=== ctrl_pipe ===
File: config.mk
export PLATFORM = sky130hd
export DESIGN_NAME = ctrl_pipe
export DESIGN_NICKNAME = d
export VERILOG_FILES = /design/src/rtl/ctrl_pipe.sv
export SDC_FILE = /design/constraint.sdc
export NUM_CORES = 1
export LEC_CHECK = 0
export CELL_PAD_IN_SITES_DETAIL_PLACEMENT = 1
export CELL_PAD_IN_SITES_GLOBAL_PLACEMENT = 1
export CORE_UTILIZATION = 29
export CTS_CLUSTER_DIAMETER = 120
export CTS_CLUSTER_SIZE = 16
export DETAILED_ROUTE_END_ITERATION = 8
export GPL_TIMING_DRIVEN = 0
export PLACE_DENSITY = 0.75
export SLEW_MARGIN = 20
export SYNTH_ARGS = -nofsm -noshare
export SYNTH_HDL_FRONTEND = slang
export SYNTH_SLANG_ARGS = --single-unit
File: constraint.sdc
create_clock -name clk -period 1.8 [get_ports clk]
set_input_delay 0.27 -clock clk [delete_from_list [all_inputs] [get_ports clk]]
set_output_delay 0.27 -clock clk [all_outputs]
set_load 0.05 [all_outputs]
File: src/rtl/ctrl_pipe.sv
// ctrl_pipe: ID/EX, EX/MEM and MEM/WB control-bundle registers for the MIPS core.
// Exposes per-stage control bits, squashes on taken branches, inserts a bubble
// on load-use hazards, freezes on external stalls and counts inserted bubbles.
// Optional feature macro: CTRL_PIPE_HAZARD_EN (load-use detection; off by default).
module ctrl_pipe #(
   parameter int REG_W = 5,
   parameter int CNT_W = 16
) (
   input  logic             clk,
   input  logic             rst,
   input  logic [2:0]       EX,
   input  logic [2:0]       M,
   input  logic [1:0]       WB,
   input  logic [REG_W-1:0] rs_id,
   input  logic [REG_W-1:0] rt_id,
   input  logic [REG_W-1:0] rt_ex_in,
   input  logic             stall_in,
   input  logic             zero_mem,
   output logic             RegDst_ex,
   output logic             ALUOp_ex,
   output logic             ALUSrc_ex,
   output logic             Branch_mem,
   output logic             MemRead_mem,
   output logic             MemWrite_mem,
   output logic             RegWrite_wb,
   output logic             MemtoReg_wb,
   output logic             branch_taken,
   output logic             pc_hold,
   output logic [CNT_W-1:0] bubble_cnt
);

   // ID/EX contents
   logic [2:0]       ex_ex;
   logic [2:0]       m_ex;
   logic [1:0]       wb_ex;
   logic [REG_W-1:0] rt_ex;
   // EX/MEM contents
   logic [2:0]       m_mem;
   logic [1:0]       wb_mem;
   // MEM/WB contents
   logic [1:0]       wb_wb;

   logic             hazard;
   logic             cnt_full;

`ifdef CTRL_PIPE_HAZARD_EN
   // Load in EX whose destination matches a source of the instruction in ID.
   always_comb begin
      hazard = m_ex[1] & (rt_ex != '0) & ((rt_ex == rs_id) | (rt_ex == rt_id));
   end
`else
   logic unused_hazard_inputs;
   assign unused_hazard_inputs = ^{rs_id, rt_id, rt_ex};

   // Load-use detection disabled: bubbles come only from branch flushes.
   always_comb begin
      hazard = 1'b0;
   end
`endif

   // Branch resolution in MEM and PC/IF-ID hold request.
   always_comb begin
      branch_taken = m_mem[2] & zero_mem;
      pc_hold      = stall_in | (hazard & ~branch_taken);
      cnt_full     = (bubble_cnt == '1);
   end

   // Stage registers and bubble counter: reset > stall > flush > hazard > advance.
   always_ff @(posedge clk) begin
      if (rst) begin
         ex_ex      <= '0;
         m_ex       <= '0;
         wb_ex      <= '0;
         rt_ex      <= '0;
         m_mem      <= '0;
         wb_mem     <= '0;
         wb_wb      <= '0;
         bubble_cnt <= '0;
      end else if (stall_in) begin
         ex_ex      <= ex_ex;
         m_ex       <= m_ex;
         wb_ex      <= wb_ex;
         rt_ex      <= rt_ex;
         m_mem      <= m_mem;
         wb_mem     <= wb_mem;
         wb_wb      <= wb_wb;
         bubble_cnt <= bubble_cnt;
      end else if (branch_taken) begin
         ex_ex  <= '0;
         m_ex   <= '0;
         wb_ex  <= '0;
         rt_ex  <= '0;
         m_mem  <= '0;
         wb_mem <= '0;
         wb_wb  <= wb_mem;
         if (!cnt_full)
            bubble_cnt <= bubble_cnt + {{(CNT_W-1){1'b0}}, 1'b1};
      end else if (hazard) begin
         ex_ex  <= '0;
         m_ex   <= '0;
         wb_ex  <= '0;
         rt_ex  <= '0;
         m_mem  <= m_ex;
         wb_mem <= wb_ex;
         wb_wb  <= wb_mem;
         if (!cnt_full)
            bubble_cnt <= bubble_cnt + {{(CNT_W-1){1'b0}}, 1'b1};
      end else begin
         ex_ex  <= EX;
         m_ex   <= M;
         wb_ex  <= WB;
         rt_ex  <= rt_ex_in;
         m_mem  <= m_ex;
         wb_mem <= wb_ex;
         wb_wb  <= wb_mem;
      end
   end

   // Per-stage control bit fan-out.
   always_comb begin
      RegDst_ex    = ex_ex[2];
      ALUOp_ex     = ex_ex[1];
      ALUSrc_ex    = ex_ex[0];
      Branch_mem   = m_mem[2];
      MemRead_mem  = m_mem[1];
      MemWrite_mem = m_mem[0];
      RegWrite_wb  = wb_wb[1];
      MemtoReg_wb  = wb_wb[0];
   end

endmodule

=== execute_stage ===
$ cat src/rtl/execute_stage_pkg.sv
// ----------------------------------------------------------------------------
// execute_stage_pkg
// Shared definitions for the execute stage:
//   - instruction class codes carried on itype_i
//   - RISC-V major opcode constants used to build instruction words
//   - funct3 ALU operation codes
//   - FSM state encoding (3 bits)
//   - sext12 helper for 12-bit immediates
// ----------------------------------------------------------------------------
package execute_stage_pkg;

  localparam int XLEN = 32;

  // Instruction classes, one-hot so an unrecognised code is easy to spot
  localparam logic [4:0] ITYPE_R = 5'b00001;
  localparam logic [4:0] ITYPE_I = 5'b00010;
  localparam logic [4:0] ITYPE_S = 5'b00100;
  localparam logic [4:0] ITYPE_U = 5'b01000;

  localparam logic [6:0] OPC_OP     = 7'b0110011;
  localparam logic [6:0] OPC_OP_IMM = 7'b0010011;
  localparam logic [6:0] OPC_STORE  = 7'b0100011;
  localparam logic [6:0] OPC_LUI    = 7'b0110111;

  localparam logic [2:0] F3_ADD  = 3'b000;
  localparam logic [2:0] F3_SLL  = 3'b001;
  localparam logic [2:0] F3_SLT  = 3'b010;
  localparam logic [2:0] F3_SLTU = 3'b011;
  localparam logic [2:0] F3_XOR  = 3'b100;
  localparam logic [2:0] F3_SRL  = 3'b101;
  localparam logic [2:0] F3_OR   = 3'b110;
  localparam logic [2:0] F3_AND  = 3'b111;

  typedef enum logic [2:0] {
    ST_IDLE   = 3'd0,
    ST_EXEC   = 3'd1,
    ST_SHIFT  = 3'd2,
    ST_RESULT = 3'd3,
    ST_WB     = 3'd4
  } state_e;

  function automatic logic [XLEN-1:0] sext12(input logic [11:0] v);
    return {{(XLEN-12){v[11]}}, v};
  endfunction

endpackage

$ cat src/rtl/exec_shifter.sv
// ----------------------------------------------------------------------------
// exec_shifter
// Left / logical-right / arithmetic-right shifter for the execute stage.
// Build option: EXEC_SERIAL_SHIFT_EN
//   undefined : combinational barrel shift of data_i by shamt_i
//   defined   : load_i captures data/amount/direction, each step_i shifts one
//               bit; result_o shows the value after the current step and
//               last_o flags the final step
// Ports:
//   clk, reset        (serial build only) clock, synchronous active-high reset
//   load_i, step_i    (serial build only) capture operands / advance one bit
//   data_i [31:0]     value to shift
//   shamt_i [4:0]     shift amount
//   left_i            1 = shift left, 0 = shift right
//   arith_i           right shifts replicate the sign bit when set
//   result_o [31:0]   shifted value
//   last_o            (serial build only) current step is the final one
// ----------------------------------------------------------------------------
module exec_shifter (
`ifdef EXEC_SERIAL_SHIFT_EN
  input  logic        clk,
  input  logic        reset,
  input  logic        load_i,
  input  logic        step_i,
  output logic        last_o,
`endif
  input  logic [31:0] data_i,
  input  logic [4:0]  shamt_i,
  input  logic        left_i,
  input  logic        arith_i,
  output logic [31:0] result_o
);

`ifdef EXEC_SERIAL_SHIFT_EN
  logic [31:0] data_q;
  logic [4:0]  cnt_q;
  logic        left_q;
  logic        arith_q;

  // One-bit step of the held value; the caller samples this on the last step
  always_comb begin
    if (left_q) result_o = {data_q[30:0], 1'b0};
    else        result_o = {arith_q & data_q[31], data_q[31:1]};
  end

  assign last_o = (cnt_q == 5'd1);

  always_ff @(posedge clk) begin
    if (reset) begin
      data_q  <= '0;
      cnt_q   <= '0;
      left_q  <= 1'b0;
      arith_q <= 1'b0;
    end else if (load_i) begin
      data_q  <= data_i;
      cnt_q   <= shamt_i;
      left_q  <= left_i;
      arith_q <= arith_i;
    end else if (step_i) begin
      data_q <= result_o;
      cnt_q  <= cnt_q - 5'd1;
    end
  end
`else
  always_comb begin
    if (left_i)       result_o = data_i << shamt_i;
    else if (arith_i) result_o = $unsigned($signed(data_i) >>> shamt_i);
    else              result_o = data_i >> shamt_i;
  end
`endif

endmodule

$ cat src/rtl/execute_stage.sv
// ----------------------------------------------------------------------------
// execute_stage
// Multi-cycle execute stage: IDLE -> EXEC -> [SHIFT] -> RESULT -> WB -> IDLE.
// Operands are latched when start_i is seen in IDLE; results are registered
// on entry to RESULT and the write-back / store strobe is high for the WB
// cycle only, so wd_o is stable for a full cycle before wd_q_o rises.
// Build option: EXEC_SERIAL_SHIFT_EN selects a one-bit-per-cycle shifter
// (SHIFT state, shamt cycles) instead of a single-cycle barrel shift.
// Ports:
//   clk, reset        clock, synchronous active-high reset
//   start_i           start strobe (ignored while busy_o)
//   ir_i [31:0]       instruction (funct3 [14:12], alt [30], rd [11:7])
//   ra_i, rb_i        operands (rb_i[11:0] is the I-type immediate)
//   pass_i [31:0]     S-type offset [11:0] or U-type immediate [19:0]
//   itype_i [4:0]     instruction class
//   wd_o, wd_q_o      write-back data and one-cycle write strobe
//   mem_addr_o, mem_wdata_o, mem_we_o   store address/data/strobe
//   busy_o, done_o    not-idle flag and one-cycle completion pulse
// ----------------------------------------------------------------------------
module execute_stage
  import execute_stage_pkg::*;
(
  input  logic        clk,
  input  logic        reset,
  input  logic        start_i,
  input  logic [31:0] ir_i,
  input  logic [31:0] ra_i,
  input  logic [31:0] rb_i,
  input  logic [31:0] pass_i,
  input  logic [4:0]  itype_i,
  output logic [31:0] wd_o,
  output logic        wd_q_o,
  output logic [31:0] mem_addr_o,
  output logic [31:0] mem_wdata_o,
  output logic        mem_we_o,
  output logic        busy_o,
  output logic        done_o
);

  state_e      state_q, state_d;
  logic [2:0]  funct3_q;
  logic        alt_q;
  logic [4:0]  rd_q;
  logic [4:0]  itype_q;
  logic [31:0] ra_q, rb_q;
  logic [19:0] pass_q;
  logic [31:0] wd_q, mem_addr_q, mem_wdata_q;
  logic        wd_strobe_q, wd_strobe_d;
  logic        mem_we_q, mem_we_d;
  logic        done_q, done_d;
  logic        capture, load_res;
  logic        is_alu, is_shift, wb_en;
  logic [31:0] opb, sh_result, shift_val, alu_res, result;
  logic        unused_bits;

  // Instruction fields outside funct3/alt/rd and the upper pass_i bits are not needed
  assign unused_bits = ^{ir_i[31], ir_i[29:15], ir_i[6:0], pass_i[31:20]};

  always_comb begin
    is_alu   = (itype_q == ITYPE_R) || (itype_q == ITYPE_I);
    opb      = (itype_q == ITYPE_I) ? sext12(rb_q[11:0]) : rb_q;
    is_shift = is_alu && ((funct3_q == F3_SLL) || (funct3_q == F3_SRL));
    wb_en    = (is_alu || (itype_q == ITYPE_U)) && (rd_q != 5'd0);
  end

`ifdef EXEC_SERIAL_SHIFT_EN
  logic shift_load, shift_step, sh_last;

  exec_shifter u_shifter (
    .clk      (clk),
    .reset    (reset),
    .load_i   (shift_load),
    .step_i   (shift_step),
    .last_o   (sh_last),
    .data_i   (ra_q),
    .shamt_i  (opb[4:0]),
    .left_i   (funct3_q == F3_SLL),
    .arith_i  (alt_q),
    .result_o (sh_result)
  );

  // A zero-amount shift never enters SHIFT, so EXEC passes operand A through
  assign shift_val = (state_q == ST_EXEC) ? ra_q : sh_result;
`else
  exec_shifter u_shifter (
    .data_i   (ra_q),
    .shamt_i  (opb[4:0]),
    .left_i   (funct3_q == F3_SLL),
    .arith_i  (alt_q),
    .result_o (sh_result)
  );

  assign shift_val = sh_result;
`endif

  // ALU and result select; sub only for R-type, unknown classes yield zero
  always_comb begin
    alu_res = '0;
    case (funct3_q)
      F3_ADD:         alu_res = (itype_q == ITYPE_R && alt_q) ? ra_q - opb : ra_q + opb;
      F3_SLL, F3_SRL: alu_res = shift_val;
      F3_SLT:         alu_res = {31'd0, $signed(ra_q) < $signed(opb)};
      F3_SLTU:        alu_res = {31'd0, ra_q < opb};
      F3_XOR:         alu_res = ra_q ^ opb;
      F3_OR:          alu_res = ra_q | opb;
      F3_AND:         alu_res = ra_q & opb;
      default:        alu_res = '0;
    endcase
    if (is_alu)                  result = alu_res;
    else if (itype_q == ITYPE_U) result = {pass_q, 12'd0};
    else                         result = '0;
  end

  // Next-state logic; strobes are computed one state early and registered
  always_comb begin
    state_d     = state_q;
    capture     = 1'b0;
    load_res    = 1'b0;
    wd_strobe_d = 1'b0;
    mem_we_d    = 1'b0;
    done_d      = 1'b0;
`ifdef EXEC_SERIAL_SHIFT_EN
    shift_load  = 1'b0;
    shift_step  = 1'b0;
`endif
    case (state_q)
      ST_IDLE: begin
        if (start_i) begin
          capture = 1'b1;
          state_d = ST_EXEC;
        end
      end
      ST_EXEC: begin
`ifdef EXEC_SERIAL_SHIFT_EN
        if (is_shift && (opb[4:0] != 5'd0)) begin
          shift_load = 1'b1;
          state_d    = ST_SHIFT;
        end else begin
          load_res = 1'b1;
          state_d  = ST_RESULT;
        end
`else
        load_res = 1'b1;
        state_d  = ST_RESULT;
`endif
      end
      ST_SHIFT: begin
`ifdef EXEC_SERIAL_SHIFT_EN
        shift_step = 1'b1;
        if (sh_last) begin
          load_res = 1'b1;
          state_d  = ST_RESULT;
        end
`else
        state_d = ST_IDLE;
`endif
      end
      ST_RESULT: begin
        wd_strobe_d = wb_en;
        mem_we_d    = (itype_q == ITYPE_S);
        done_d      = 1'b1;
        state_d     = ST_WB;
      end
      ST_WB:   state_d = ST_IDLE;
      default: state_d = ST_IDLE;
    endcase
  end

  always_ff @(posedge clk) begin
    if (reset) begin
      state_q     <= ST_IDLE;
      funct3_q    <= '0;
      alt_q       <= 1'b0;
      rd_q        <= '0;
      itype_q     <= '0;
      ra_q        <= '0;
      rb_q        <= '0;
      pass_q      <= '0;
      wd_q        <= '0;
      mem_addr_q  <= '0;
      mem_wdata_q <= '0;
      wd_strobe_q <= 1'b0;
      mem_we_q    <= 1'b0;
      done_q      <= 1'b0;
    end else begin
      state_q     <= state_d;
      wd_strobe_q <= wd_strobe_d;
      mem_we_q    <= mem_we_d;
      done_q      <= done_d;
      if (capture) begin
        funct3_q <= ir_i[14:12];
        alt_q    <= ir_i[30];
        rd_q     <= ir_i[11:7];
        itype_q  <= itype_i;
        ra_q     <= ra_i;
        rb_q     <= rb_i;
        pass_q   <= pass_i[19:0];
      end
      // Stores leave wd_o untouched; everything else leaves the memory port untouched
      if (load_res) begin
        if (itype_q == ITYPE_S) begin
          mem_addr_q  <= ra_q + sext12(pass_q[11:0]);
          mem_wdata_q <= rb_q;
        end else begin
          wd_q <= result;
        end
      end
    end
  end

  assign wd_o        = wd_q;
  assign wd_q_o      = wd_strobe_q;
  assign mem_addr_o  = mem_addr_q;
  assign mem_wdata_o = mem_wdata_q;
  assign mem_we_o    = mem_we_q;
  assign done_o      = done_q;
  assign busy_o      = (state_q != ST_IDLE);

endmodule

$ cat config.mk
export PLATFORM = sky130hd
export DESIGN_NAME = execute_stage
export DESIGN_NICKNAME = d
export VERILOG_FILES = /design/src/rtl/execute_stage_pkg.sv /design/src/rtl/exec_shifter.sv /design/src/rtl/execute_stage.sv
export SDC_FILE = /design/constraint.sdc
export NUM_CORES = 1
export LEC_CHECK = 0
export ABC_AREA = 0
export CORE_MARGIN = 4
export CORE_UTILIZATION = 25
export DETAILED_ROUTE_END_ITERATION = 6
export GPL_ROUTABILITY_DRIVEN = 0
export MAX_ROUTING_LAYER = met4
export PLACE_DENSITY_LB_ADDON = 0.12
export SLEW_MARGIN = 10
export SYNTH_ARGS = -nofsm -noshare
export SYNTH_HDL_FRONTEND = slang
export SYNTH_SLANG_ARGS = --single-unit
$ cat constraint.sdc
create_clock -name clk -period 5.2 [get_ports clk]
set_input_delay 0.78 -clock clk [delete_from_list [all_inputs] [get_ports clk]]
set_output_delay 0.78 -clock clk [all_outputs]
set_load 0.02 [all_outputs]
**execute_stage: wiring heat map**

27 x 27 tiles, from dark blue (low) to red (high), scaled to the fullest tile. Values are wire area over tile area, all layers added.
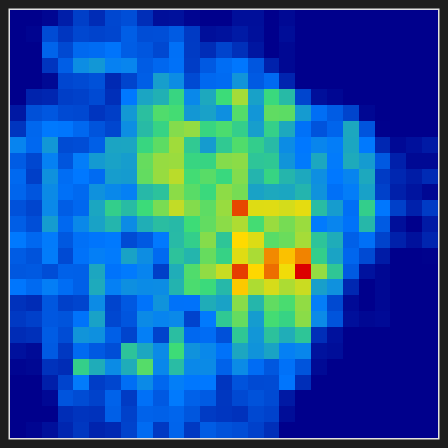
mean over tiles: 0.20
fullest tile: 0.89
tiles over half the peak: 11%
nearly empty tiles: 24%
densest ninth of the die: middle

**execute_stage: clock distribution**

Scale bar: 100 um.
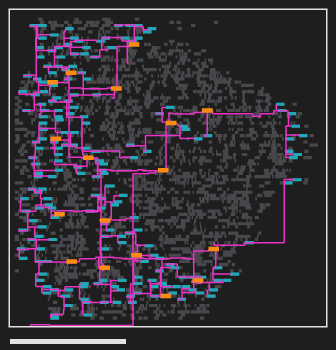
[clock wires] magenta | length: 3,480 um
[clock drivers] orange | count: 17
[flip-flops] cyan | count: 200
routed clock nets: 18

==> results.yml, execute_stage <==
# yosys + openroad results
run_status:
  status: "finished clean"
global_routing:
  grt_pass1_vias: 18356
  grt_pass1_wl_um: 128300
floorplan:
  die-area_um2: 74640
  fp_util: 0.2541
synthesis:
  ys_sh_xor: 0.02291
  synth_top_flop_cell: "dfxtp_1"
  synth-async-reset-ratio: 0
  most_common_cell: "nand2_1"
power:
  pwr-share-comb: 0.359
  p_total_uw: 4943
critical_path:
  end_kind: "register"
finish:
  fin_util: 0.3073
  lay_top_count: "nand2_1"
hold_path:
  min-delay-start: "mem_addr_o[26]"
sta:
  setup_slack_ns: 0.7285
  fin_setup_tns_ns: 0
clocking:
  ctsResizeCount: 0
  post-cts-setup-buffers: 0
placement:
  place_area_um2: 20650
==> execute_stage: metal layers <==
| layer | routed length (um) | vias up |
|---|---|---|
| li1 | - | 8732 |
| met1 | 39370 | 9274 |
| met2 | 38210 | 899 |
| met3 | 6956 | 165 |
| met4 | 3969 | 0 |
| met5 | 0 | - |
==> execute_stage: worst min-delay path, delay by kind of cell, from the launching register on <==
family | cells | cell delay (ns)
and+or+nand+nor | 1 | 0.05
DFF | 1 | 0.31
AOI/OAI and AO/OA | 1 | 0.05
**ctrl_pipe: wiring heat map**

15 x 15 tiles, from dark blue (low) to red (high), scaled to the fullest tile. Values are wire area over tile area, all layers added.
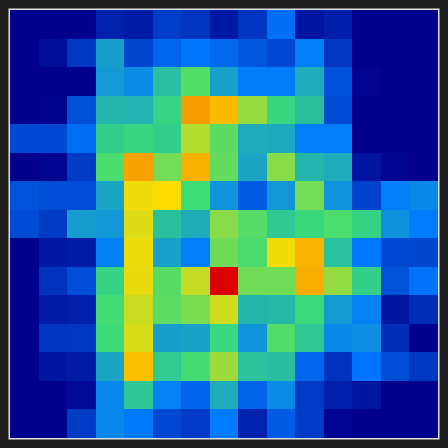
nearly empty tiles: 20%
emptiest ninth of the die: top right
densest ninth of the die: middle
tiles over half the peak: 19%
fullest tile: 0.49
mean over tiles: 0.14

==> results.yml, ctrl_pipe <==
# yosys + openroad results
power:
  powerDensity_nw_per_um2: 705.2
routing:
  wl_um: 4803
  m1WireLength_um: 2141
critical_path:
  critPathTopFamily: "buffers and inverters"
  rr_worst_depth: 6
  r2r-end: "bubble_cnt[8]"
  end_kind: "primary output"
run_status:
  status: "finished clean"
clocking:
  clk_latency_ns: 0.29
sta:
  fmax_mhz: 564.2
  fin_crit_ns: 1.772
global_routing:
  grt-busiest-layer: "met2"
  use_met3: 0.04390
hold_path:
  min-delay-start: "rst"
synthesis:
  synth-seq-cells: 31
## ctrl_pipe: cell type report
| class | count | area, um2 | area share |
|---|---|---|---|
| clock inverter | 2 | 35.03 | 0.01574 |
| timing repair buffer | 45 | 442.9 | 0.1990 |
| tap | 67 | 83.83 | 0.03766 |
| clock buffer | 6 | 82.58 | 0.03710 |
| inverter | 5 | 18.77 | 0.008432 |
| multi-input combinational | 125 | 854.6 | 0.3839 |
| buffer | 11 | 60.06 | 0.02698 |
| sequential | 31 | 648.1 | 0.2912 |

=== dcache_ctrl ===
**dcache_ctrl: placed standard cells**

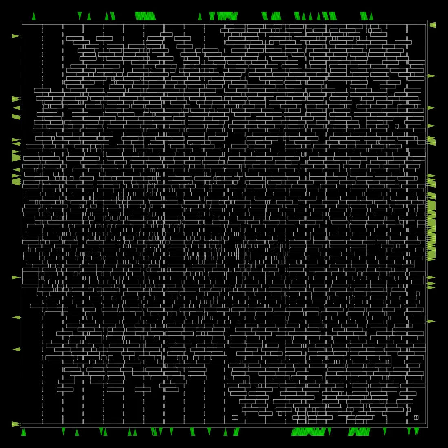

==> src/rtl/dcache_ctrl.sv <==
// Direct-mapped, write-through, no-write-allocate data cache controller (16 x 1-word lines).
// Optional hit/miss statistics counters are enabled with macro DCACHE_STATS_EN.
module dcache_ctrl (
    input  logic        clk,
    input  logic        rst_n,
    input  logic        memRead,
    input  logic        memWrite,
    input  logic [31:0] addr,
    input  logic [31:0] writeData,
    output logic [31:0] readData,
    output logic        hit,
    output logic        mem_req,
    output logic        mem_we,
    output logic [31:0] mem_addr,
    output logic [31:0] mem_wdata,
    input  logic [31:0] mem_rdata,
    input  logic        mem_ready
`ifdef DCACHE_STATS_EN
    ,
    output logic [15:0] hit_count,
    output logic [15:0] miss_count
`endif
);

    localparam int unsigned LINES  = 16;
    localparam int unsigned IDX_W  = 4;
    localparam int unsigned TAG_W  = 26;
    localparam int unsigned DATA_W = 32;

    localparam logic [1:0] IDLE  = 2'd0;
    localparam logic [1:0] FETCH = 2'd1;
    localparam logic [1:0] WRITE = 2'd2;
    localparam logic [1:0] WDONE = 2'd3;

    logic [1:0]        state_q, state_d;
    logic [LINES-1:0]  valid_q, valid_d;
    logic [TAG_W-1:0]  tag_q  [LINES];
    logic [DATA_W-1:0] data_q [LINES];

    logic [IDX_W-1:0]  idx;
    logic [TAG_W-1:0]  tag;
    logic              lookup_hit;
    logic              fill_en;
    logic              wupd_en;
    logic              unused_addr_lsb;

    assign idx             = addr[5:2];
    assign tag             = addr[31:6];
    assign lookup_hit      = valid_q[idx] && (tag_q[idx] == tag);
    assign mem_addr        = {addr[31:2], 2'b00};
    assign mem_wdata       = writeData;
    assign unused_addr_lsb = ^addr[1:0];

    // State and valid bits; reset abandons any outstanding backing access.
    always_ff @(posedge clk) begin
        if (!rst_n) begin
            state_q <= IDLE;
            valid_q <= '0;
        end else begin
            state_q <= state_d;
            valid_q <= valid_d;
        end
    end

    // Tag/data storage needs no reset: valid bits qualify every lookup.
    always_ff @(posedge clk) begin
        if (fill_en) begin
            tag_q[idx]  <= tag;
            data_q[idx] <= mem_rdata;
        end else if (wupd_en) begin
            data_q[idx] <= writeData;
        end
    end

    always_comb begin
        state_d  = state_q;
        valid_d  = valid_q;
        hit      = 1'b1;
        readData = '0;
        mem_req  = 1'b0;
        mem_we   = 1'b0;
        fill_en  = 1'b0;
        wupd_en  = 1'b0;
        case (state_q)
            IDLE: begin
                if (memWrite) begin
                    hit     = 1'b0;
                    state_d = WRITE;
                end else if (memRead) begin
                    if (lookup_hit) begin
                        readData = data_q[idx];
                    end else begin
                        hit     = 1'b0;
                        state_d = FETCH;
                    end
                end
            end
            FETCH: begin
                hit     = 1'b0;
                mem_req = 1'b1;
                if (mem_ready) begin
                    fill_en      = 1'b1;
                    valid_d[idx] = 1'b1;
                    state_d      = IDLE;
                end
            end
            WRITE: begin
                hit     = 1'b0;
                mem_req = 1'b1;
                mem_we  = 1'b1;
                if (mem_ready) begin
                    wupd_en = lookup_hit;
                    state_d = WDONE;
                end
            end
            WDONE: begin
                state_d = IDLE;
            end
            default: begin
                state_d = IDLE;
            end
        endcase
    end

`ifdef DCACHE_STATS_EN
    logic        prev_fetch_q;
    logic [15:0] hit_cnt_q, miss_cnt_q;
    logic        cnt_hit_c, cnt_miss_c;

    // The first hit after a refill is the miss completing, not a new hit.
    assign cnt_hit_c  = (state_q == IDLE) && memRead && !memWrite && lookup_hit && !prev_fetch_q;
    assign cnt_miss_c = (state_q == IDLE) && (state_d == FETCH);

    always_ff @(posedge clk) begin
        if (!rst_n) begin
            prev_fetch_q <= 1'b0;
            hit_cnt_q    <= '0;
            miss_cnt_q   <= '0;
        end else begin
            prev_fetch_q <= (state_q == FETCH);
            if (cnt_hit_c && (hit_cnt_q != 16'hFFFF)) begin
                hit_cnt_q <= hit_cnt_q + 16'(1);
            end
            if (cnt_miss_c && (miss_cnt_q != 16'hFFFF)) begin
                miss_cnt_q <= miss_cnt_q + 16'(1);
            end
        end
    end

    assign hit_count  = hit_cnt_q;
    assign miss_count = miss_cnt_q;
`endif

endmodule

==> config.mk <==
export PLATFORM = sky130hd
export DESIGN_NAME = dcache_ctrl
export DESIGN_NICKNAME = d
export VERILOG_FILES = /design/src/rtl/dcache_ctrl.sv
export SDC_FILE = /design/constraint.sdc
export NUM_CORES = 1
export LEC_CHECK = 0
export CORE_MARGIN = 1
export CORE_UTILIZATION = 50
export CTS_CLUSTER_DIAMETER = 100
export DETAILED_ROUTE_END_ITERATION = 10
export DONT_BUFFER_PORTS = 1
export HOLD_SLACK_MARGIN = 0.03
export SYNTH_ARGS = -nofsm -noshare
export SYNTH_HDL_FRONTEND = slang
export SYNTH_SLANG_ARGS = --single-unit
==> constraint.sdc <==
create_clock -name clk -period 13.4 [get_ports clk]
set_input_delay 1.34 -clock clk [delete_from_list [all_inputs] [get_ports clk]]
set_output_delay 1.34 -clock clk [all_outputs]
set_load 0.01 [all_outputs]
=== alu_wb_stage ===
[config.mk]
export PLATFORM = sky130hd
export DESIGN_NAME = alu_wb_stage
export DESIGN_NICKNAME = d
export VERILOG_FILES = /design/src/rtl/alu_wb_stage.sv
export SDC_FILE = /design/constraint.sdc
export NUM_CORES = 1
export LEC_CHECK = 0
export CORE_ASPECT_RATIO = 0.5
export CORE_MARGIN = 1
export CORE_UTILIZATION = 30
export CTS_BUF_LIST = sky130_fd_sc_hd__clkbuf_16
export CTS_CLUSTER_DIAMETER = 200
export CTS_CLUSTER_SIZE = 16
export DETAILED_ROUTE_END_ITERATION = 8
export SLEW_MARGIN = 40
export SYNTH_ARGS = -nofsm -noshare
export SYNTH_HDL_FRONTEND = slang
export SYNTH_SLANG_ARGS = --single-unit
[constraint.sdc]
create_clock -name clk -period 4.05 [get_ports clk]
set_input_delay 0.81 -clock clk [delete_from_list [all_inputs] [get_ports clk]]
set_output_delay 0.81 -clock clk [all_outputs]
set_load 0.05 [all_outputs]
[src/rtl/alu_wb_stage.sv]
// -----------------------------------------------------------------------------
// alu_wb_stage
//   Writeback stage downstream of the 2x2 ALU. Accepts one result bundle per
//   valid/ready handshake, holds it, and sequences it into a single-write-port
//   register file (MUL: two beats, rd0<=q0 then rd1<=q1; other valid ops: one
//   beat). Maintains the architectural {N,Z,C,V} flag register, updated with
//   the held status/mask on the edge at which the op's last beat is accepted.
//
// Parameters
//   REG_ADDR_W  register-file index width (default 5)
//   DATA_W      result word width, fixed at 32 for ALU compatibility
//
// Ports
//   clk, rst          clock, synchronous active-high reset
//   in_valid/in_ready bundle handshake
//   in_op             ALU opcode (0x00 NOP, 0x01..0x11 valid, 0x04 MUL,
//                     >=0x12 undefined)
//   in_q0/in_q1       primary / secondary (MUL high) result
//   in_st, in_fmask   status {N,Z,C,V} and per-bit flag update enable
//   in_rd0/in_rd1     destinations for q0 / q1
//   wr_valid/wr_ready register-file write handshake
//   wr_addr/wr_data   write index / data (registered)
//   flags             architectural flags {N,Z,C,V}
//   bad_op            sticky undefined-opcode indicator, cleared by rst only
//
// Build option
//   ALU_WB_BYPASS_EN  adds byp_valid/byp_addr/byp_data, mirroring each
//                     accepted write beat for upstream operand forwarding.
// -----------------------------------------------------------------------------
module alu_wb_stage #(
    parameter int unsigned REG_ADDR_W = 5,
    parameter int unsigned DATA_W     = 32
) (
    input  logic                  clk,
    input  logic                  rst,
    input  logic                  in_valid,
    output logic                  in_ready,
    input  logic [7:0]            in_op,
    input  logic [DATA_W-1:0]     in_q0,
    input  logic [DATA_W-1:0]     in_q1,
    input  logic [3:0]            in_st,
    input  logic [REG_ADDR_W-1:0] in_rd0,
    input  logic [REG_ADDR_W-1:0] in_rd1,
    input  logic [3:0]            in_fmask,
    output logic                  wr_valid,
    input  logic                  wr_ready,
    output logic [REG_ADDR_W-1:0] wr_addr,
    output logic [DATA_W-1:0]     wr_data,
    output logic [3:0]            flags,
    output logic                  bad_op
`ifdef ALU_WB_BYPASS_EN
    ,
    output logic                  byp_valid,
    output logic [REG_ADDR_W-1:0] byp_addr,
    output logic [DATA_W-1:0]     byp_data
`endif
);

    localparam logic [7:0] OP_NOP     = 8'h00;
    localparam logic [7:0] OP_MUL     = 8'h04;
    localparam logic [7:0] OP_LAST_OK = 8'h11;

    typedef enum logic [1:0] {
        IDLE,
        BEAT0,
        BEAT1
    } state_e;

    state_e                  state_q;
    logic [7:0]              op_q;
    logic [DATA_W-1:0]       q1_q;
    logic [REG_ADDR_W-1:0]   rd1_q;
    logic [3:0]              st_q;
    logic [3:0]              fmask_q;
    logic                    wr_valid_q;
    logic [REG_ADDR_W-1:0]   wr_addr_q;
    logic [DATA_W-1:0]       wr_data_q;
    logic [3:0]              flags_q;
    logic [3:0]              flags_d;
    logic                    bad_op_q;

    logic last_beat;
    logic retire;
    logic accept;
    logic in_op_writes;
    logic in_op_bad;

    always_comb begin
        last_beat    = (state_q == BEAT1) || ((state_q == BEAT0) && (op_q != OP_MUL));
        retire       = last_beat && wr_ready;
        in_ready     = (state_q == IDLE) || retire;
        accept       = in_valid && in_ready;
        in_op_writes = (in_op != OP_NOP) && (in_op <= OP_LAST_OK);
        in_op_bad    = (in_op > OP_LAST_OK);
        // Flag merge always uses the held bundle, so a NOP/bad op accepted on
        // the retiring edge cannot disturb the retiring op's update.
        flags_d      = (flags_q & ~fmask_q) | (st_q & fmask_q);
    end

    always_ff @(posedge clk) begin
        if (rst) begin
            state_q    <= IDLE;
            op_q       <= '0;
            q1_q       <= '0;
            rd1_q      <= '0;
            st_q       <= '0;
            fmask_q    <= '0;
            wr_valid_q <= 1'b0;
            wr_addr_q  <= '0;
            wr_data_q  <= '0;
            flags_q    <= '0;
            bad_op_q   <= 1'b0;
        end else begin
            if (retire) begin
                flags_q <= flags_d;
            end

            if ((state_q == BEAT0) && (op_q == OP_MUL) && wr_ready) begin
                state_q   <= BEAT1;
                wr_addr_q <= rd1_q;
                wr_data_q <= q1_q;
            end else if ((state_q == IDLE) || retire) begin
                // Free slot: either reload BEAT0 from a new bundle or go idle.
                if (accept && in_op_writes) begin
                    state_q    <= BEAT0;
                    wr_valid_q <= 1'b1;
                    wr_addr_q  <= in_rd0;
                    wr_data_q  <= in_q0;
                    op_q       <= in_op;
                    q1_q       <= in_q1;
                    rd1_q      <= in_rd1;
                    st_q       <= in_st;
                    fmask_q    <= in_fmask;
                end else begin
                    state_q    <= IDLE;
                    wr_valid_q <= 1'b0;
                end
                if (accept && in_op_bad) begin
                    bad_op_q <= 1'b1;
                end
            end
        end
    end

    assign wr_valid = wr_valid_q;
    assign wr_addr  = wr_addr_q;
    assign wr_data  = wr_data_q;
    assign flags    = flags_q;
    assign bad_op   = bad_op_q;

`ifdef ALU_WB_BYPASS_EN
    assign byp_valid = wr_valid_q && wr_ready;
    assign byp_addr  = wr_addr_q;
    assign byp_data  = wr_data_q;
`endif

endmodule


==> layout pictures side by side <==
Register map, names as in the netlist.
Plate I
Scale bar: 100 um. Other cells in grey.
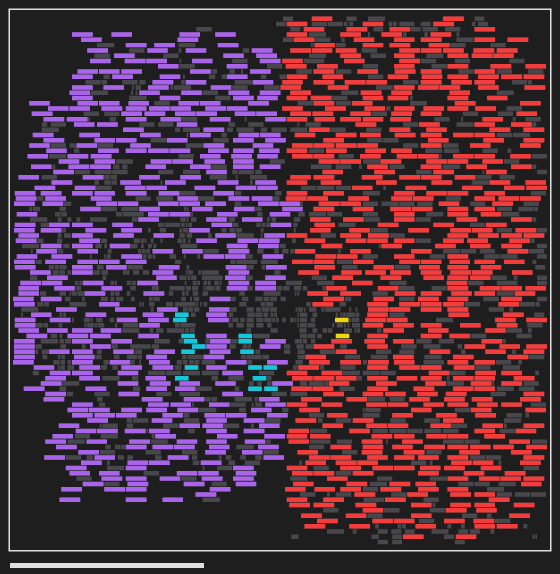
Plate II
Scale bar: 50 um. Other sequential cells in the stronger grey, the rest of the logic in the fainter grey.
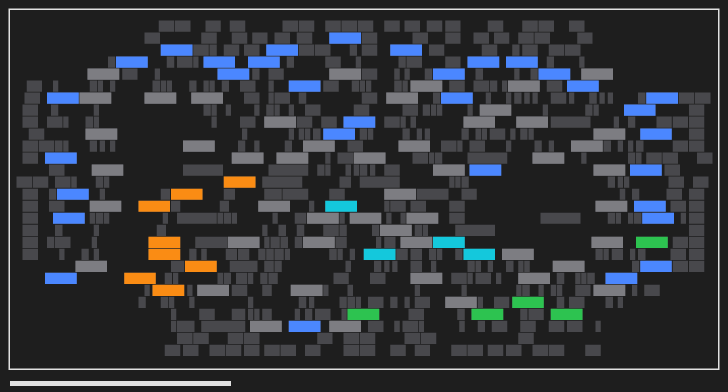
Plate I -> dcache_ctrl
Plate II -> alu_wb_stage

**alu_wb_stage: clock distribution**

Scale bar: 50 um.
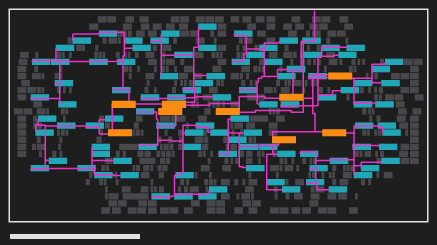
[clock drivers] orange | count: 9
[flip-flops] cyan | count: 98
[clock wires] magenta | length: 1,150 um
routed clock nets: 10

==> results.yml, alu_wb_stage <==
# yosys + openroad results
finish:
  inverters: 3
  logic_area_um2: 1647
  antenna_cells: 0
  fill_cells: 1243
  sh_seq_area: 0.3555
  seq_area_um2: 1962
  fin_util: 0.4593
clocking:
  cts_tree: "done"
  clockBufferDepth: 2
sta:
  drv_slew: 0
  fin_skew_ns: 0.004843
critical_path:
  arrival_ns: 2.80
  path_max_fanout: 9
synthesis:
  synth_cell_types: 27
  synth-async-reset-ratio: 0
  synth.logic.top_family: "simple AND/OR/NAND/NOR gates"
  ys_seq_share: 0.5218
  ys_sh_aoi: 0.1511
placement:
  post-place-cells: 717
  pre_cts_ws_ns: 0.4417
global_routing:
  grt_use_met1: 0.1842
  grt_pass1_vias: 3141
  grt-busiest-layer: "met2"
run_status:
  status: "finished clean"
power:
  pwr-share-clk: 0.383
  leakage_uw: 0.001817
  p_total_uw: 1893
floorplan:
  die_h_um: 81.16
run:
  warnings: 26
==> alu_wb_stage: final timing paths <==
| check | endpoint | startpoint | slack (ns) |
|---|---|---|---|
| worst max-delay path | in_ready | wr_ready | 0.44 |
| worst min-delay path | wr_data[11] | q1_q[11] | 0.45 |
| worst max register to register | wr_data[28] | op_q[3] | 1.49 |
| worst min register to register | wr_data[11] | q1_q[11] | 0.45 |
==> alu_wb_stage: flip-flops by register name (all words and copies together), names as in the netlist, named ones only <==
register	count
wr_data	32
state_q	2
fmask_q	4
op_q	8
q1_q	32
st_q	4
rd1_q	5
wr_valid	1
wr_addr	5
bad_op	1
**dcache_ctrl: wiring heat map**

28 x 28 tiles, from dark blue (low) to red (high), scaled to the fullest tile. Values are wire area over tile area, all layers added.
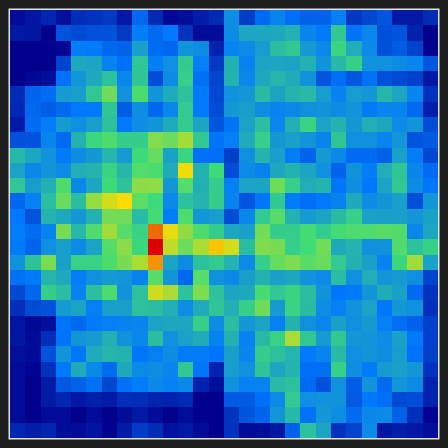
emptiest ninth of the die: bottom left
fullest tile: 0.55
tiles over half the peak: 9.2%
mean over tiles: 0.17
nearly empty tiles: 3.6%

**dcache_ctrl: sizing map**

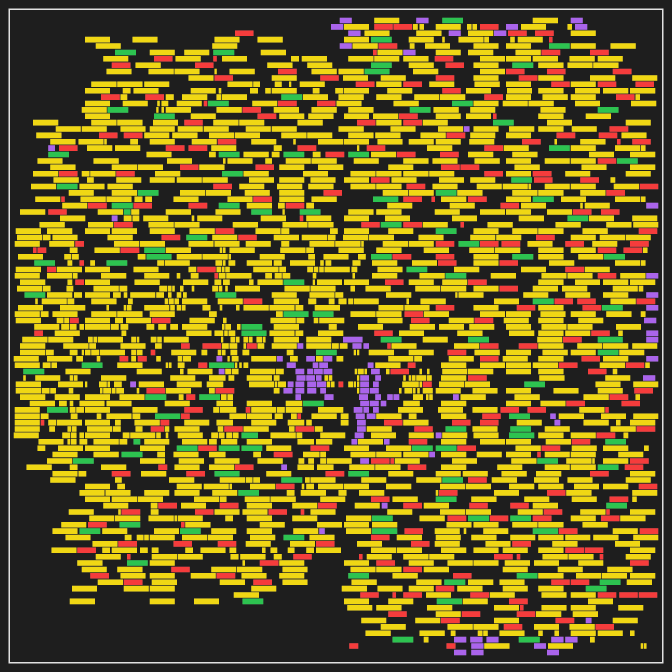
[_0 and _1 cells] yellow | cells: 1,339
[_2 cells] red | cells: 286
[_3 and _4 cells] purple | cells: 98
[_6 and larger] green | cells: 113

About 'placed standard cells' of dcache_ctrl:
filler cell count: 5,543
flop share of the area: 0.6738
Flops: 946
Tap Count: 969

==> results.yml, dcache_ctrl <==
# yosys + openroad results
synthesis:
  synth-async-reset-ratio: 0
  most_common_cell: "edfxtp_1"
  synth_top_flop_cell: "edfxtp_1"
  synth.logic.top_family: "multiplexers"
clocking:
  ctsResizeCount: 0
  clk_latency_ns: 0.64
  cts_num_sinks: 946
  cts_tree: "done"
global_routing:
  grt_use_met1: 0.2986
  grt-busiest-layer: "met2"
sta:
  drv_slew: 0
  fin_crit_sh: 0.5662
  setup_viol: 0
  hold_viol: 0
finish:
  nets: 1865
  signal_buffers: 29
critical_path:
  end_kind: "primary output"
  critical_path_required_ns: 12.06
  crit_path_frequent_cell: "nor4_1"
routing:
  routed_via_density: 6.151
  firstDrtPassIters: 5
  highest_layer: "met4"
  wl_met3_um: 4147
  vias: 17254
run_status:
  status: "finished clean"
placement:
  numPortBuffers: 0
run:
  warnings: 34
==> dcache_ctrl: power breakdown <==
group | switching [uW] | internal, uW
Clock | 1100 | 1570
Combinational | 115 | 120
Sequential | 4.27 | 3270
Total | 1220 | 4960
==> dcache_ctrl: path summary, 6_finish.rpt <==
path	startpoint	endpoint	slack [ns]	depth (start not counted)
setup / recovery	addr[2]	readData[30]	5.81	9
hold / removal	valid_q[6]	valid_q[6]	0.46	1
setup reg to reg	tag_q[1][8]	data_q[15][24]	8.67	10
hold reg to reg	valid_q[6]	valid_q[6]	0.46	1

=== serial_subtractor_32b ===
`config.mk`:
```
export PLATFORM = sky130hd
export DESIGN_NAME = serial_subtractor_32b
export DESIGN_NICKNAME = d
export VERILOG_FILES = /design/src/rtl/serial_subtractor_32b_pkg.sv /design/src/rtl/serial_subtractor_32b_full_sub.sv /design/src/rtl/serial_subtractor_32b.sv
export SDC_FILE = /design/constraint.sdc
export NUM_CORES = 1
export LEC_CHECK = 0
export CAP_MARGIN = 30
export CORE_MARGIN = 2
export CORE_UTILIZATION = 40
export CTS_CLUSTER_DIAMETER = 60
export DETAILED_ROUTE_END_ITERATION = 12
export SLEW_MARGIN = 20
export SYNTH_ARGS = -nofsm -noshare
export SYNTH_HDL_FRONTEND = slang
export SYNTH_SLANG_ARGS = --single-unit
```
`constraint.sdc`:
```
create_clock -name clk -period 3.4 [get_ports clk]
set_input_delay 1.02 -clock clk [delete_from_list [all_inputs] [get_ports clk]]
set_output_delay 1.02 -clock clk [all_outputs]
set_load 0.05 [all_outputs]
```
`src/rtl/serial_subtractor_32b_pkg.sv`:
```
// Shared definitions for the bit-serial subtractor: state encoding, default
// width and the elaboration-time check on the bits-per-cycle parameter.
package serial_sub_pkg;

    typedef enum logic [1:0] {
        ST_IDLE = 2'd0,
        ST_RUN  = 2'd1,
        ST_DONE = 2'd2
    } sub_state_e;

    localparam int DEFAULT_WIDTH = 32;

    // BPC must be a power of two no larger than 8 and must divide the width.
    function automatic bit bpc_legal(input int width, input int bpc);
        return ((bpc == 1) || (bpc == 2) || (bpc == 4) || (bpc == 8)) &&
               ((width % bpc) == 0);
    endfunction

endpackage

```
`src/rtl/serial_subtractor_32b_full_sub.sv`:
```
// One full-subtractor cell: computes x + ~y + cin, so that a chain of them
// seeded with cin=1 forms a two's-complement subtract.
module full_sub_1b (
    input  logic x_i,
    input  logic y_i,
    input  logic cin_i,
    output logic d_o,
    output logic cout_o
);

    logic ny;

    assign ny     = ~y_i;
    assign d_o    = x_i ^ ny ^ cin_i;
    assign cout_o = (x_i & ny) | (cin_i & (x_i ^ ny));

endmodule

```
`src/rtl/serial_subtractor_32b.sv`:
```
// Multi-cycle subtractor: diff = a - b, BPC bits per clock LSB first, with a
// self-check flag comparing the serial result against a behavioural subtract.
module serial_subtractor_32b
    import serial_sub_pkg::*;
#(
    parameter int WIDTH = DEFAULT_WIDTH,
    parameter int BPC   = 1
) (
    input  logic             clk,
    input  logic             rst_n,
    input  logic             start,
    input  logic [WIDTH-1:0] a,
    input  logic [WIDTH-1:0] b,
    output logic             busy,
    output logic             done,
    output logic [WIDTH-1:0] diff,
    output logic             borrow,
    output logic             overflow,
    output logic             sig,
    output logic [1:0]       dbg_state
);

    localparam int STEPS = WIDTH / BPC;
    localparam int CW    = $clog2(STEPS + 1);

    localparam logic [1:0] IDLE = 2'(ST_IDLE);
    localparam logic [1:0] RUN  = 2'(ST_RUN);
    localparam logic [1:0] DONE = 2'(ST_DONE);

    if (!bpc_legal(WIDTH, BPC)) begin : g_bad_bpc
        $error("serial_subtractor_32b: BPC must be 1, 2, 4 or 8 and divide WIDTH");
    end

    // Handshake: start is sampled only in IDLE or DONE; busy is high for the
    // STEPS cycles of RUN; done pulses for one cycle and results then hold
    // until the next accepted start.
    logic [1:0]       state_q, state_d;
    logic [WIDTH-1:0] a_sh_q, a_sh_d;
    logic [WIDTH-1:0] b_sh_q, b_sh_d;
    logic [WIDTH-1:0] a_lat_q, a_lat_d;
    logic [WIDTH-1:0] b_lat_q, b_lat_d;
    logic [WIDTH-1:0] diff_q, diff_d;
    logic [CW-1:0]    count_q, count_d;
    logic             carry_q, carry_d;
    logic             borrow_q, borrow_d;
    logic             overflow_q, overflow_d;
    logic             sig_q, sig_d;

    logic [BPC:0]     c_chain;
    logic [BPC-1:0]   res;
    logic [WIDTH-1:0] diff_next;

    assign c_chain[0] = carry_q;

    for (genvar gi = 0; gi < BPC; gi++) begin : g_cell
        full_sub_1b u_cell (
            .x_i    (a_sh_q[gi]),
            .y_i    (b_sh_q[gi]),
            .cin_i  (c_chain[gi]),
            .d_o    (res[gi]),
            .cout_o (c_chain[gi+1])
        );
    end

    // Result bits enter from the MSB end so the first slice ends up at the LSB.
    assign diff_next = {res, diff_q[WIDTH-1:BPC]};

    always_comb begin
        state_d    = state_q;
        a_sh_d     = a_sh_q;
        b_sh_d     = b_sh_q;
        a_lat_d    = a_lat_q;
        b_lat_d    = b_lat_q;
        diff_d     = diff_q;
        count_d    = count_q;
        carry_d    = carry_q;
        borrow_d   = borrow_q;
        overflow_d = overflow_q;
        sig_d      = sig_q;

        case (state_q)
            RUN: begin
                a_sh_d  = a_sh_q >> BPC;
                b_sh_d  = b_sh_q >> BPC;
                diff_d  = diff_next;
                carry_d = c_chain[BPC];
                count_d = count_q + 1'b1;
                if (count_q == CW'(STEPS - 1)) begin
                    state_d    = DONE;
                    borrow_d   = ~c_chain[BPC];
                    overflow_d = (a_lat_q[WIDTH-1] != b_lat_q[WIDTH-1]) &&
                                 (diff_next[WIDTH-1] != a_lat_q[WIDTH-1]);
                    sig_d      = (diff_next == (a_lat_q - b_lat_q));
                end
            end
            default: begin
                if (state_q == DONE) begin
                    state_d = IDLE;
                end
                if (start) begin
                    state_d = RUN;
                    a_sh_d  = a;
                    b_sh_d  = b;
                    a_lat_d = a;
                    b_lat_d = b;
                    carry_d = 1'b1;
                    count_d = '0;
                    diff_d  = '0;
                end
            end
        endcase
    end

    always_ff @(posedge clk) begin
        if (!rst_n) begin
            state_q    <= IDLE;
            a_sh_q     <= '0;
            b_sh_q     <= '0;
            a_lat_q    <= '0;
            b_lat_q    <= '0;
            diff_q     <= '0;
            count_q    <= '0;
            carry_q    <= 1'b0;
            borrow_q   <= 1'b0;
            overflow_q <= 1'b0;
            sig_q      <= 1'b0;
        end else begin
            state_q    <= state_d;
            a_sh_q     <= a_sh_d;
            b_sh_q     <= b_sh_d;
            a_lat_q    <= a_lat_d;
            b_lat_q    <= b_lat_d;
            diff_q     <= diff_d;
            count_q    <= count_d;
            carry_q    <= carry_d;
            borrow_q   <= borrow_d;
            overflow_q <= overflow_d;
            sig_q      <= sig_d;
        end
    end

    assign busy      = (state_q == RUN);
    assign done      = (state_q == DONE);
    assign diff      = diff_q;
    assign borrow    = borrow_q;
    assign overflow  = overflow_q;
    assign sig       = sig_q;
    assign dbg_state = state_q;

endmodule

```
=== cfeb_kchar_framer ===
### config.mk
export PLATFORM = sky130hd
export DESIGN_NAME = cfeb_kchar_framer
export DESIGN_NICKNAME = d
export VERILOG_FILES = /design/src/rtl/cfeb_kchar_framer_pkg.sv /design/src/rtl/cfeb_kchar_framer.sv
export SDC_FILE = /design/constraint.sdc
export NUM_CORES = 1
export LEC_CHECK = 0
export ABC_AREA = 0
export CAP_MARGIN = 15
export CELL_PAD_IN_SITES_DETAIL_PLACEMENT = 1
export CELL_PAD_IN_SITES_GLOBAL_PLACEMENT = 2
export CORE_MARGIN = 10
export CORE_UTILIZATION = 31
export CTS_BUF_LIST = sky130_fd_sc_hd__clkbuf_8
export CTS_CLUSTER_DIAMETER = 50
export DETAILED_ROUTE_END_ITERATION = 6
export MAX_ROUTING_LAYER = met4
export PLACE_DENSITY_LB_ADDON = 0.1
export SLEW_MARGIN = 20
export SYNTH_ARGS = -nofsm -noshare
export SYNTH_HDL_FRONTEND = slang
export SYNTH_SLANG_ARGS = --single-unit
### constraint.sdc
create_clock -name clock -period 2.22 [get_ports clock]
set_clock_uncertainty 0.15 [all_clocks]
set_input_delay 0.666 -clock clock [delete_from_list [all_inputs] [get_ports clock]]
set_output_delay 0.666 -clock clock [all_outputs]
set_load 0.005 [all_outputs]
### src/rtl/cfeb_kchar_framer_pkg.sv
// Shared CFEB trigger-link constants: K-character codes, separator layout and
// link state encodings. The receive-side sync monitor uses the same package.
package cfeb_kchar_framer_pkg;

    // 8b/10b K-characters carried in the upper byte of the separator word
    localparam logic [7:0] K_BC   = 8'hBC;
    localparam logic [7:0] K_FC   = 8'hFC;
    // Fixed data byte in the lower half of the separator word
    localparam logic [7:0] SEP_LO = 8'h50;

    // Three data words plus one separator per comparator frame
    localparam int unsigned WORDS_PER_FRAME = 4;

    // K flags per byte, [1] = upper byte
    localparam logic [1:0] ISK_DATA = 2'b00;
    localparam logic [1:0] ISK_SEP  = 2'b10;

    // Encoding is exported directly as link_state
    typedef enum logic [1:0] {
        LinkOff = 2'd0,
        LinkUp  = 2'd1,
        LinkRun = 2'd2
    } link_state_e;

    // Separator word: FC marker or plain BC comma, followed by the 50 byte
    function automatic logic [15:0] sep_word(input logic fc_marker);
        return {(fc_marker ? K_FC : K_BC), SEP_LO};
    endfunction

endpackage

### src/rtl/cfeb_kchar_framer.sv
// Transmit framer for the CFEB trigger fiber. Each 48-bit comparator frame is
// sent as three 16-bit data words and one K-character separator. The
// separator is BC50 except once every MARKER_PERIOD frames, when it is FC50.
// LINKUP sends zero-data frames so the far end can lock before RUN starts.
module cfeb_kchar_framer
    import cfeb_kchar_framer_pkg::*;
#(
    parameter int unsigned MARKER_PERIOD = 256,
    parameter int unsigned LINKUP_FRAMES = 64
) (
    input  logic        clock,
    input  logic        global_reset_n,
    input  logic        clk_lock,
    input  logic        fiber_enable,
    input  logic        ttc_resync,
    input  logic [47:0] data_in,
    output logic        frame_strobe,
    output logic [15:0] tx_data,
    output logic [1:0]  tx_isk,
    output logic        sync_done,
    output logic [7:0]  frame_cnt,
    output logic [1:0]  link_state
);

    localparam logic [1:0] LastPhase  = 2'(WORDS_PER_FRAME - 1);
    localparam logic [7:0] MarkerLast = 8'(MARKER_PERIOD - 1);
    localparam logic [7:0] LinkupLast = 8'(LINKUP_FRAMES - 1);

    link_state_e state_q;
    logic [1:0]  phase_q;
    logic [7:0]  cnt_q;
    logic [15:0] tx_data_q;
    logic [1:0]  tx_isk_q;
    logic        sync_done_q;
    logic        resync_pend_q;
    logic [47:0] hold_q;

    logic        link_ok;
    logic        last_phase;
    logic        fc_marker;
    logic        resync_now;
    logic [7:0]  cnt_run_next;
    logic [15:0] word_d;
    logic [1:0]  isk_d;

    // Frame timing decode and next-word mux
    always_comb begin
        link_ok      = clk_lock & fiber_enable;
        last_phase   = (phase_q == LastPhase);
        resync_now   = resync_pend_q | ttc_resync;
        fc_marker    = (state_q == LinkRun) && (cnt_q == MarkerLast);
        cnt_run_next = (cnt_q == MarkerLast) ? 8'd0 : cnt_q + 8'd1;

        // Strobe one cycle ahead of word0 so the hold register feeds the next frame
        frame_strobe = last_phase &&
                       ((state_q == LinkRun) ||
                        ((state_q == LinkUp) && (cnt_q == LinkupLast)));

        word_d = 16'h0000;
        isk_d  = ISK_DATA;
        if (state_q == LinkRun) begin
            unique case (phase_q)
                2'd0: word_d = hold_q[15:0];
                2'd1: word_d = hold_q[31:16];
                2'd2: word_d = hold_q[47:32];
                2'd3: begin
                    word_d = sep_word(fc_marker);
                    isk_d  = ISK_SEP;
                end
            endcase
        end else if ((state_q == LinkUp) && last_phase) begin
            // Linkup frames carry zero data and never the FC marker
            word_d = sep_word(1'b0);
            isk_d  = ISK_SEP;
        end
    end

    // Link FSM, phase and frame counters, resync handling and registered outputs
    always_ff @(posedge clock or negedge global_reset_n) begin
        if (!global_reset_n) begin
            state_q       <= LinkOff;
            phase_q       <= 2'd0;
            cnt_q         <= 8'd0;
            tx_data_q     <= 16'h0000;
            tx_isk_q      <= ISK_DATA;
            sync_done_q   <= 1'b0;
            resync_pend_q <= 1'b0;
        end else if (!link_ok) begin
            // Losing lock or enable abandons the frame in flight
            state_q       <= LinkOff;
            phase_q       <= 2'd0;
            cnt_q         <= 8'd0;
            tx_data_q     <= 16'h0000;
            tx_isk_q      <= ISK_DATA;
            sync_done_q   <= 1'b0;
            resync_pend_q <= 1'b0;
        end else begin
            tx_data_q <= word_d;
            tx_isk_q  <= isk_d;
            case (state_q)
                LinkOff: begin
                    state_q       <= LinkUp;
                    phase_q       <= 2'd0;
                    cnt_q         <= 8'd0;
                    sync_done_q   <= 1'b0;
                    resync_pend_q <= 1'b0;
                end

                LinkUp: begin
                    phase_q <= phase_q + 2'd1;
                    if (last_phase) begin
                        if (cnt_q == LinkupLast) begin
                            // Count reaches zero on RUN entry, which also satisfies a pending resync
                            state_q       <= LinkRun;
                            cnt_q         <= 8'd0;
                            sync_done_q   <= 1'b1;
                            resync_pend_q <= 1'b0;
                        end else if (resync_now) begin
                            cnt_q         <= 8'd0;
                            resync_pend_q <= 1'b0;
                        end else begin
                            cnt_q <= cnt_q + 8'd1;
                        end
                    end else if (ttc_resync) begin
                        resync_pend_q <= 1'b1;
                    end
                end

                LinkRun: begin
                    phase_q <= phase_q + 2'd1;
                    if (last_phase) begin
                        // Realign only at a frame boundary so the frame in flight completes intact
                        if (resync_now) begin
                            cnt_q         <= 8'd0;
                            resync_pend_q <= 1'b0;
                            sync_done_q   <= 1'b1;
                        end else begin
                            cnt_q <= cnt_run_next;
                        end
                    end else if (ttc_resync) begin
                        resync_pend_q <= 1'b1;
                        sync_done_q   <= 1'b0;
                    end
                end

                default: begin
                    state_q       <= LinkOff;
                    phase_q       <= 2'd0;
                    cnt_q         <= 8'd0;
                    sync_done_q   <= 1'b0;
                    resync_pend_q <= 1'b0;
                end
            endcase
        end
    end

    // Frame hold register, captured one cycle before word0 goes out
    always_ff @(posedge clock or negedge global_reset_n) begin
        if (!global_reset_n) begin
            hold_q <= 48'h0;
        end else if (frame_strobe) begin
            hold_q <= data_in;
        end
    end

    assign tx_data    = tx_data_q;
    assign tx_isk     = tx_isk_q;
    assign sync_done  = sync_done_q;
    assign frame_cnt  = cnt_q;
    assign link_state = state_q;

endmodule
=== mem_port_arbiter ===
$ cat src/rtl/mem_arb_pkg.sv
// mem_arb_pkg: shared types for the memory port arbiter.
// FSM states, requester owner encoding, wait-counter sizing.
package mem_arb_pkg;

  typedef enum logic [1:0] {
    ST_IDLE   = 2'd0,
    ST_ACCESS = 2'd1,
    ST_WAIT   = 2'd2,
    ST_DONE   = 2'd3
  } state_e;

  localparam logic OWN_CPU = 1'b0;
  localparam logic OWN_DBG = 1'b1;

  localparam int RD_LAT_MAX = 4;
  localparam int CNT_W      = $clog2(RD_LAT_MAX + 1);

endpackage

$ cat src/rtl/mem_port_arbiter_pick.sv
// arb_pick: combinational winner select between CPU and debug port.
// Ports: cpu_req_i/dbg_req_i requests, last_i previous owner
// (ARB_ROUND_ROBIN_EN only), any_o request present, win_o owner.
// Default build: fixed dbg>cpu. ARB_ROUND_ROBIN_EN: alternate on tie.
module arb_pick
  import mem_arb_pkg::*;
(
  input  logic cpu_req_i,
  input  logic dbg_req_i,
`ifdef ARB_ROUND_ROBIN_EN
  input  logic last_i,
`endif
  output logic any_o,
  output logic win_o
);

  always_comb begin
    any_o = cpu_req_i | dbg_req_i;
    win_o = dbg_req_i ? OWN_DBG : OWN_CPU;
`ifdef ARB_ROUND_ROBIN_EN
    // On a tie the requester that did not own the last access wins.
    if (cpu_req_i && dbg_req_i) win_o = ~last_i;
`endif
  end

endmodule

$ cat src/rtl/mem_port_arbiter.sv
// mem_port_arbiter: shares one single-port memory between the CPU and
// the debug/loader port, one access at a time.
// Ports: clk, rst (async, active-low); cpu_*/dbg_* request side
// (req, we, addr, wdata in; gnt, done pulses and held rdata out);
// mem_en/mem_we/mem_addr/mem_wdata out, mem_rdata in; busy out.
// Config macro: ARB_ROUND_ROBIN_EN selects round-robin tie-breaking.
module mem_port_arbiter
  import mem_arb_pkg::*;
#(
  parameter int AW     = 5,
  parameter int DW     = 8,
  parameter int RD_LAT = 1
) (
  input  logic          clk,
  input  logic          rst,
  input  logic          cpu_req,
  input  logic          cpu_we,
  input  logic [AW-1:0] cpu_addr,
  input  logic [DW-1:0] cpu_wdata,
  output logic          cpu_gnt,
  output logic          cpu_done,
  output logic [DW-1:0] cpu_rdata,
  input  logic          dbg_req,
  input  logic          dbg_we,
  input  logic [AW-1:0] dbg_addr,
  input  logic [DW-1:0] dbg_wdata,
  output logic          dbg_gnt,
  output logic          dbg_done,
  output logic [DW-1:0] dbg_rdata,
  output logic          mem_en,
  output logic          mem_we,
  output logic [AW-1:0] mem_addr,
  output logic [DW-1:0] mem_wdata,
  input  logic [DW-1:0] mem_rdata,
  output logic          busy
);

  state_e           state_q, state_d;
  logic             owner_q, owner_d;
  logic             we_q, we_d;
  logic [AW-1:0]    addr_q, addr_d;
  logic [DW-1:0]    wdata_q, wdata_d;
  logic [DW-1:0]    cpu_rdata_q, cpu_rdata_d;
  logic [DW-1:0]    dbg_rdata_q, dbg_rdata_d;
  logic [CNT_W-1:0] cnt_q, cnt_d;
  logic             any_req;
  logic             win;

`ifdef ARB_ROUND_ROBIN_EN
  logic last_q;

  always_ff @(posedge clk or negedge rst) begin
    if (!rst) last_q <= OWN_DBG;
    else if (state_q == ST_IDLE && any_req) last_q <= win;
  end
`endif

  arb_pick u_pick (
    .cpu_req_i (cpu_req),
    .dbg_req_i (dbg_req),
`ifdef ARB_ROUND_ROBIN_EN
    .last_i    (last_q),
`endif
    .any_o     (any_req),
    .win_o     (win)
  );

  always_ff @(posedge clk or negedge rst) begin
    if (!rst) begin
      state_q     <= ST_IDLE;
      owner_q     <= OWN_CPU;
      we_q        <= 1'b0;
      addr_q      <= '0;
      wdata_q     <= '0;
      cpu_rdata_q <= '0;
      dbg_rdata_q <= '0;
      cnt_q       <= '0;
    end else begin
      state_q     <= state_d;
      owner_q     <= owner_d;
      we_q        <= we_d;
      addr_q      <= addr_d;
      wdata_q     <= wdata_d;
      cpu_rdata_q <= cpu_rdata_d;
      dbg_rdata_q <= dbg_rdata_d;
      cnt_q       <= cnt_d;
    end
  end

  always_comb begin
    state_d     = state_q;
    owner_d     = owner_q;
    we_d        = we_q;
    addr_d      = addr_q;
    wdata_d     = wdata_q;
    cpu_rdata_d = cpu_rdata_q;
    dbg_rdata_d = dbg_rdata_q;
    cnt_d       = cnt_q;
    mem_en      = 1'b0;
    mem_we      = 1'b0;
    cpu_gnt     = 1'b0;
    dbg_gnt     = 1'b0;
    cpu_done    = 1'b0;
    dbg_done    = 1'b0;
    unique case (state_q)
      ST_IDLE: begin
        if (any_req) begin
          state_d = ST_ACCESS;
          owner_d = win;
          if (win == OWN_DBG) begin
            we_d    = dbg_we;
            addr_d  = dbg_addr;
            wdata_d = dbg_wdata;
          end else begin
            we_d    = cpu_we;
            addr_d  = cpu_addr;
            wdata_d = cpu_wdata;
          end
        end
      end
      ST_ACCESS: begin
        mem_en  = 1'b1;
        mem_we  = we_q;
        cpu_gnt = (owner_q == OWN_CPU);
        dbg_gnt = (owner_q == OWN_DBG);
        cnt_d   = CNT_W'(1);
        state_d = we_q ? ST_DONE : ST_WAIT;
      end
      ST_WAIT: begin
        // cnt counts cycles since mem_en; data is valid when it hits RD_LAT.
        if (cnt_q == CNT_W'(RD_LAT)) begin
          state_d = ST_DONE;
          if (owner_q == OWN_DBG) dbg_rdata_d = mem_rdata;
          else cpu_rdata_d = mem_rdata;
        end else begin
          cnt_d = cnt_q + 1'b1;
        end
      end
      ST_DONE: begin
        cpu_done = (owner_q == OWN_CPU);
        dbg_done = (owner_q == OWN_DBG);
        state_d  = ST_IDLE;
      end
      default: state_d = ST_IDLE;
    endcase
  end

  assign mem_addr  = addr_q;
  assign mem_wdata = wdata_q;
  assign cpu_rdata = cpu_rdata_q;
  assign dbg_rdata = dbg_rdata_q;
  assign busy      = (state_q != ST_IDLE);

endmodule

$ cat config.mk
export PLATFORM = sky130hd
export DESIGN_NAME = mem_port_arbiter
export DESIGN_NICKNAME = d
export VERILOG_FILES = /design/src/rtl/mem_arb_pkg.sv /design/src/rtl/mem_port_arbiter_pick.sv /design/src/rtl/mem_port_arbiter.sv
export SDC_FILE = /design/constraint.sdc
export NUM_CORES = 1
export LEC_CHECK = 0
export CAP_MARGIN = 30
export CELL_PAD_IN_SITES_DETAIL_PLACEMENT = 1
export CELL_PAD_IN_SITES_GLOBAL_PLACEMENT = 2
export CORE_MARGIN = 2
export CORE_UTILIZATION = 23
export CTS_CLUSTER_SIZE = 16
export DETAILED_ROUTE_END_ITERATION = 6
export GPL_TIMING_DRIVEN = 0
export PLACE_DENSITY = 0.76
export REMOVE_ABC_BUFFERS = 1
export SYNTH_ARGS = -nofsm -noshare
export SYNTH_HDL_FRONTEND = slang
export SYNTH_SLANG_ARGS = --single-unit
$ cat constraint.sdc
create_clock -name clk -period 1.73 [get_ports clk]
set_input_delay 0.173 -clock clk [delete_from_list [all_inputs] [get_ports clk]]
set_output_delay 0.173 -clock clk [all_outputs]
set_load 0.01 [all_outputs]
=== keypad_scanner ===
$ cat config.mk
export PLATFORM = sky130hd
export DESIGN_NAME = keypad_scanner
export DESIGN_NICKNAME = d
export VERILOG_FILES = /design/src/rtl/keypad_pkg.sv /design/src/rtl/keypad_event_fifo.sv /design/src/rtl/keypad_scanner.sv
export SDC_FILE = /design/constraint.sdc
export NUM_CORES = 1
export LEC_CHECK = 0
export CAP_MARGIN = 20
export CORE_ASPECT_RATIO = 2
export CORE_MARGIN = 1
export CORE_UTILIZATION = 50
export DETAILED_ROUTE_END_ITERATION = 10
export HOLD_SLACK_MARGIN = 0.06
export PLACE_DENSITY = 0.67
export SYNTH_ARGS = -nofsm -noshare
export SYNTH_HDL_FRONTEND = slang
export SYNTH_HIERARCHICAL = 1
export SYNTH_SLANG_ARGS = --single-unit
export TNS_END_PERCENT = 1
$ cat constraint.sdc
create_clock -name clock_keyboards -period 10.05 [get_ports clock_keyboards]
set_input_delay 3.015 -clock clock_keyboards [delete_from_list [all_inputs] [get_ports clock_keyboards]]
set_output_delay 3.015 -clock clock_keyboards [all_outputs]
set_load 0.005 [all_outputs]
$ cat src/rtl/keypad_pkg.sv
// Shared scan-state encoding, queued event record and elaboration helpers
// for the matrix keypad scanner.
package keypad_pkg;

  localparam int MAX_KEY_W = 6;

  typedef enum logic [1:0] {
    SETTLE = 2'd0,
    SAMPLE = 2'd1,
    EVAL   = 2'd2
  } scan_state_t;

  typedef struct packed {
    logic [MAX_KEY_W-1:0] code;
    logic                 press;
    logic                 is_repeat;
  } key_event_t;

  function automatic bit is_pow2(input int n);
    return (n >= 2) && ((n & (n - 1)) == 0);
  endfunction

endpackage

$ cat src/rtl/keypad_event_fifo.sv
// First-word fall-through event queue; a push into a full queue is accepted
// only when a pop frees a slot in the same cycle, otherwise it is dropped.
module keypad_event_fifo #(
  parameter int DEPTH = 8,
  parameter int WIDTH = 8
) (
  input  logic             clock_keyboards,
  input  logic             reset_n,
  input  logic             push,
  input  logic [WIDTH-1:0] push_data,
  input  logic             pop,
  output logic [WIDTH-1:0] head,
  output logic             empty,
  output logic             full,
  output logic             drop
);

  localparam int PTR_W = $clog2(DEPTH);

  logic [WIDTH-1:0] mem [DEPTH];
  logic [PTR_W:0]   wr_ptr;
  logic [PTR_W:0]   rd_ptr;
  logic             do_write;
  logic             do_read;

  assign empty    = (wr_ptr == rd_ptr);
  assign full     = (wr_ptr[PTR_W] != rd_ptr[PTR_W]) &&
                    (wr_ptr[PTR_W-1:0] == rd_ptr[PTR_W-1:0]);
  assign do_read  = pop && !empty;
  assign do_write = push && (!full || do_read);
  assign drop     = push && full && !do_read;
  assign head     = mem[rd_ptr[PTR_W-1:0]];

  always_ff @(posedge clock_keyboards or negedge reset_n) begin
    if (!reset_n) begin
      wr_ptr <= '0;
      rd_ptr <= '0;
    end else begin
      if (do_write) wr_ptr <= wr_ptr + (PTR_W+1)'(1);
      if (do_read)  rd_ptr <= rd_ptr + (PTR_W+1)'(1);
    end
  end

  // Storage needs no reset: the head is only meaningful while non-empty.
  always_ff @(posedge clock_keyboards) begin
    if (do_write) mem[wr_ptr[PTR_W-1:0]] <= push_data;
  end

endmodule

$ cat src/rtl/keypad_scanner.sv
// Matrix keypad scanner: column drive, per-key frame debounce, event queue.
// Optional auto-repeat of the last pressed key is built when KEYPAD_REPEAT_EN is defined.
//   state  | meaning
//   SETTLE | column driven, waiting for row lines to settle
//   SAMPLE | latch inverted row lines for the driven column
//   EVAL   | debounce one key per cycle, row = step
module keypad_scanner
  import keypad_pkg::*;
#(
  parameter  int ROWS               = 4,
  parameter  int COLS               = 4,
  parameter  int SETTLE_CYCLES      = 2,
  parameter  int DEBOUNCE_SCANS     = 900,
  parameter  int FIFO_DEPTH         = 8,
  parameter  int REPEAT_DELAY_SCANS = 20000,
  parameter  int REPEAT_RATE_SCANS  = 4000,
  localparam int KEY_W              = $clog2(ROWS*COLS)
) (
  input  logic                 clock_keyboards,
  input  logic                 reset_n,
  input  logic [ROWS-1:0]      keyboard_row_n,
  output logic [COLS-1:0]      keyboard_col_n,
  output logic [ROWS*COLS-1:0] keys,
  output logic                 event_valid,
  input  logic                 event_ready,
  output logic [KEY_W-1:0]     event_code,
  output logic                 event_press,
  output logic                 event_repeat,
  output logic                 overflow,
  input  logic                 clear_overflow
);

  localparam int NKEYS  = ROWS*COLS;
  localparam int COL_W  = $clog2(COLS);
  localparam int ROW_W  = $clog2(ROWS);
  localparam int STEP_W = $clog2(SETTLE_CYCLES + ROWS);
  localparam int CNT_W  = (DEBOUNCE_SCANS > 1) ? $clog2(DEBOUNCE_SCANS) : 1;
  localparam int EV_W   = $bits(key_event_t);

  if (!is_pow2(FIFO_DEPTH)) begin : g_bad_depth
    $error("keypad_scanner: FIFO_DEPTH must be a power of two >= 2");
  end
  if (ROWS < 2 || ROWS > 8 || COLS < 2 || COLS > 8 || KEY_W > MAX_KEY_W) begin : g_bad_matrix
    $error("keypad_scanner: ROWS and COLS must be within 2..8");
  end
  if (SETTLE_CYCLES < 1 || DEBOUNCE_SCANS < 1 ||
      REPEAT_DELAY_SCANS < 1 || REPEAT_RATE_SCANS < 1) begin : g_bad_timing
    $error("keypad_scanner: cycle and scan counts must be >= 1");
  end

  scan_state_t       state;
  scan_state_t       state_nxt;
  logic [COL_W-1:0]  col;
  logic [COL_W-1:0]  col_nxt;
  logic [STEP_W-1:0] step;
  logic [STEP_W-1:0] step_nxt;
  logic              active;
  logic              sample_en;
  logic              eval_en;
  logic [ROW_W-1:0]  row;

  // active holds the scan off for the first cycle so column 0 gets a full period.
  always_ff @(posedge clock_keyboards or negedge reset_n) begin
    if (!reset_n) begin
      state  <= SETTLE;
      col    <= '0;
      step   <= STEP_W'(SETTLE_CYCLES-1);
      active <= 1'b0;
    end else begin
      state  <= state_nxt;
      col    <= col_nxt;
      step   <= step_nxt;
      active <= 1'b1;
    end
  end

  always_comb begin
    state_nxt = state;
    col_nxt   = col;
    step_nxt  = step;
    if (active) begin
      case (state)
        SETTLE: begin
          if (step == '0) state_nxt = SAMPLE;
          else            step_nxt  = step - STEP_W'(1);
        end
        SAMPLE: begin
          state_nxt = EVAL;
          step_nxt  = '0;
        end
        EVAL: begin
          if (step == STEP_W'(ROWS-1)) begin
            state_nxt = SETTLE;
            step_nxt  = STEP_W'(SETTLE_CYCLES-1);
            col_nxt   = (col == COL_W'(COLS-1)) ? '0 : col + COL_W'(1);
          end else begin
            step_nxt = step + STEP_W'(1);
          end
        end
        default: begin
          state_nxt = SETTLE;
          step_nxt  = STEP_W'(SETTLE_CYCLES-1);
        end
      endcase
    end
  end

  always_comb begin
    keyboard_col_n = '1;
    sample_en      = 1'b0;
    eval_en        = 1'b0;
    if (active) begin
      keyboard_col_n = ~({{(COLS-1){1'b0}}, 1'b1} << col);
      sample_en      = (state == SAMPLE);
      eval_en        = (state == EVAL);
    end
  end

  assign row = step[ROW_W-1:0];

  logic [ROWS-1:0]  row_sample;
  logic [CNT_W-1:0] cnt [NKEYS];
  logic [KEY_W-1:0] key_idx;
  logic             key_now;
  logic             key_cur;
  logic             cnt_done;
  logic             toggle;

  always_ff @(posedge clock_keyboards or negedge reset_n) begin
    if (!reset_n)       row_sample <= '0;
    else if (sample_en) row_sample <= ~keyboard_row_n;
  end

  assign key_idx  = KEY_W'(int'(row) * COLS + int'(col));
  assign key_now  = row_sample[row];
  assign key_cur  = keys[key_idx];
  assign cnt_done = (cnt[key_idx] == CNT_W'(DEBOUNCE_SCANS-1));
  assign toggle   = eval_en && (key_now != key_cur) && cnt_done;

  // Any sample that agrees with the stable level restarts that key's count.
  always_ff @(posedge clock_keyboards or negedge reset_n) begin
    if (!reset_n) begin
      keys <= '0;
      for (int i = 0; i < NKEYS; i++) cnt[i] <= '0;
    end else if (eval_en) begin
      if (key_now == key_cur) begin
        cnt[key_idx] <= '0;
      end else if (cnt_done) begin
        keys[key_idx] <= key_now;
        cnt[key_idx]  <= '0;
      end else begin
        cnt[key_idx] <= cnt[key_idx] + CNT_W'(1);
      end
    end
  end

  logic       push;
  key_event_t push_ev;

`ifdef KEYPAD_REPEAT_EN
  localparam int REP_MAX = (REPEAT_DELAY_SCANS > REPEAT_RATE_SCANS) ?
                           REPEAT_DELAY_SCANS : REPEAT_RATE_SCANS;
  localparam int REP_W   = (REP_MAX > 1) ? $clog2(REP_MAX) : 1;

  logic             rep_active;
  logic [KEY_W-1:0] rep_key;
  logic [REP_W-1:0] rep_cnt;
  logic             frame_tick;
  logic             rep_fire;

  // Frame tick lands in SETTLE, so a repeat push never collides with an EVAL push.
  assign frame_tick = active && (state == SETTLE) && (col == '0) &&
                      (step == STEP_W'(SETTLE_CYCLES-1));
  assign rep_fire   = rep_active && frame_tick && (rep_cnt == '0);

  always_ff @(posedge clock_keyboards or negedge reset_n) begin
    if (!reset_n) begin
      rep_active <= 1'b0;
      rep_key    <= '0;
      rep_cnt    <= '0;
    end else if (toggle && key_now) begin
      rep_active <= 1'b1;
      rep_key    <= key_idx;
      rep_cnt    <= REP_W'(REPEAT_DELAY_SCANS-1);
    end else if (toggle && (key_idx == rep_key)) begin
      rep_active <= 1'b0;
    end else if (rep_active && frame_tick) begin
      rep_cnt <= (rep_cnt == '0) ? REP_W'(REPEAT_RATE_SCANS-1) : rep_cnt - REP_W'(1);
    end
  end

  assign push = toggle || rep_fire;

  always_comb begin
    push_ev = '0;
    if (toggle) begin
      push_ev.code  = MAX_KEY_W'(key_idx);
      push_ev.press = key_now;
    end else if (rep_fire) begin
      push_ev.code      = MAX_KEY_W'(rep_key);
      push_ev.press     = 1'b1;
      push_ev.is_repeat = 1'b1;
    end
  end
`else
  assign push = toggle;

  always_comb begin
    push_ev       = '0;
    push_ev.code  = MAX_KEY_W'(key_idx);
    push_ev.press = key_now;
  end
`endif

  logic [EV_W-1:0] head_bits;
  key_event_t      head_ev;
  logic            fifo_empty;
  logic            fifo_drop;
  logic            unused_fifo_full;
  logic            unused_head;

  keypad_event_fifo #(
    .DEPTH (FIFO_DEPTH),
    .WIDTH (EV_W)
  ) u_fifo (
    .clock_keyboards (clock_keyboards),
    .reset_n         (reset_n),
    .push            (push),
    .push_data       (push_ev),
    .pop             (event_ready),
    .head            (head_bits),
    .empty           (fifo_empty),
    .full            (unused_fifo_full),
    .drop            (fifo_drop)
  );

  assign head_ev     = key_event_t'(head_bits);
  assign unused_head = ^head_bits;
  assign event_valid = !fifo_empty;
  assign event_code  = fifo_empty ? '0 : head_ev.code[KEY_W-1:0];
  assign event_press = !fifo_empty && head_ev.press;
`ifdef KEYPAD_REPEAT_EN
  assign event_repeat = !fifo_empty && head_ev.is_repeat;
`else
  assign event_repeat = 1'b0;
`endif

  // A drop in the same cycle as a clear wins, so no lost event goes unreported.
  always_ff @(posedge clock_keyboards or negedge reset_n) begin
    if (!reset_n)            overflow <= 1'b0;
    else if (fifo_drop)      overflow <= 1'b1;
    else if (clear_overflow) overflow <= 1'b0;
  end

endmodule
**serial_subtractor_32b: sizing map**

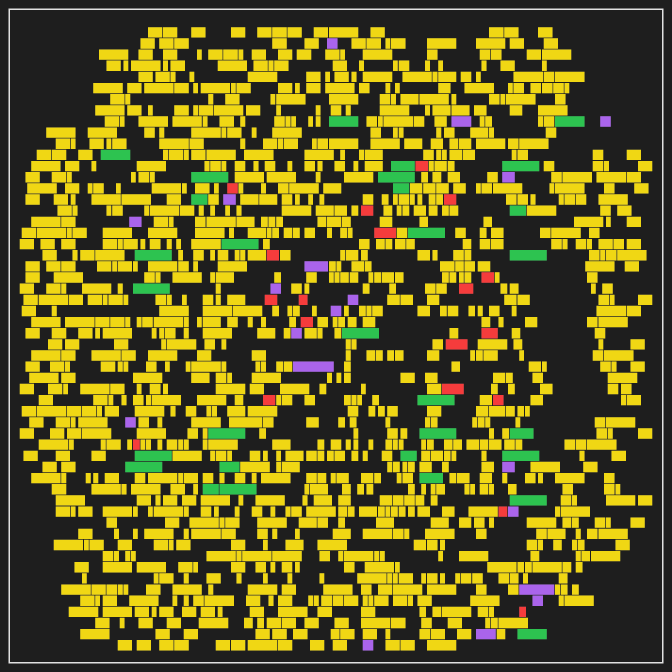
[_6 and larger] green | cells: 30
[_0 and _1 cells] yellow | cells: 1,152
[_2 cells] red | cells: 19
[_3 and _4 cells] purple | cells: 19

**serial_subtractor_32b: placed standard cells**

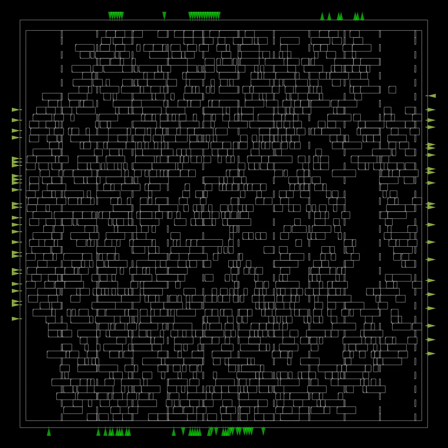
Tap Count: 319
filler cell count: 2,359
flop share of the area: 0.2992
Flops: 172
post-layout util: 0.4888

==> results.yml, serial_subtractor_32b <==
# yosys + openroad results
run_status:
  status: "finished clean"
power:
  p_clk_uw: 1970
  p_total_uw: 5572
  vdd_drop_max_v: 0.0003044
finish:
  layout.cells.non_filler: 1539
  lay_top_count: "nand2_1"
  antenna_cells: 0
  largest_class: "multi-input combinational cells"
floorplan:
  fp_util: 0.4089
  die-area_um2: 25320
  num_io_pins: 106
critical_path:
  r2r_slack_ns: 0.36
  crit_cells: 12
  critical_path_required_ns: 3.78
global_routing:
  globalRouteOverflowTotal: 0
  grt_use_total: 0.2115
  grt-busiest-layer: "met1"
routing:
  drc: 0
  routed_via_density: 5.337
  highest_layer: "met4"
clocking:
  cts_root_buf: "clkbuf_16"
  cts_tree: "done"
placement:
  pre_cts_ws_ns: 0.3530
  gp_congestion: 0.9333
  place_area_um2: 10920
synthesis:
  largest_area_cell: "dfxtp_1"
  edf_count: 0
  synth_adder_area_share: 0.04705
hold_path:
  hold_path_depth: 2
-- serial_subtractor_32b: sequential cells by signal, summed over array words and instances, names as in the netlist --
signal,count
carry_q,1
sig,1
a_sh_q,32
b_lat_q,32
overflow,1
count_q,6
borrow,1
diff,32
a_lat_q,32
b_sh_q,32
dbg_state,2
-- serial_subtractor_32b: worst paths after layout --
check | startpoint | endpoint
setup / recovery | a_lat_q[0] | sig
hold / removal | b_lat_q[4] | b_lat_q[4]
setup reg to reg | a_lat_q[0] | sig
hold reg to reg | b_lat_q[4] | b_lat_q[4]
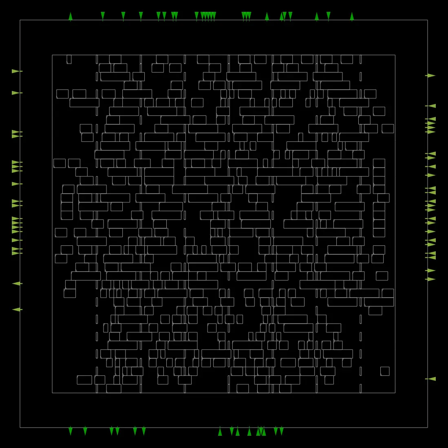
**Above:** cfeb_kchar_framer (placed standard cells).
Tap Count: 143
core area: 11,420 um2
post-layout util: 0.4485
Final Non-Filler Cells: 555

**cfeb_kchar_framer: register map, names as in the netlist**

Scale bar: 50 um. Other sequential cells in the stronger grey, the rest of the logic in the fainter grey.
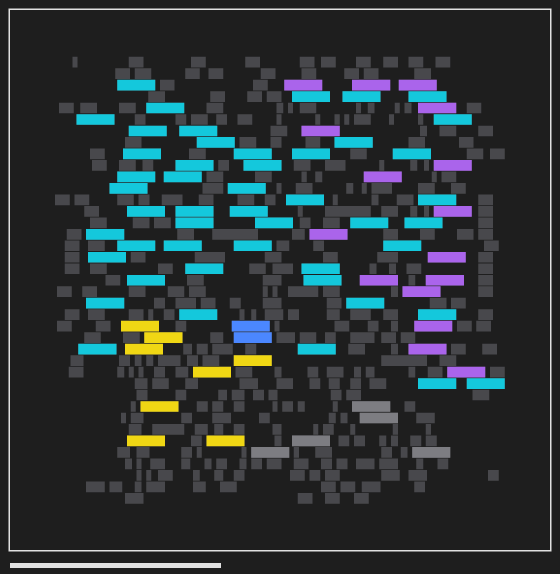
[`hold_q`] cyan | sequential cells: 48
[`tx_data`] purple | sequential cells: 16
[`frame_cnt`] yellow | sequential cells: 8
[`phase_q`] blue | sequential cells: 2

==> results.yml, cfeb_kchar_framer <==
# yosys + openroad results
run_status:
  failed_checks: "setup timing"
  status: "finished, violations left"
finish:
  clock_buffers: 9
  top_register: "hold_q"
critical_path:
  crit_buf_inv: 2
  crit_path_frequent_cell: "and3_4"
  r2r_slack_ns: -0.14
synthesis:
  synth-async-reset-ratio: 1.000
  synth_top_area_share: 0.5473
  synth_adder_area_share: 0.03117
floorplan:
  fp_util: 0.3163
  rows: 39
sta:
  setup_slack_ns: -0.2027
  drv_slew: 0
  setup_viol: 49
  fin_setup_tns_ns: -5.735
power:
  p_sw_frac: 0.2239
  p_switching_uw: 694.7
==> cfeb_kchar_framer: final timing paths <==
path                                start             to  depth (start not counted)
hold / removal             global_reset_n  link_state[1]                          1
max in group asynchronous  global_reset_n     tx_data[0]                          2
setup / recovery             frame_cnt[0]   frame_strobe                          6
hold reg to reg                phase_q[0]     phase_q[0]                          1
min in group clock             phase_q[0]     phase_q[0]                          1
setup reg to reg             frame_cnt[0]     hold_q[35]                          6
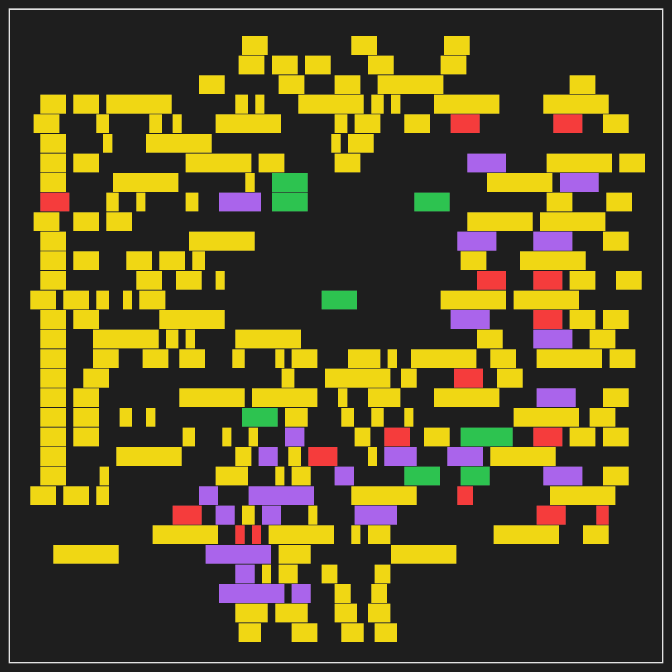
**Above:** mem_port_arbiter (sizing map).
[_0 and _1 cells] yellow | cells: 181
[_2 cells] red | cells: 16
[_6 and larger] green | cells: 8
[_3 and _4 cells] purple | cells: 23

==> results.yml, mem_port_arbiter <==
# yosys + openroad results
run_status:
  status: "finished, violations left"
  failed_checks: "hold timing"
power:
  pwr-share-clk: 0.139
  pg_comb_uw: 2430
  vdd_drop_max_v: 0.0004027
  leakage_uw: 0.001225
routing:
  firstDrtPassIters: 4
sta:
  whs_ns: -0.01528
  hold_viol: 36
synthesis:
  synth_cell_types: 26
  top_cells_by_area: "dfrtp_1 (52%), mux2i_1 (8.7%), mux2_4 (7.0%)"
  synth-seq-cells: 36
  synth-async-reset-ratio: 1.000
placement:
  place_area_um2: 2550
  numPortBuffers: 75
critical_path:
  crit_end: "cpu_rdata[1]"
global_routing:
  use_met3: 0.04674
-- mem_port_arbiter: cell type report --
| type | instances | area (um2) | share of cell area |
|---|---|---|---|
| clock buffers | 8 | 90.09 | 0.03226 |
| inverters | 4 | 15.01 | 0.005376 |
| multi-input cells | 95 | 825.8 | 0.2957 |
| flip-flops and latches | 36 | 900.9 | 0.3226 |
| well taps | 99 | 123.9 | 0.04435 |
| repair buffers | 85 | 837.1 | 0.2997 |
-- mem_port_arbiter: what timing repair did --
item	4_1_cts	5_1_grt
gates cloned	1	0
pin swaps	2	1
endpoints found under the setup margin	39	10
setup buffers	7	3
resized	18	3
**keypad_scanner: wiring heat map**

11 x 21 tiles, from dark blue (low) to red (high), scaled to the fullest tile. Values are wire area over tile area, all layers added.
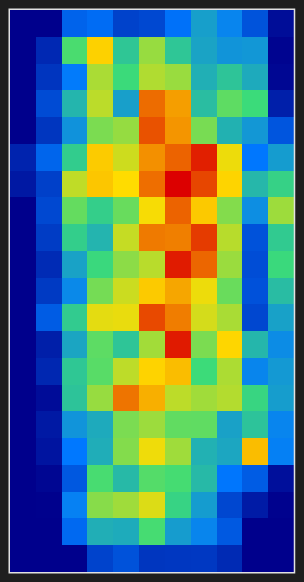
densest ninth of the die: middle
nearly empty tiles: 14%
tiles over half the peak: 38%
emptiest ninth of the die: bottom left

==> results.yml, keypad_scanner <==
# yosys + openroad results
power:
  p_sw_frac: 0.3223
  pwr-share-comb: 0.263
  vdd_drop_max_v: 0.0001545
  p_switching_uw: 935.6
critical_path:
  arrival_ns: 3.10
  critical_path_required_ns: 7.04
  end_kind: "primary output"
  crit_end: "keyboard_col_n[0]"
finish:
  inverters: 13
  clk_share: 0.06659
  lay_top_count: "dfrtp_1"
  most-common-layout-cells: "dfrtp_1 (194), nand2_1 (173), o21ai_0 (78), o31ai_1 (67), mux4_2 (43)"
routing:
  wl_per_cell_um: 22.07
run_status:
  status: "finished clean"
global_routing:
  grt_pass1_vias: 7249
sta:
  fin_skew_ns: 0.01856
  drv_slew: 0
  setup_slack_ns: 3.939
synthesis:
  post_synth_instance_area_um2: 11190
hold_path:
  min_path_type: "reg2reg"
## keypad_scanner: layer usage
layer | vias up | share of wire | wire, um | track usage
li1 | 3299 | - | - | -
met1 | 3610 | 0.36 | 9354 | 0.2613
met2 | 150 | 0.57 | 14910 | 0.4611
met3 | 55 | 0.039 | 1027 | 0.03191
met4 | 0 | 0.038 | 1008 | 0.1134
met5 | - | 0 | 0 | 0
## keypad_scanner: state kept, by name, indices dropped and copies added (netlist names)
name / count
keys: 16
active: 1
col: 2
cnt: 160
row_sample: 4
overflow: 1
state: 2
u_fifo/rd_ptr: 4
u_fifo/mem: 40
u_fifo/wr_ptr: 4
step: 3

=== pulse_wave_gen ===
**src/rtl/synth_pkg.sv**
```systemverilog
// Shared definitions for the synthesizer oscillator family.
// Provides the default phase/sample widths and the parameter set carried
// between the request shadow and the active copy of an oscillator.
package synth_pkg;

    localparam int unsigned PHASE_W_DEF = 16;
    localparam int unsigned OUT_W_DEF   = 8;

    // One complete oscillator setting: pitch, duty threshold, level, polarity
    typedef struct packed {
        logic [PHASE_W_DEF-1:0] inc;
        logic [PHASE_W_DEF-1:0] duty;
        logic [OUT_W_DEF-1:0]   amp;
        logic                   pol;
    } param_set_t;

endpackage

```
**src/rtl/phase_acc.sv**
```systemverilog
// Phase accumulator with run enable, synchronous clear and carry-out.
// Ports:
//   clk, rst  - clock, async active-low reset
//   en        - advance phase by inc each clk
//   clr       - force phase to 0 (takes priority over en)
//   inc       - phase step per clk
//   phase     - current (registered) phase
//   carry_c   - combinational: the step taken this cycle wraps modulo 2^W
module phase_acc #(
    parameter int unsigned W = 16
) (
    input  logic         clk,
    input  logic         rst,
    input  logic         en,
    input  logic         clr,
    input  logic [W-1:0] inc,
    output logic [W-1:0] phase,
    output logic         carry_c
);

    logic [W:0] sum_c;

    assign sum_c   = {1'b0, phase} + {1'b0, inc};
    // Only a step that is actually taken can wrap
    assign carry_c = en & ~clr & sum_c[W];

    // Phase register
    always_ff @(posedge clk or negedge rst) begin
        if (!rst) begin
            phase <= '0;
        end else if (clr) begin
            phase <= '0;
        end else if (en) begin
            phase <= sum_c[W-1:0];
        end
    end

endmodule

```
**src/rtl/pulse_wave_gen.sv**
```systemverilog
// Square/pulse oscillator with glitch-free parameter updates.
// A request captures inc/duty/amp/pol into a pending shadow; the shadow is
// promoted to the active set on period wrap while running, or at once while
// idle, so a period is never built from a mix of old and new settings.
// Ports:
//   clk, rst   - clock, async active-low reset
//   en         - oscillator run enable (0 holds phase at 0, output 0)
//   inc        - tuning word, phase step per clk
//   duty       - high-time threshold as a fraction of 2^PHASE_W
//   amp        - level driven during the high portion
//   pol        - 0 high first then low, 1 inverted
//   upd_req    - one-cycle request to capture the inputs above
//   upd_ack    - one-cycle pulse when a captured set becomes active
//   wave       - registered output sample
//   sync       - one-cycle pulse on period wrap
module pulse_wave_gen
    import synth_pkg::*;
#(
    parameter int unsigned PHASE_W = PHASE_W_DEF,
    parameter int unsigned OUT_W   = OUT_W_DEF
) (
    input  logic               clk,
    input  logic               rst,
    input  logic               en,
    input  logic [PHASE_W-1:0] inc,
    input  logic [PHASE_W-1:0] duty,
    input  logic [OUT_W-1:0]   amp,
    input  logic               pol,
    input  logic               upd_req,
    output logic               upd_ack,
    output logic [OUT_W-1:0]   wave,
    output logic               sync
);

    // Same layout as param_set_t, sized to this instance's widths
    typedef struct packed {
        logic [PHASE_W-1:0] inc;
        logic [PHASE_W-1:0] duty;
        logic [OUT_W-1:0]   amp;
        logic               pol;
    } set_t;

    set_t               act_q;
    set_t               pend_q;
    set_t               cap_c;
    set_t               apply_set_c;
    logic               pend_v_q;
    logic               pend_v_d;
    logic               apply_c;
    logic               clr_c;
    logic               wrap_c;
    logic               hi_c;
    logic [PHASE_W-1:0] phase;

    assign cap_c = '{inc: inc, duty: duty, amp: amp, pol: pol};
    assign clr_c = ~en;

    phase_acc #(
        .W (PHASE_W)
    ) u_phase_acc (
        .clk     (clk),
        .rst     (rst),
        .en      (en),
        .clr     (clr_c),
        .inc     (act_q.inc),
        .phase   (phase),
        .carry_c (wrap_c)
    );

    // High/low decision on the pre-update phase
    assign hi_c = (phase < act_q.duty) ^ act_q.pol;

    // Promotion of a set into the active registers.
    // Idle: a request in this cycle bypasses the shadow so the ack follows
    // the request by one clk. Running: only the shadow as it stood before
    // this cycle's capture is promoted, and only on wrap.
    always_comb begin
        apply_c     = 1'b0;
        apply_set_c = pend_q;
        pend_v_d    = pend_v_q;
        if (!en) begin
            if (upd_req) begin
                apply_c     = 1'b1;
                apply_set_c = cap_c;
            end else if (pend_v_q) begin
                apply_c = 1'b1;
            end
            pend_v_d = 1'b0;
        end else begin
            if (wrap_c && pend_v_q) begin
                apply_c  = 1'b1;
                pend_v_d = 1'b0;
            end
            if (upd_req) begin
                pend_v_d = 1'b1;
            end
        end
    end

    // Shadow, active set and output registers
    always_ff @(posedge clk or negedge rst) begin
        if (!rst) begin
            act_q    <= '0;
            pend_q   <= '0;
            pend_v_q <= 1'b0;
            upd_ack  <= 1'b0;
            wave     <= '0;
            sync     <= 1'b0;
        end else begin
            if (upd_req) begin
                pend_q <= cap_c;
            end
            pend_v_q <= pend_v_d;
            if (apply_c) begin
                act_q <= apply_set_c;
            end
            upd_ack <= apply_c;
            wave    <= (en && hi_c) ? act_q.amp : '0;
            sync    <= wrap_c;
        end
    end

endmodule

```
**config.mk**
```make
export PLATFORM = sky130hd
export DESIGN_NAME = pulse_wave_gen
export DESIGN_NICKNAME = d
export VERILOG_FILES = /design/src/rtl/synth_pkg.sv /design/src/rtl/phase_acc.sv /design/src/rtl/pulse_wave_gen.sv
export SDC_FILE = /design/constraint.sdc
export NUM_CORES = 1
export LEC_CHECK = 0
export ABC_AREA = 1
export CAP_MARGIN = 10
export CORE_MARGIN = 5
export CORE_UTILIZATION = 52
export CTS_BUF_LIST = sky130_fd_sc_hd__clkbuf_16
export CTS_CLUSTER_DIAMETER = 200
export DETAILED_ROUTE_END_ITERATION = 12
export MAX_ROUTING_LAYER = met4
export PLACE_DENSITY_LB_ADDON = 0.08
export SYNTH_ARGS = -nofsm -noshare
export SYNTH_HDL_FRONTEND = slang
export SYNTH_SLANG_ARGS = --single-unit
export TNS_END_PERCENT = 100
```
**constraint.sdc**
```tcl
create_clock -name clk -period 1.9 [get_ports clk]
set_clock_uncertainty 0.15 [all_clocks]
set_input_delay 0.285 -clock clk [delete_from_list [all_inputs] [get_ports clk]]
set_output_delay 0.285 -clock clk [all_outputs]
set_load 0.03 [all_outputs]
```
=== id_ex_stage ===
<file path="src/rtl/cpu_pkg.sv">
// Shared CPU definitions used by the ID/EX stage and its forwarding muxes.
//
// Contents:
//   DEF_DATA_W / DEF_REG_AW : default datapath and register-address widths
//   alu_op_t                : ALU operation codes driven on the ALU CONTROL input
//   fwd_sel_t               : which source an operand forward mux picked
//   id_ex_ctrl_t            : control flags and destination register carried by ID/EX
package cpu_pkg;

    localparam int DEF_DATA_W = 32;
    localparam int DEF_REG_AW = 5;

    typedef enum logic [3:0] {
        ALU_ADD  = 4'b0000,
        ALU_OR   = 4'b0001,
        ALU_AND  = 4'b0010,
        ALU_BNE  = 4'b0011,
        ALU_SLT  = 4'b0100,
        ALU_SUB  = 4'b0111,
        ALU_SLL  = 4'b1000,
        ALU_XOR  = 4'b1001,
        ALU_SRL  = 4'b1010,
        ALU_BGE  = 4'b1011,
        ALU_LUI  = 4'b1100,
        ALU_SLTU = 4'b1101,
        ALU_SRA  = 4'b1110,
        ALU_BEQ  = 4'b1111
    } alu_op_t;

    typedef enum logic [1:0] {
        FWD_REG = 2'd0,
        FWD_MEM = 2'd1,
        FWD_WB  = 2'd2
    } fwd_sel_t;

    // An all-zero value of this struct is a bubble: no writes, ALU op ADD.
    typedef struct packed {
        logic                  reg_write;
        logic                  mem_read;
        logic                  mem_write;
        logic                  src_a;
        logic                  src_b;
        logic [3:0]            alu_control;
        logic [DEF_REG_AW-1:0] rd;
    } id_ex_ctrl_t;

endpackage

</file>
<file path="src/rtl/forward_mux.sv">
// Operand forwarding mux for one source register of the instruction held in ID/EX.
//
// Ports:
//   rs            in  : source register address held in ID/EX
//   reg_data      in  : register-file data captured with that instruction
//   mem_reg_write in  : EX/MEM stage will write a register
//   mem_rd        in  : EX/MEM destination register
//   mem_result    in  : EX/MEM result value
//   wb_reg_write  in  : MEM/WB stage will write a register
//   wb_rd         in  : MEM/WB destination register
//   wb_result     in  : MEM/WB result value
//   value         out : operand after forwarding
//   sel           out : which source was chosen
module forward_mux
    import cpu_pkg::*;
#(
    parameter int DATA_W = DEF_DATA_W,
    parameter int REG_AW = DEF_REG_AW
) (
    input  logic [REG_AW-1:0] rs,
    input  logic [DATA_W-1:0] reg_data,
    input  logic              mem_reg_write,
    input  logic [REG_AW-1:0] mem_rd,
    input  logic [DATA_W-1:0] mem_result,
    input  logic              wb_reg_write,
    input  logic [REG_AW-1:0] wb_rd,
    input  logic [DATA_W-1:0] wb_result,
    output logic [DATA_W-1:0] value,
    output fwd_sel_t          sel
);

    // The younger EX/MEM result is checked first so it wins when both stages
    // target the same register; x0 is hardwired zero and never forwarded.
    always_comb begin
        sel   = FWD_REG;
        value = reg_data;
        if (rs != '0 && mem_reg_write && mem_rd == rs) begin
            sel   = FWD_MEM;
            value = mem_result;
        end else if (rs != '0 && wb_reg_write && wb_rd == rs) begin
            sel   = FWD_WB;
            value = wb_result;
        end
    end

endmodule

</file>
<file path="src/rtl/id_ex_stage.sv">
// ID/EX pipeline register and ALU operand-select stage.
//
// Registers the decoded instruction, forwards EX/MEM and MEM/WB results into
// the stored source operands, drives the ALU x/y/control inputs and raises a
// combinational load-use hazard request towards IF/ID.
//
// Build option: define ID_EX_FORWARD_EN to enable EX/MEM and MEM/WB forwarding.
// Without it, operands come only from the stored register data, the mem_* and
// wb_* inputs are ignored, and load_use_stall fires for any register-writing
// instruction in EX whose rd matches a source of the decoding instruction.
//
// Ports:
//   clk, rst_n                     : clock, asynchronous active-low reset
//   stall                          : hold stage (source data refreshed from forwards)
//   flush                          : load a bubble
//   id_valid, id_pc, id_rs1_data, id_rs2_data, id_imm,
//   id_rs1, id_rs2, id_rd, id_alu_control, id_src_a, id_src_b,
//   id_reg_write, id_mem_read, id_mem_write : decoded instruction
//   mem_rd, mem_reg_write, mem_result       : EX/MEM forward source
//   wb_rd, wb_reg_write, wb_result          : MEM/WB forward source
//   x, y, control                  : ALU operands and op code
//   ex_valid, ex_reg_write, ex_mem_read, ex_mem_write, ex_rd, ex_pc : registered state
//   ex_store_data                  : forwarded rs2 for stores
//   load_use_stall                 : hazard request to IF/ID
module id_ex_stage
    import cpu_pkg::*;
#(
    parameter int DATA_W = DEF_DATA_W,
    parameter int REG_AW = DEF_REG_AW
) (
    input  logic              clk,
    input  logic              rst_n,
    input  logic              stall,
    input  logic              flush,
    input  logic              id_valid,
    input  logic [DATA_W-1:0] id_pc,
    input  logic [DATA_W-1:0] id_rs1_data,
    input  logic [DATA_W-1:0] id_rs2_data,
    input  logic [DATA_W-1:0] id_imm,
    input  logic [REG_AW-1:0] id_rs1,
    input  logic [REG_AW-1:0] id_rs2,
    input  logic [REG_AW-1:0] id_rd,
    input  logic [3:0]        id_alu_control,
    input  logic              id_src_a,
    input  logic              id_src_b,
    input  logic              id_reg_write,
    input  logic              id_mem_read,
    input  logic              id_mem_write,
    input  logic [REG_AW-1:0] mem_rd,
    input  logic [REG_AW-1:0] wb_rd,
    input  logic              mem_reg_write,
    input  logic              wb_reg_write,
    input  logic [DATA_W-1:0] mem_result,
    input  logic [DATA_W-1:0] wb_result,
    output logic [DATA_W-1:0] x,
    output logic [DATA_W-1:0] y,
    output logic [3:0]        control,
    output logic              ex_valid,
    output logic              ex_reg_write,
    output logic              ex_mem_read,
    output logic              ex_mem_write,
    output logic [REG_AW-1:0] ex_rd,
    output logic [DATA_W-1:0] ex_pc,
    output logic [DATA_W-1:0] ex_store_data,
    output logic              load_use_stall
);

    logic              valid_q;
    id_ex_ctrl_t       ctrl_q;
    logic [DATA_W-1:0] pc_q;
    logic [DATA_W-1:0] rs1_data_q;
    logic [DATA_W-1:0] rs2_data_q;
    logic [DATA_W-1:0] imm_q;
    logic [REG_AW-1:0] rs1_q;
    logic [REG_AW-1:0] rs2_q;

    logic [DATA_W-1:0] rs1_fwd;
    logic [DATA_W-1:0] rs2_fwd;
    fwd_sel_t          rs1_sel;
    fwd_sel_t          rs2_sel;

    logic              f_mem_we;
    logic              f_wb_we;
    logic [REG_AW-1:0] f_mem_rd;
    logic [REG_AW-1:0] f_wb_rd;
    logic [DATA_W-1:0] f_mem_result;
    logic [DATA_W-1:0] f_wb_result;
    logic              hazard_kind;

`ifdef ID_EX_FORWARD_EN
    // Later stages feed the forward muxes; only a load in EX is a hazard
    // because every other result reaches us through the EX/MEM forward.
    assign f_mem_we     = mem_reg_write;
    assign f_wb_we      = wb_reg_write;
    assign f_mem_rd     = mem_rd;
    assign f_wb_rd      = wb_rd;
    assign f_mem_result = mem_result;
    assign f_wb_result  = wb_result;
    assign hazard_kind  = ctrl_q.mem_read;
`else
    // Forward sources tied off so the muxes collapse to the stored data;
    // any register write still in flight must then be waited out.
    logic unused_fwd_inputs;
    assign f_mem_we     = 1'b0;
    assign f_wb_we      = 1'b0;
    assign f_mem_rd     = '0;
    assign f_wb_rd      = '0;
    assign f_mem_result = '0;
    assign f_wb_result  = '0;
    assign hazard_kind  = ctrl_q.reg_write;
    assign unused_fwd_inputs = ^{mem_rd, wb_rd, mem_reg_write, wb_reg_write,
                                 mem_result, wb_result};
`endif

    forward_mux #(.DATA_W(DATA_W), .REG_AW(REG_AW)) u_fwd_rs1 (
        .rs            (rs1_q),
        .reg_data      (rs1_data_q),
        .mem_reg_write (f_mem_we),
        .mem_rd        (f_mem_rd),
        .mem_result    (f_mem_result),
        .wb_reg_write  (f_wb_we),
        .wb_rd         (f_wb_rd),
        .wb_result     (f_wb_result),
        .value         (rs1_fwd),
        .sel           (rs1_sel)
    );

    forward_mux #(.DATA_W(DATA_W), .REG_AW(REG_AW)) u_fwd_rs2 (
        .rs            (rs2_q),
        .reg_data      (rs2_data_q),
        .mem_reg_write (f_mem_we),
        .mem_rd        (f_mem_rd),
        .mem_result    (f_mem_result),
        .wb_reg_write  (f_wb_we),
        .wb_rd         (f_wb_rd),
        .wb_result     (f_wb_result),
        .value         (rs2_fwd),
        .sel           (rs2_sel)
    );

    // Select indications are for debug visibility only.
    logic unused_sel;
    assign unused_sel = ^{rs1_sel, rs2_sel};

    // Both source fields are compared whatever the instruction format, so an
    // unused rs field can cause a harmless extra bubble.
    assign load_use_stall = valid_q & hazard_kind & id_valid & (ctrl_q.rd != '0) &
                            ((ctrl_q.rd == id_rs1) | (ctrl_q.rd == id_rs2));

    // While stalled the stored source data is overwritten with its forwarded
    // value, so a MEM/WB result that retires mid-stall is not lost.
    always_ff @(posedge clk or negedge rst_n) begin
        if (!rst_n) begin
            valid_q    <= 1'b0;
            ctrl_q     <= '0;
            pc_q       <= '0;
            rs1_data_q <= '0;
            rs2_data_q <= '0;
            imm_q      <= '0;
            rs1_q      <= '0;
            rs2_q      <= '0;
        end else if (flush) begin
            valid_q    <= 1'b0;
            ctrl_q     <= '0;
            pc_q       <= '0;
            rs1_data_q <= '0;
            rs2_data_q <= '0;
            imm_q      <= '0;
            rs1_q      <= '0;
            rs2_q      <= '0;
        end else if (stall) begin
            rs1_data_q <= rs1_fwd;
            rs2_data_q <= rs2_fwd;
        end else if (load_use_stall) begin
            valid_q    <= 1'b0;
            ctrl_q     <= '0;
            pc_q       <= '0;
            rs1_data_q <= '0;
            rs2_data_q <= '0;
            imm_q      <= '0;
            rs1_q      <= '0;
            rs2_q      <= '0;
        end else begin
            valid_q            <= id_valid;
            ctrl_q.reg_write   <= id_reg_write;
            ctrl_q.mem_read    <= id_mem_read;
            ctrl_q.mem_write   <= id_mem_write;
            ctrl_q.src_a       <= id_src_a;
            ctrl_q.src_b       <= id_src_b;
            ctrl_q.alu_control <= id_alu_control;
            ctrl_q.rd          <= id_rd;
            pc_q               <= id_pc;
            rs1_data_q         <= id_rs1_data;
            rs2_data_q         <= id_rs2_data;
            imm_q              <= id_imm;
            rs1_q              <= id_rs1;
            rs2_q              <= id_rs2;
        end
    end

    assign x             = ctrl_q.src_a ? pc_q  : rs1_fwd;
    assign y             = ctrl_q.src_b ? imm_q : rs2_fwd;
    assign control       = ctrl_q.alu_control;
    assign ex_store_data = rs2_fwd;
    assign ex_valid      = valid_q;
    assign ex_reg_write  = ctrl_q.reg_write;
    assign ex_mem_read   = ctrl_q.mem_read;
    assign ex_mem_write  = ctrl_q.mem_write;
    assign ex_rd         = ctrl_q.rd;
    assign ex_pc         = pc_q;

endmodule

</file>
<file path="config.mk">
export PLATFORM = sky130hd
export DESIGN_NAME = id_ex_stage
export DESIGN_NICKNAME = d
export VERILOG_FILES = /design/src/rtl/cpu_pkg.sv /design/src/rtl/forward_mux.sv /design/src/rtl/id_ex_stage.sv
export SDC_FILE = /design/constraint.sdc
export NUM_CORES = 1
export LEC_CHECK = 0
export ABC_AREA = 0
export CAP_MARGIN = 25
export CORE_AREA = 2 2 146 148
export CTS_CLUSTER_DIAMETER = 150
export DETAILED_ROUTE_END_ITERATION = 10
export DIE_AREA = 0 0 148 150
export DONT_BUFFER_PORTS = 1
export PLACE_DENSITY = 0.58
export SYNTH_ARGS = -nofsm -noshare
export SYNTH_HDL_FRONTEND = slang
export SYNTH_SLANG_ARGS = --single-unit
</file>
<file path="constraint.sdc">
create_clock -name clk -period 1.8 [get_ports clk]
set_input_delay 0.27 -clock clk [delete_from_list [all_inputs] [get_ports clk]]
set_output_delay 0.27 -clock clk [all_outputs]
set_load 0.005 [all_outputs]
</file>
=== seq_timeout_cnt ===
[src/rtl/seq_timeout_cnt.sv]
// Clear/enable cycle counter whose expire flag marks the last allowed RUN cycle.
module seq_timeout_cnt #(
   parameter int TIMEOUT = 1024,
   localparam int W = $clog2(TIMEOUT)
) (
   input  logic         clk,
   input  logic         rst,
   input  logic         clr,
   input  logic         en,
   output logic [W-1:0] count,
   output logic         expire
);

   logic [W-1:0] count_reg;

   always_ff @(posedge clk or posedge rst) begin
      if (rst)
         count_reg <= '0;
      else if (clr)
         count_reg <= '0;
      else if (en)
         count_reg <= count_reg + 1'b1;
   end

   assign count  = count_reg;
   assign expire = (count_reg == W'(TIMEOUT - 1));

endmodule

[config.mk]
export PLATFORM = sky130hd
export DESIGN_NAME = seq_timeout_cnt
export DESIGN_NICKNAME = d
export VERILOG_FILES = /design/src/rtl/seq_timeout_cnt.sv
export SDC_FILE = /design/constraint.sdc
export NUM_CORES = 1
export LEC_CHECK = 0
export CORE_AREA = 2 2 39 41
export CTS_CLUSTER_SIZE = 20
export DETAILED_ROUTE_END_ITERATION = 8
export DIE_AREA = 0 0 41 43
export PLACE_DENSITY = 0.68
export SETUP_SLACK_MARGIN = 0.3
export SYNTH_ARGS = -nofsm -noshare
export SYNTH_HDL_FRONTEND = slang
export SYNTH_SLANG_ARGS = --single-unit
[constraint.sdc]
create_clock -name clk -period 1.81 [get_ports clk]
set_input_delay 0.181 -clock clk [delete_from_list [all_inputs] [get_ports clk]]
set_output_delay 0.181 -clock clk [all_outputs]
set_load 0.01 [all_outputs]
**pulse_wave_gen: clock distribution**

Scale bar: 20 um.
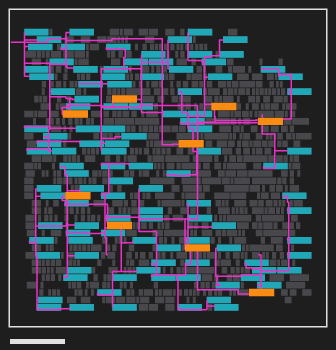
[clock wires] magenta | length: 1,360 um
[flip-flops] cyan | count: 109
[clock drivers] orange | count: 9
routed clock nets: 10
flops lie: spread over the die

**pulse_wave_gen: placed standard cells**

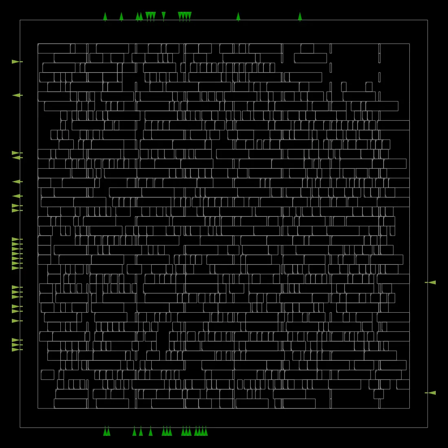
core area: 10,890 um2
num rows: 38
flop share of the area: 0.3431

==> results.yml, pulse_wave_gen <==
# yosys + openroad results
sta:
  setup_slack_ns: -0.2692
  setup_viol: 60
  fin_setup_tns_ns: -11.40
routing:
  vias: 5026
  first_iter_violations: 346
  wl_met3_um: 611
critical_path:
  startpoint: "u_phase_acc.phase[0]"
  path_max_fanout: 9
  crit_type: "reg2reg"
synthesis:
  synth_top_area_share: 0.4710
  ys_sh_aoi: 0.1236
  synth-async-reset-ratio: 1.000
clocking:
  numCtsBuffers: 9
  cts_tree: "done"
global_routing:
  grt_util_met2: 0.3800
finish:
  area_delta_synth_final_pct: 37.42
  layout.cells.non_filler: 966
run_status:
  failed_checks: "setup timing"
  status: "finished, violations left"
pulse_wave_gen: report_power, final:
group | switching, uW | total, uW | internal (uW)
Combinational | 2610 | 4900 | 2290
Clock | 916 | 1960 | 1040
Sequential | 429 | 3280 | 2850
Total | 3960 | 10100 | 6190
pulse_wave_gen: tightest hold or removal path: cells and delay by family:
family | cells | cell delay [ns]
AOI/OAI and AO/OA | 1 | 0.06
buffers and inverters | 2 | 0.23
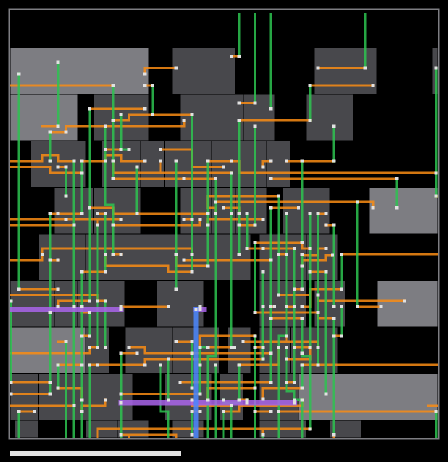
**Above:** seq_timeout_cnt (zoomed window).
Scale bar: 10 um. Window x 8 to 33, y 18 to 43 um. Cells in grey, sequential cells in the stronger grey; small squares are vias.
[metal 2] green
[metal 1] orange
[metal 3] purple
[metal 4] blue
cells with their middle in the window: 41
netlist names of flops here include: `count` (2)
most frequent: nand2_1 (4), buf_4 (4)
sequential cells in the window: 2

**seq_timeout_cnt: clock distribution**

Scale bar: 10 um.
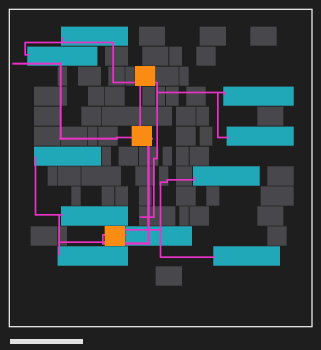
[flip-flops] cyan | count: 10
[clock wires] magenta | length: 175 um
[clock drivers] orange | count: 3
flops lie: spread over the die
routed clock nets: 4

==> results.yml, seq_timeout_cnt <==
# yosys + openroad results
run_status:
  status: "finished clean"
sta:
  drv_slew: 0
power:
  vdd_drop_max_v: 0.0004291
  p_switching_uw: 120.9
  seq_power_share: 0.465
  seq_cell_power_uw: 232
  leakage_uw: 0.0003172
global_routing:
  antenna_found_initial: 0
  grt_max_degree: 11
  globalRouteOverflowTotal: 0
  grt_use_total: 0.1753
synthesis:
  synth_top_flop_cell: "dfrtp_1"
  synth.logic.top_family: "simple AND/OR/NAND/NOR gates"
  synthSimpleGateAreaFrac: 0.2024
routing:
  wl_per_cell_um: 13.12
  drc: 0
finish:
  final_area_um2: 750.7
  most-common-layout-cells: "clkdlybuf4s50_1 (11), dfrtp_1 (7), nor2_1 (5), a21oi_1 (5), buf_4 (5)"
critical_path:
  rr_worst_depth: 3
  crit_cells: 1
  end_kind: "primary output"
  startpoint: "count[4]"
placement:
  place_area_um2: 685.7
  gp_congestion: 0.7592
  numPortBuffers: 14
clocking:
  clockBufferDepth: 2
## seq_timeout_cnt: cell type report
type	count	area (um2)	area share
clock buffers	4	36.28	0.04833
inverters	3	11.26	0.01500
multi-input cells	37	251.5	0.3350
flip-flops and latches	10	254.0	0.3383
well taps	16	20.02	0.02667
repair buffers	19	177.7	0.2367
## seq_timeout_cnt: kinds of logic after synthesis
family,after synthesis
buffers and inverters,5
flip-flops,10
AND/OR/NAND/NOR,20
AND-OR/OR-AND,11
XOR/XNOR,4
adder cells (fa/ha/maj),1
multiplexers,1
**id_ex_stage: wiring heat map**

30 x 30 tiles, from dark blue (low) to red (high), scaled to the fullest tile. Values are wire area over tile area, all layers added.
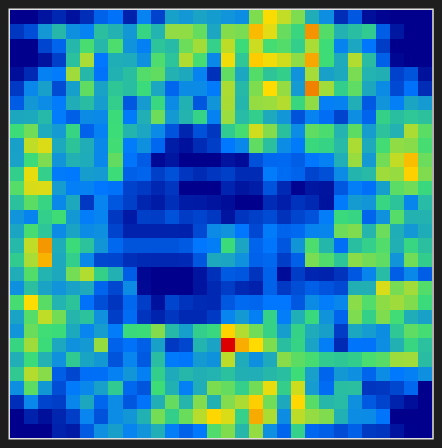
emptiest ninth of the die: middle
mean over tiles: 0.22
fullest tile: 0.67
tiles over half the peak: 21%
nearly empty tiles: 5.2%

**id_ex_stage: placed standard cells**

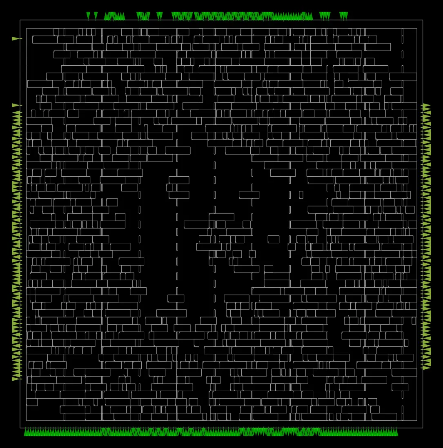
num rows: 53
post-layout util: 0.5605

==> results.yml, id_ex_stage <==
# yosys + openroad results
synthesis:
  synth_adder_area_share: 0
  ys_sh_aoi: 0.2851
finish:
  clk_share: 0.05394
  fill_cells: 1809
sta:
  whs_ns: -0.4520
  setup_viol: 142
  setup_slack_ns: -0.2475
  hold_viol: 158
run_status:
  failed_checks: "hold timing, setup timing"
  status: "finished, violations left"
floorplan:
  core-area_um2: 20690
clocking:
  clk_pin_slew_ns: 0.06
global_routing:
  grt_use_total: 0.2448
critical_path:
  critical_path_required_ns: 1.53
placement:
  pre_cts_ws_ns: -0.06643
hold_path:
  min_path_type: "in2async"
id_ex_stage: layout by cell type (no fill, tap or decap), types with 2 or more instances in the layout:
cell type / count
clkinv_4: 2
buf_16: 6
o41ai_2: 81
clkbuf_16: 28
o21ai_1: 6
nor3_1: 137
mux2_2: 64
xnor2_2: 3
a32oi_2: 59
a22oi_2: 6
a32oi_1: 78
buf_8: 5
clkbuf_8: 3
buf_4: 11
inv_1: 137
nand3_1: 2
xnor2_1: 7
bufinv_16: 4
buf_12: 20
buf_6: 21
dfrtp_1: 142
nand2_1: 8
dlygate4sd3_1: 8
o41ai_1: 55


==> layout pictures side by side <==
Wiring heat map.
image #1
26 x 26 tiles, from dark blue (low) to red (high), scaled to the fullest tile. Values are wire area over tile area, all layers added.
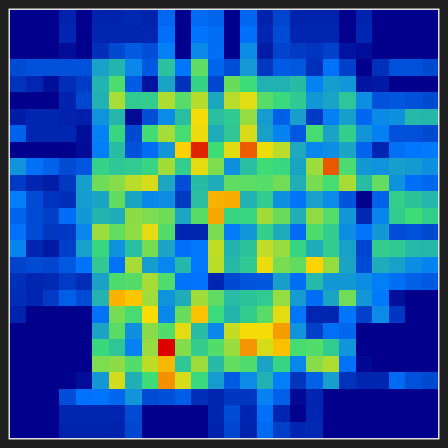
image #2
32 x 16 tiles, from dark blue (low) to red (high), scaled to the fullest tile. Values are wire area over tile area, all layers added.
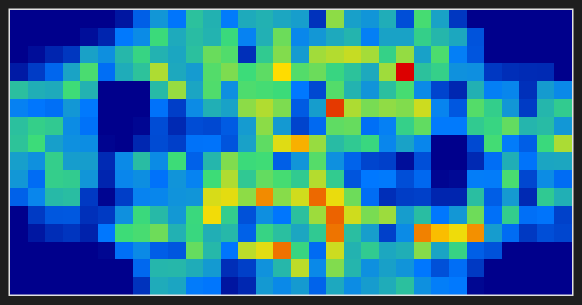
image #3
8 x 9 tiles, from dark blue (low) to red (high), scaled to the fullest tile. Values are wire area over tile area, all layers added.
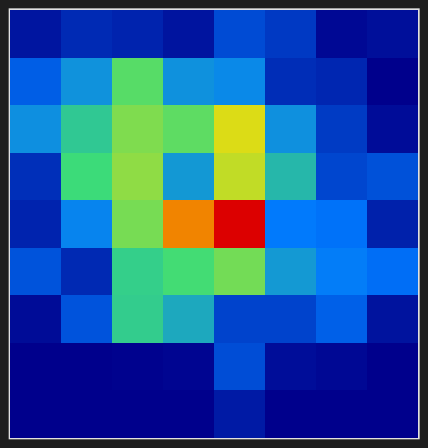
image #4
23 x 23 tiles, from dark blue (low) to red (high), scaled to the fullest tile. Values are wire area over tile area, all layers added.
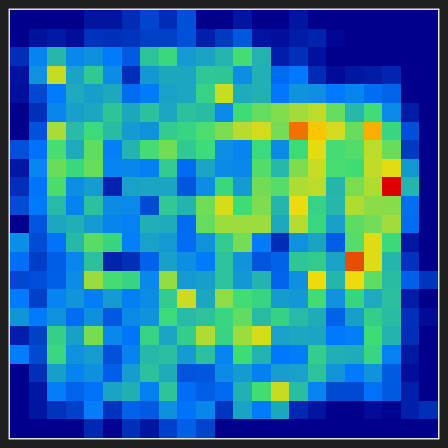
image #5
32 x 32 tiles, from dark blue (low) to red (high), scaled to the fullest tile. Values are wire area over tile area, all layers added.
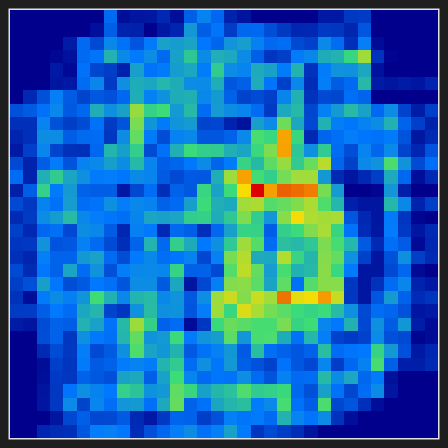
image #6
18 x 18 tiles, from dark blue (low) to red (high), scaled to the fullest tile. Values are wire area over tile area, all layers added.
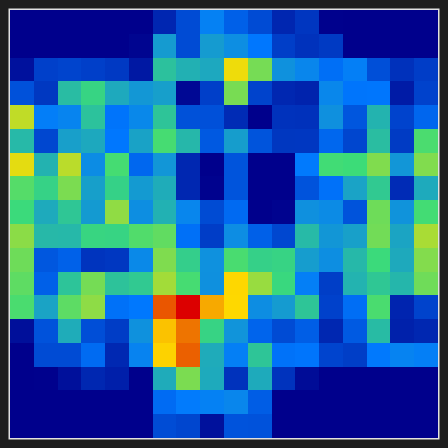
cfeb_kchar_framer -> image #1
mem_port_arbiter -> image #6
seq_timeout_cnt -> image #3
pulse_wave_gen -> image #4
alu_wb_stage -> image #2
serial_subtractor_32b -> image #5

Key to image #4:
tiles over half the peak: 17%
mean over tiles: 0.18
fullest tile: 0.59
nearly empty tiles: 14%
densest ninth of the die: right middle


## Gallery

Register map, names as in the netlist.
(a)
Scale bar: 20 um. Other sequential cells in the stronger grey, the rest of the logic in the fainter grey.
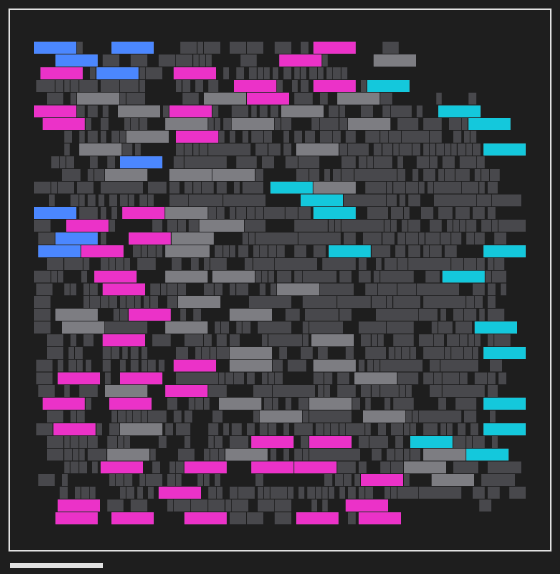
(b)
Scale bar: 20 um. Other sequential cells in the stronger grey, the rest of the logic in the fainter grey.
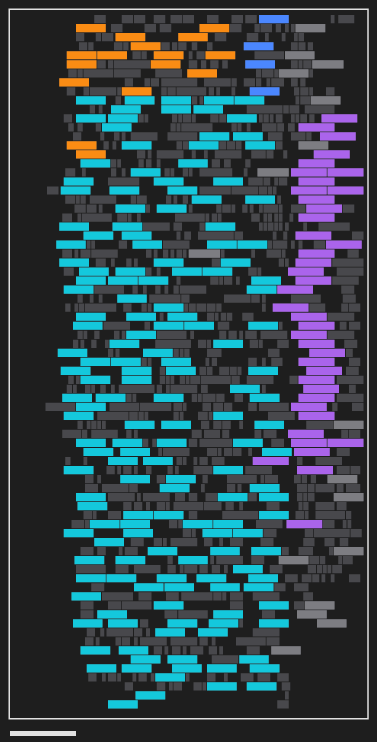
(c)
Scale bar: 50 um. Other sequential cells in the stronger grey, the rest of the logic in the fainter grey.
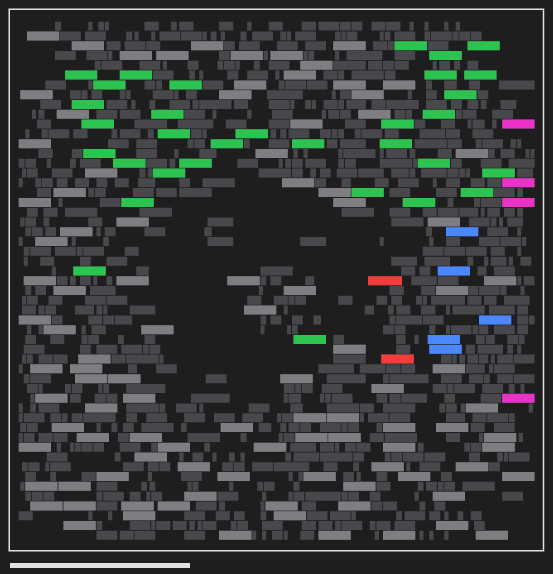
(d)
Scale bar: 100 um. Other sequential cells in the stronger grey, the rest of the logic in the fainter grey.
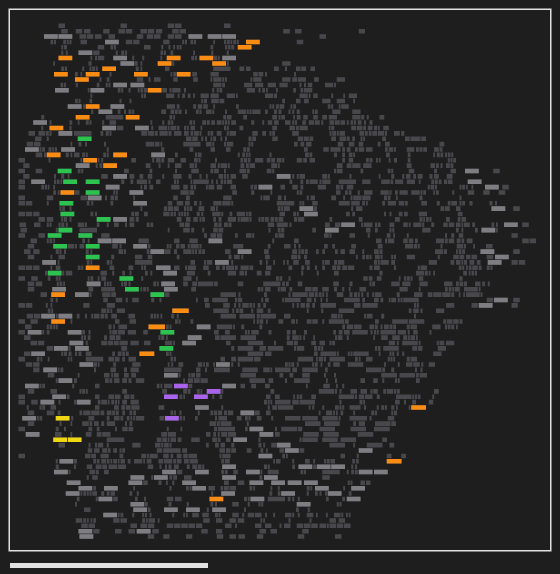
(e)
Scale bar: 20 um. Other sequential cells in the stronger grey, the rest of the logic in the fainter grey.
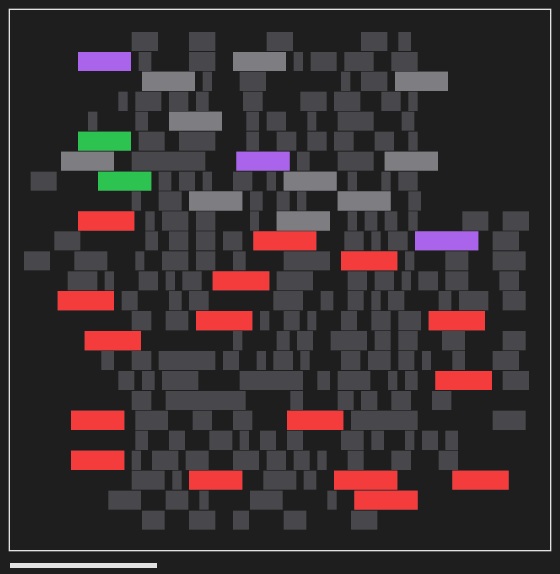
(f)
Scale bar: 20 um. Other sequential cells in the stronger grey, the rest of the logic in the fainter grey.
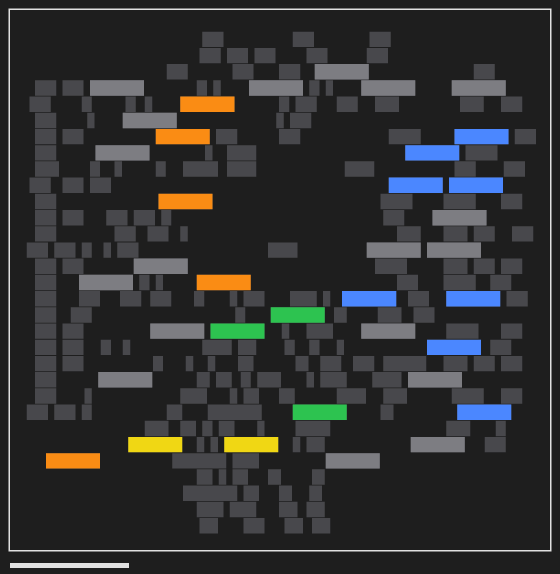
(c) is id_ex_stage.
(a) is pulse_wave_gen.
(d) is execute_stage.
(b) is keypad_scanner.
(f) is mem_port_arbiter.
(e) is ctrl_pipe.
- most sequential cells: (b)
- most cells: (d)

Key to (b):
[`cnt`] cyan | sequential cells: 160
[`u_fifo/mem`] purple | sequential cells: 40
[`row_sample`] blue | sequential cells: 4
[`keys`] orange | sequential cells: 16
not coloured: 17

Power figures rest on the tool's default switching activity, not on a simulated workload.
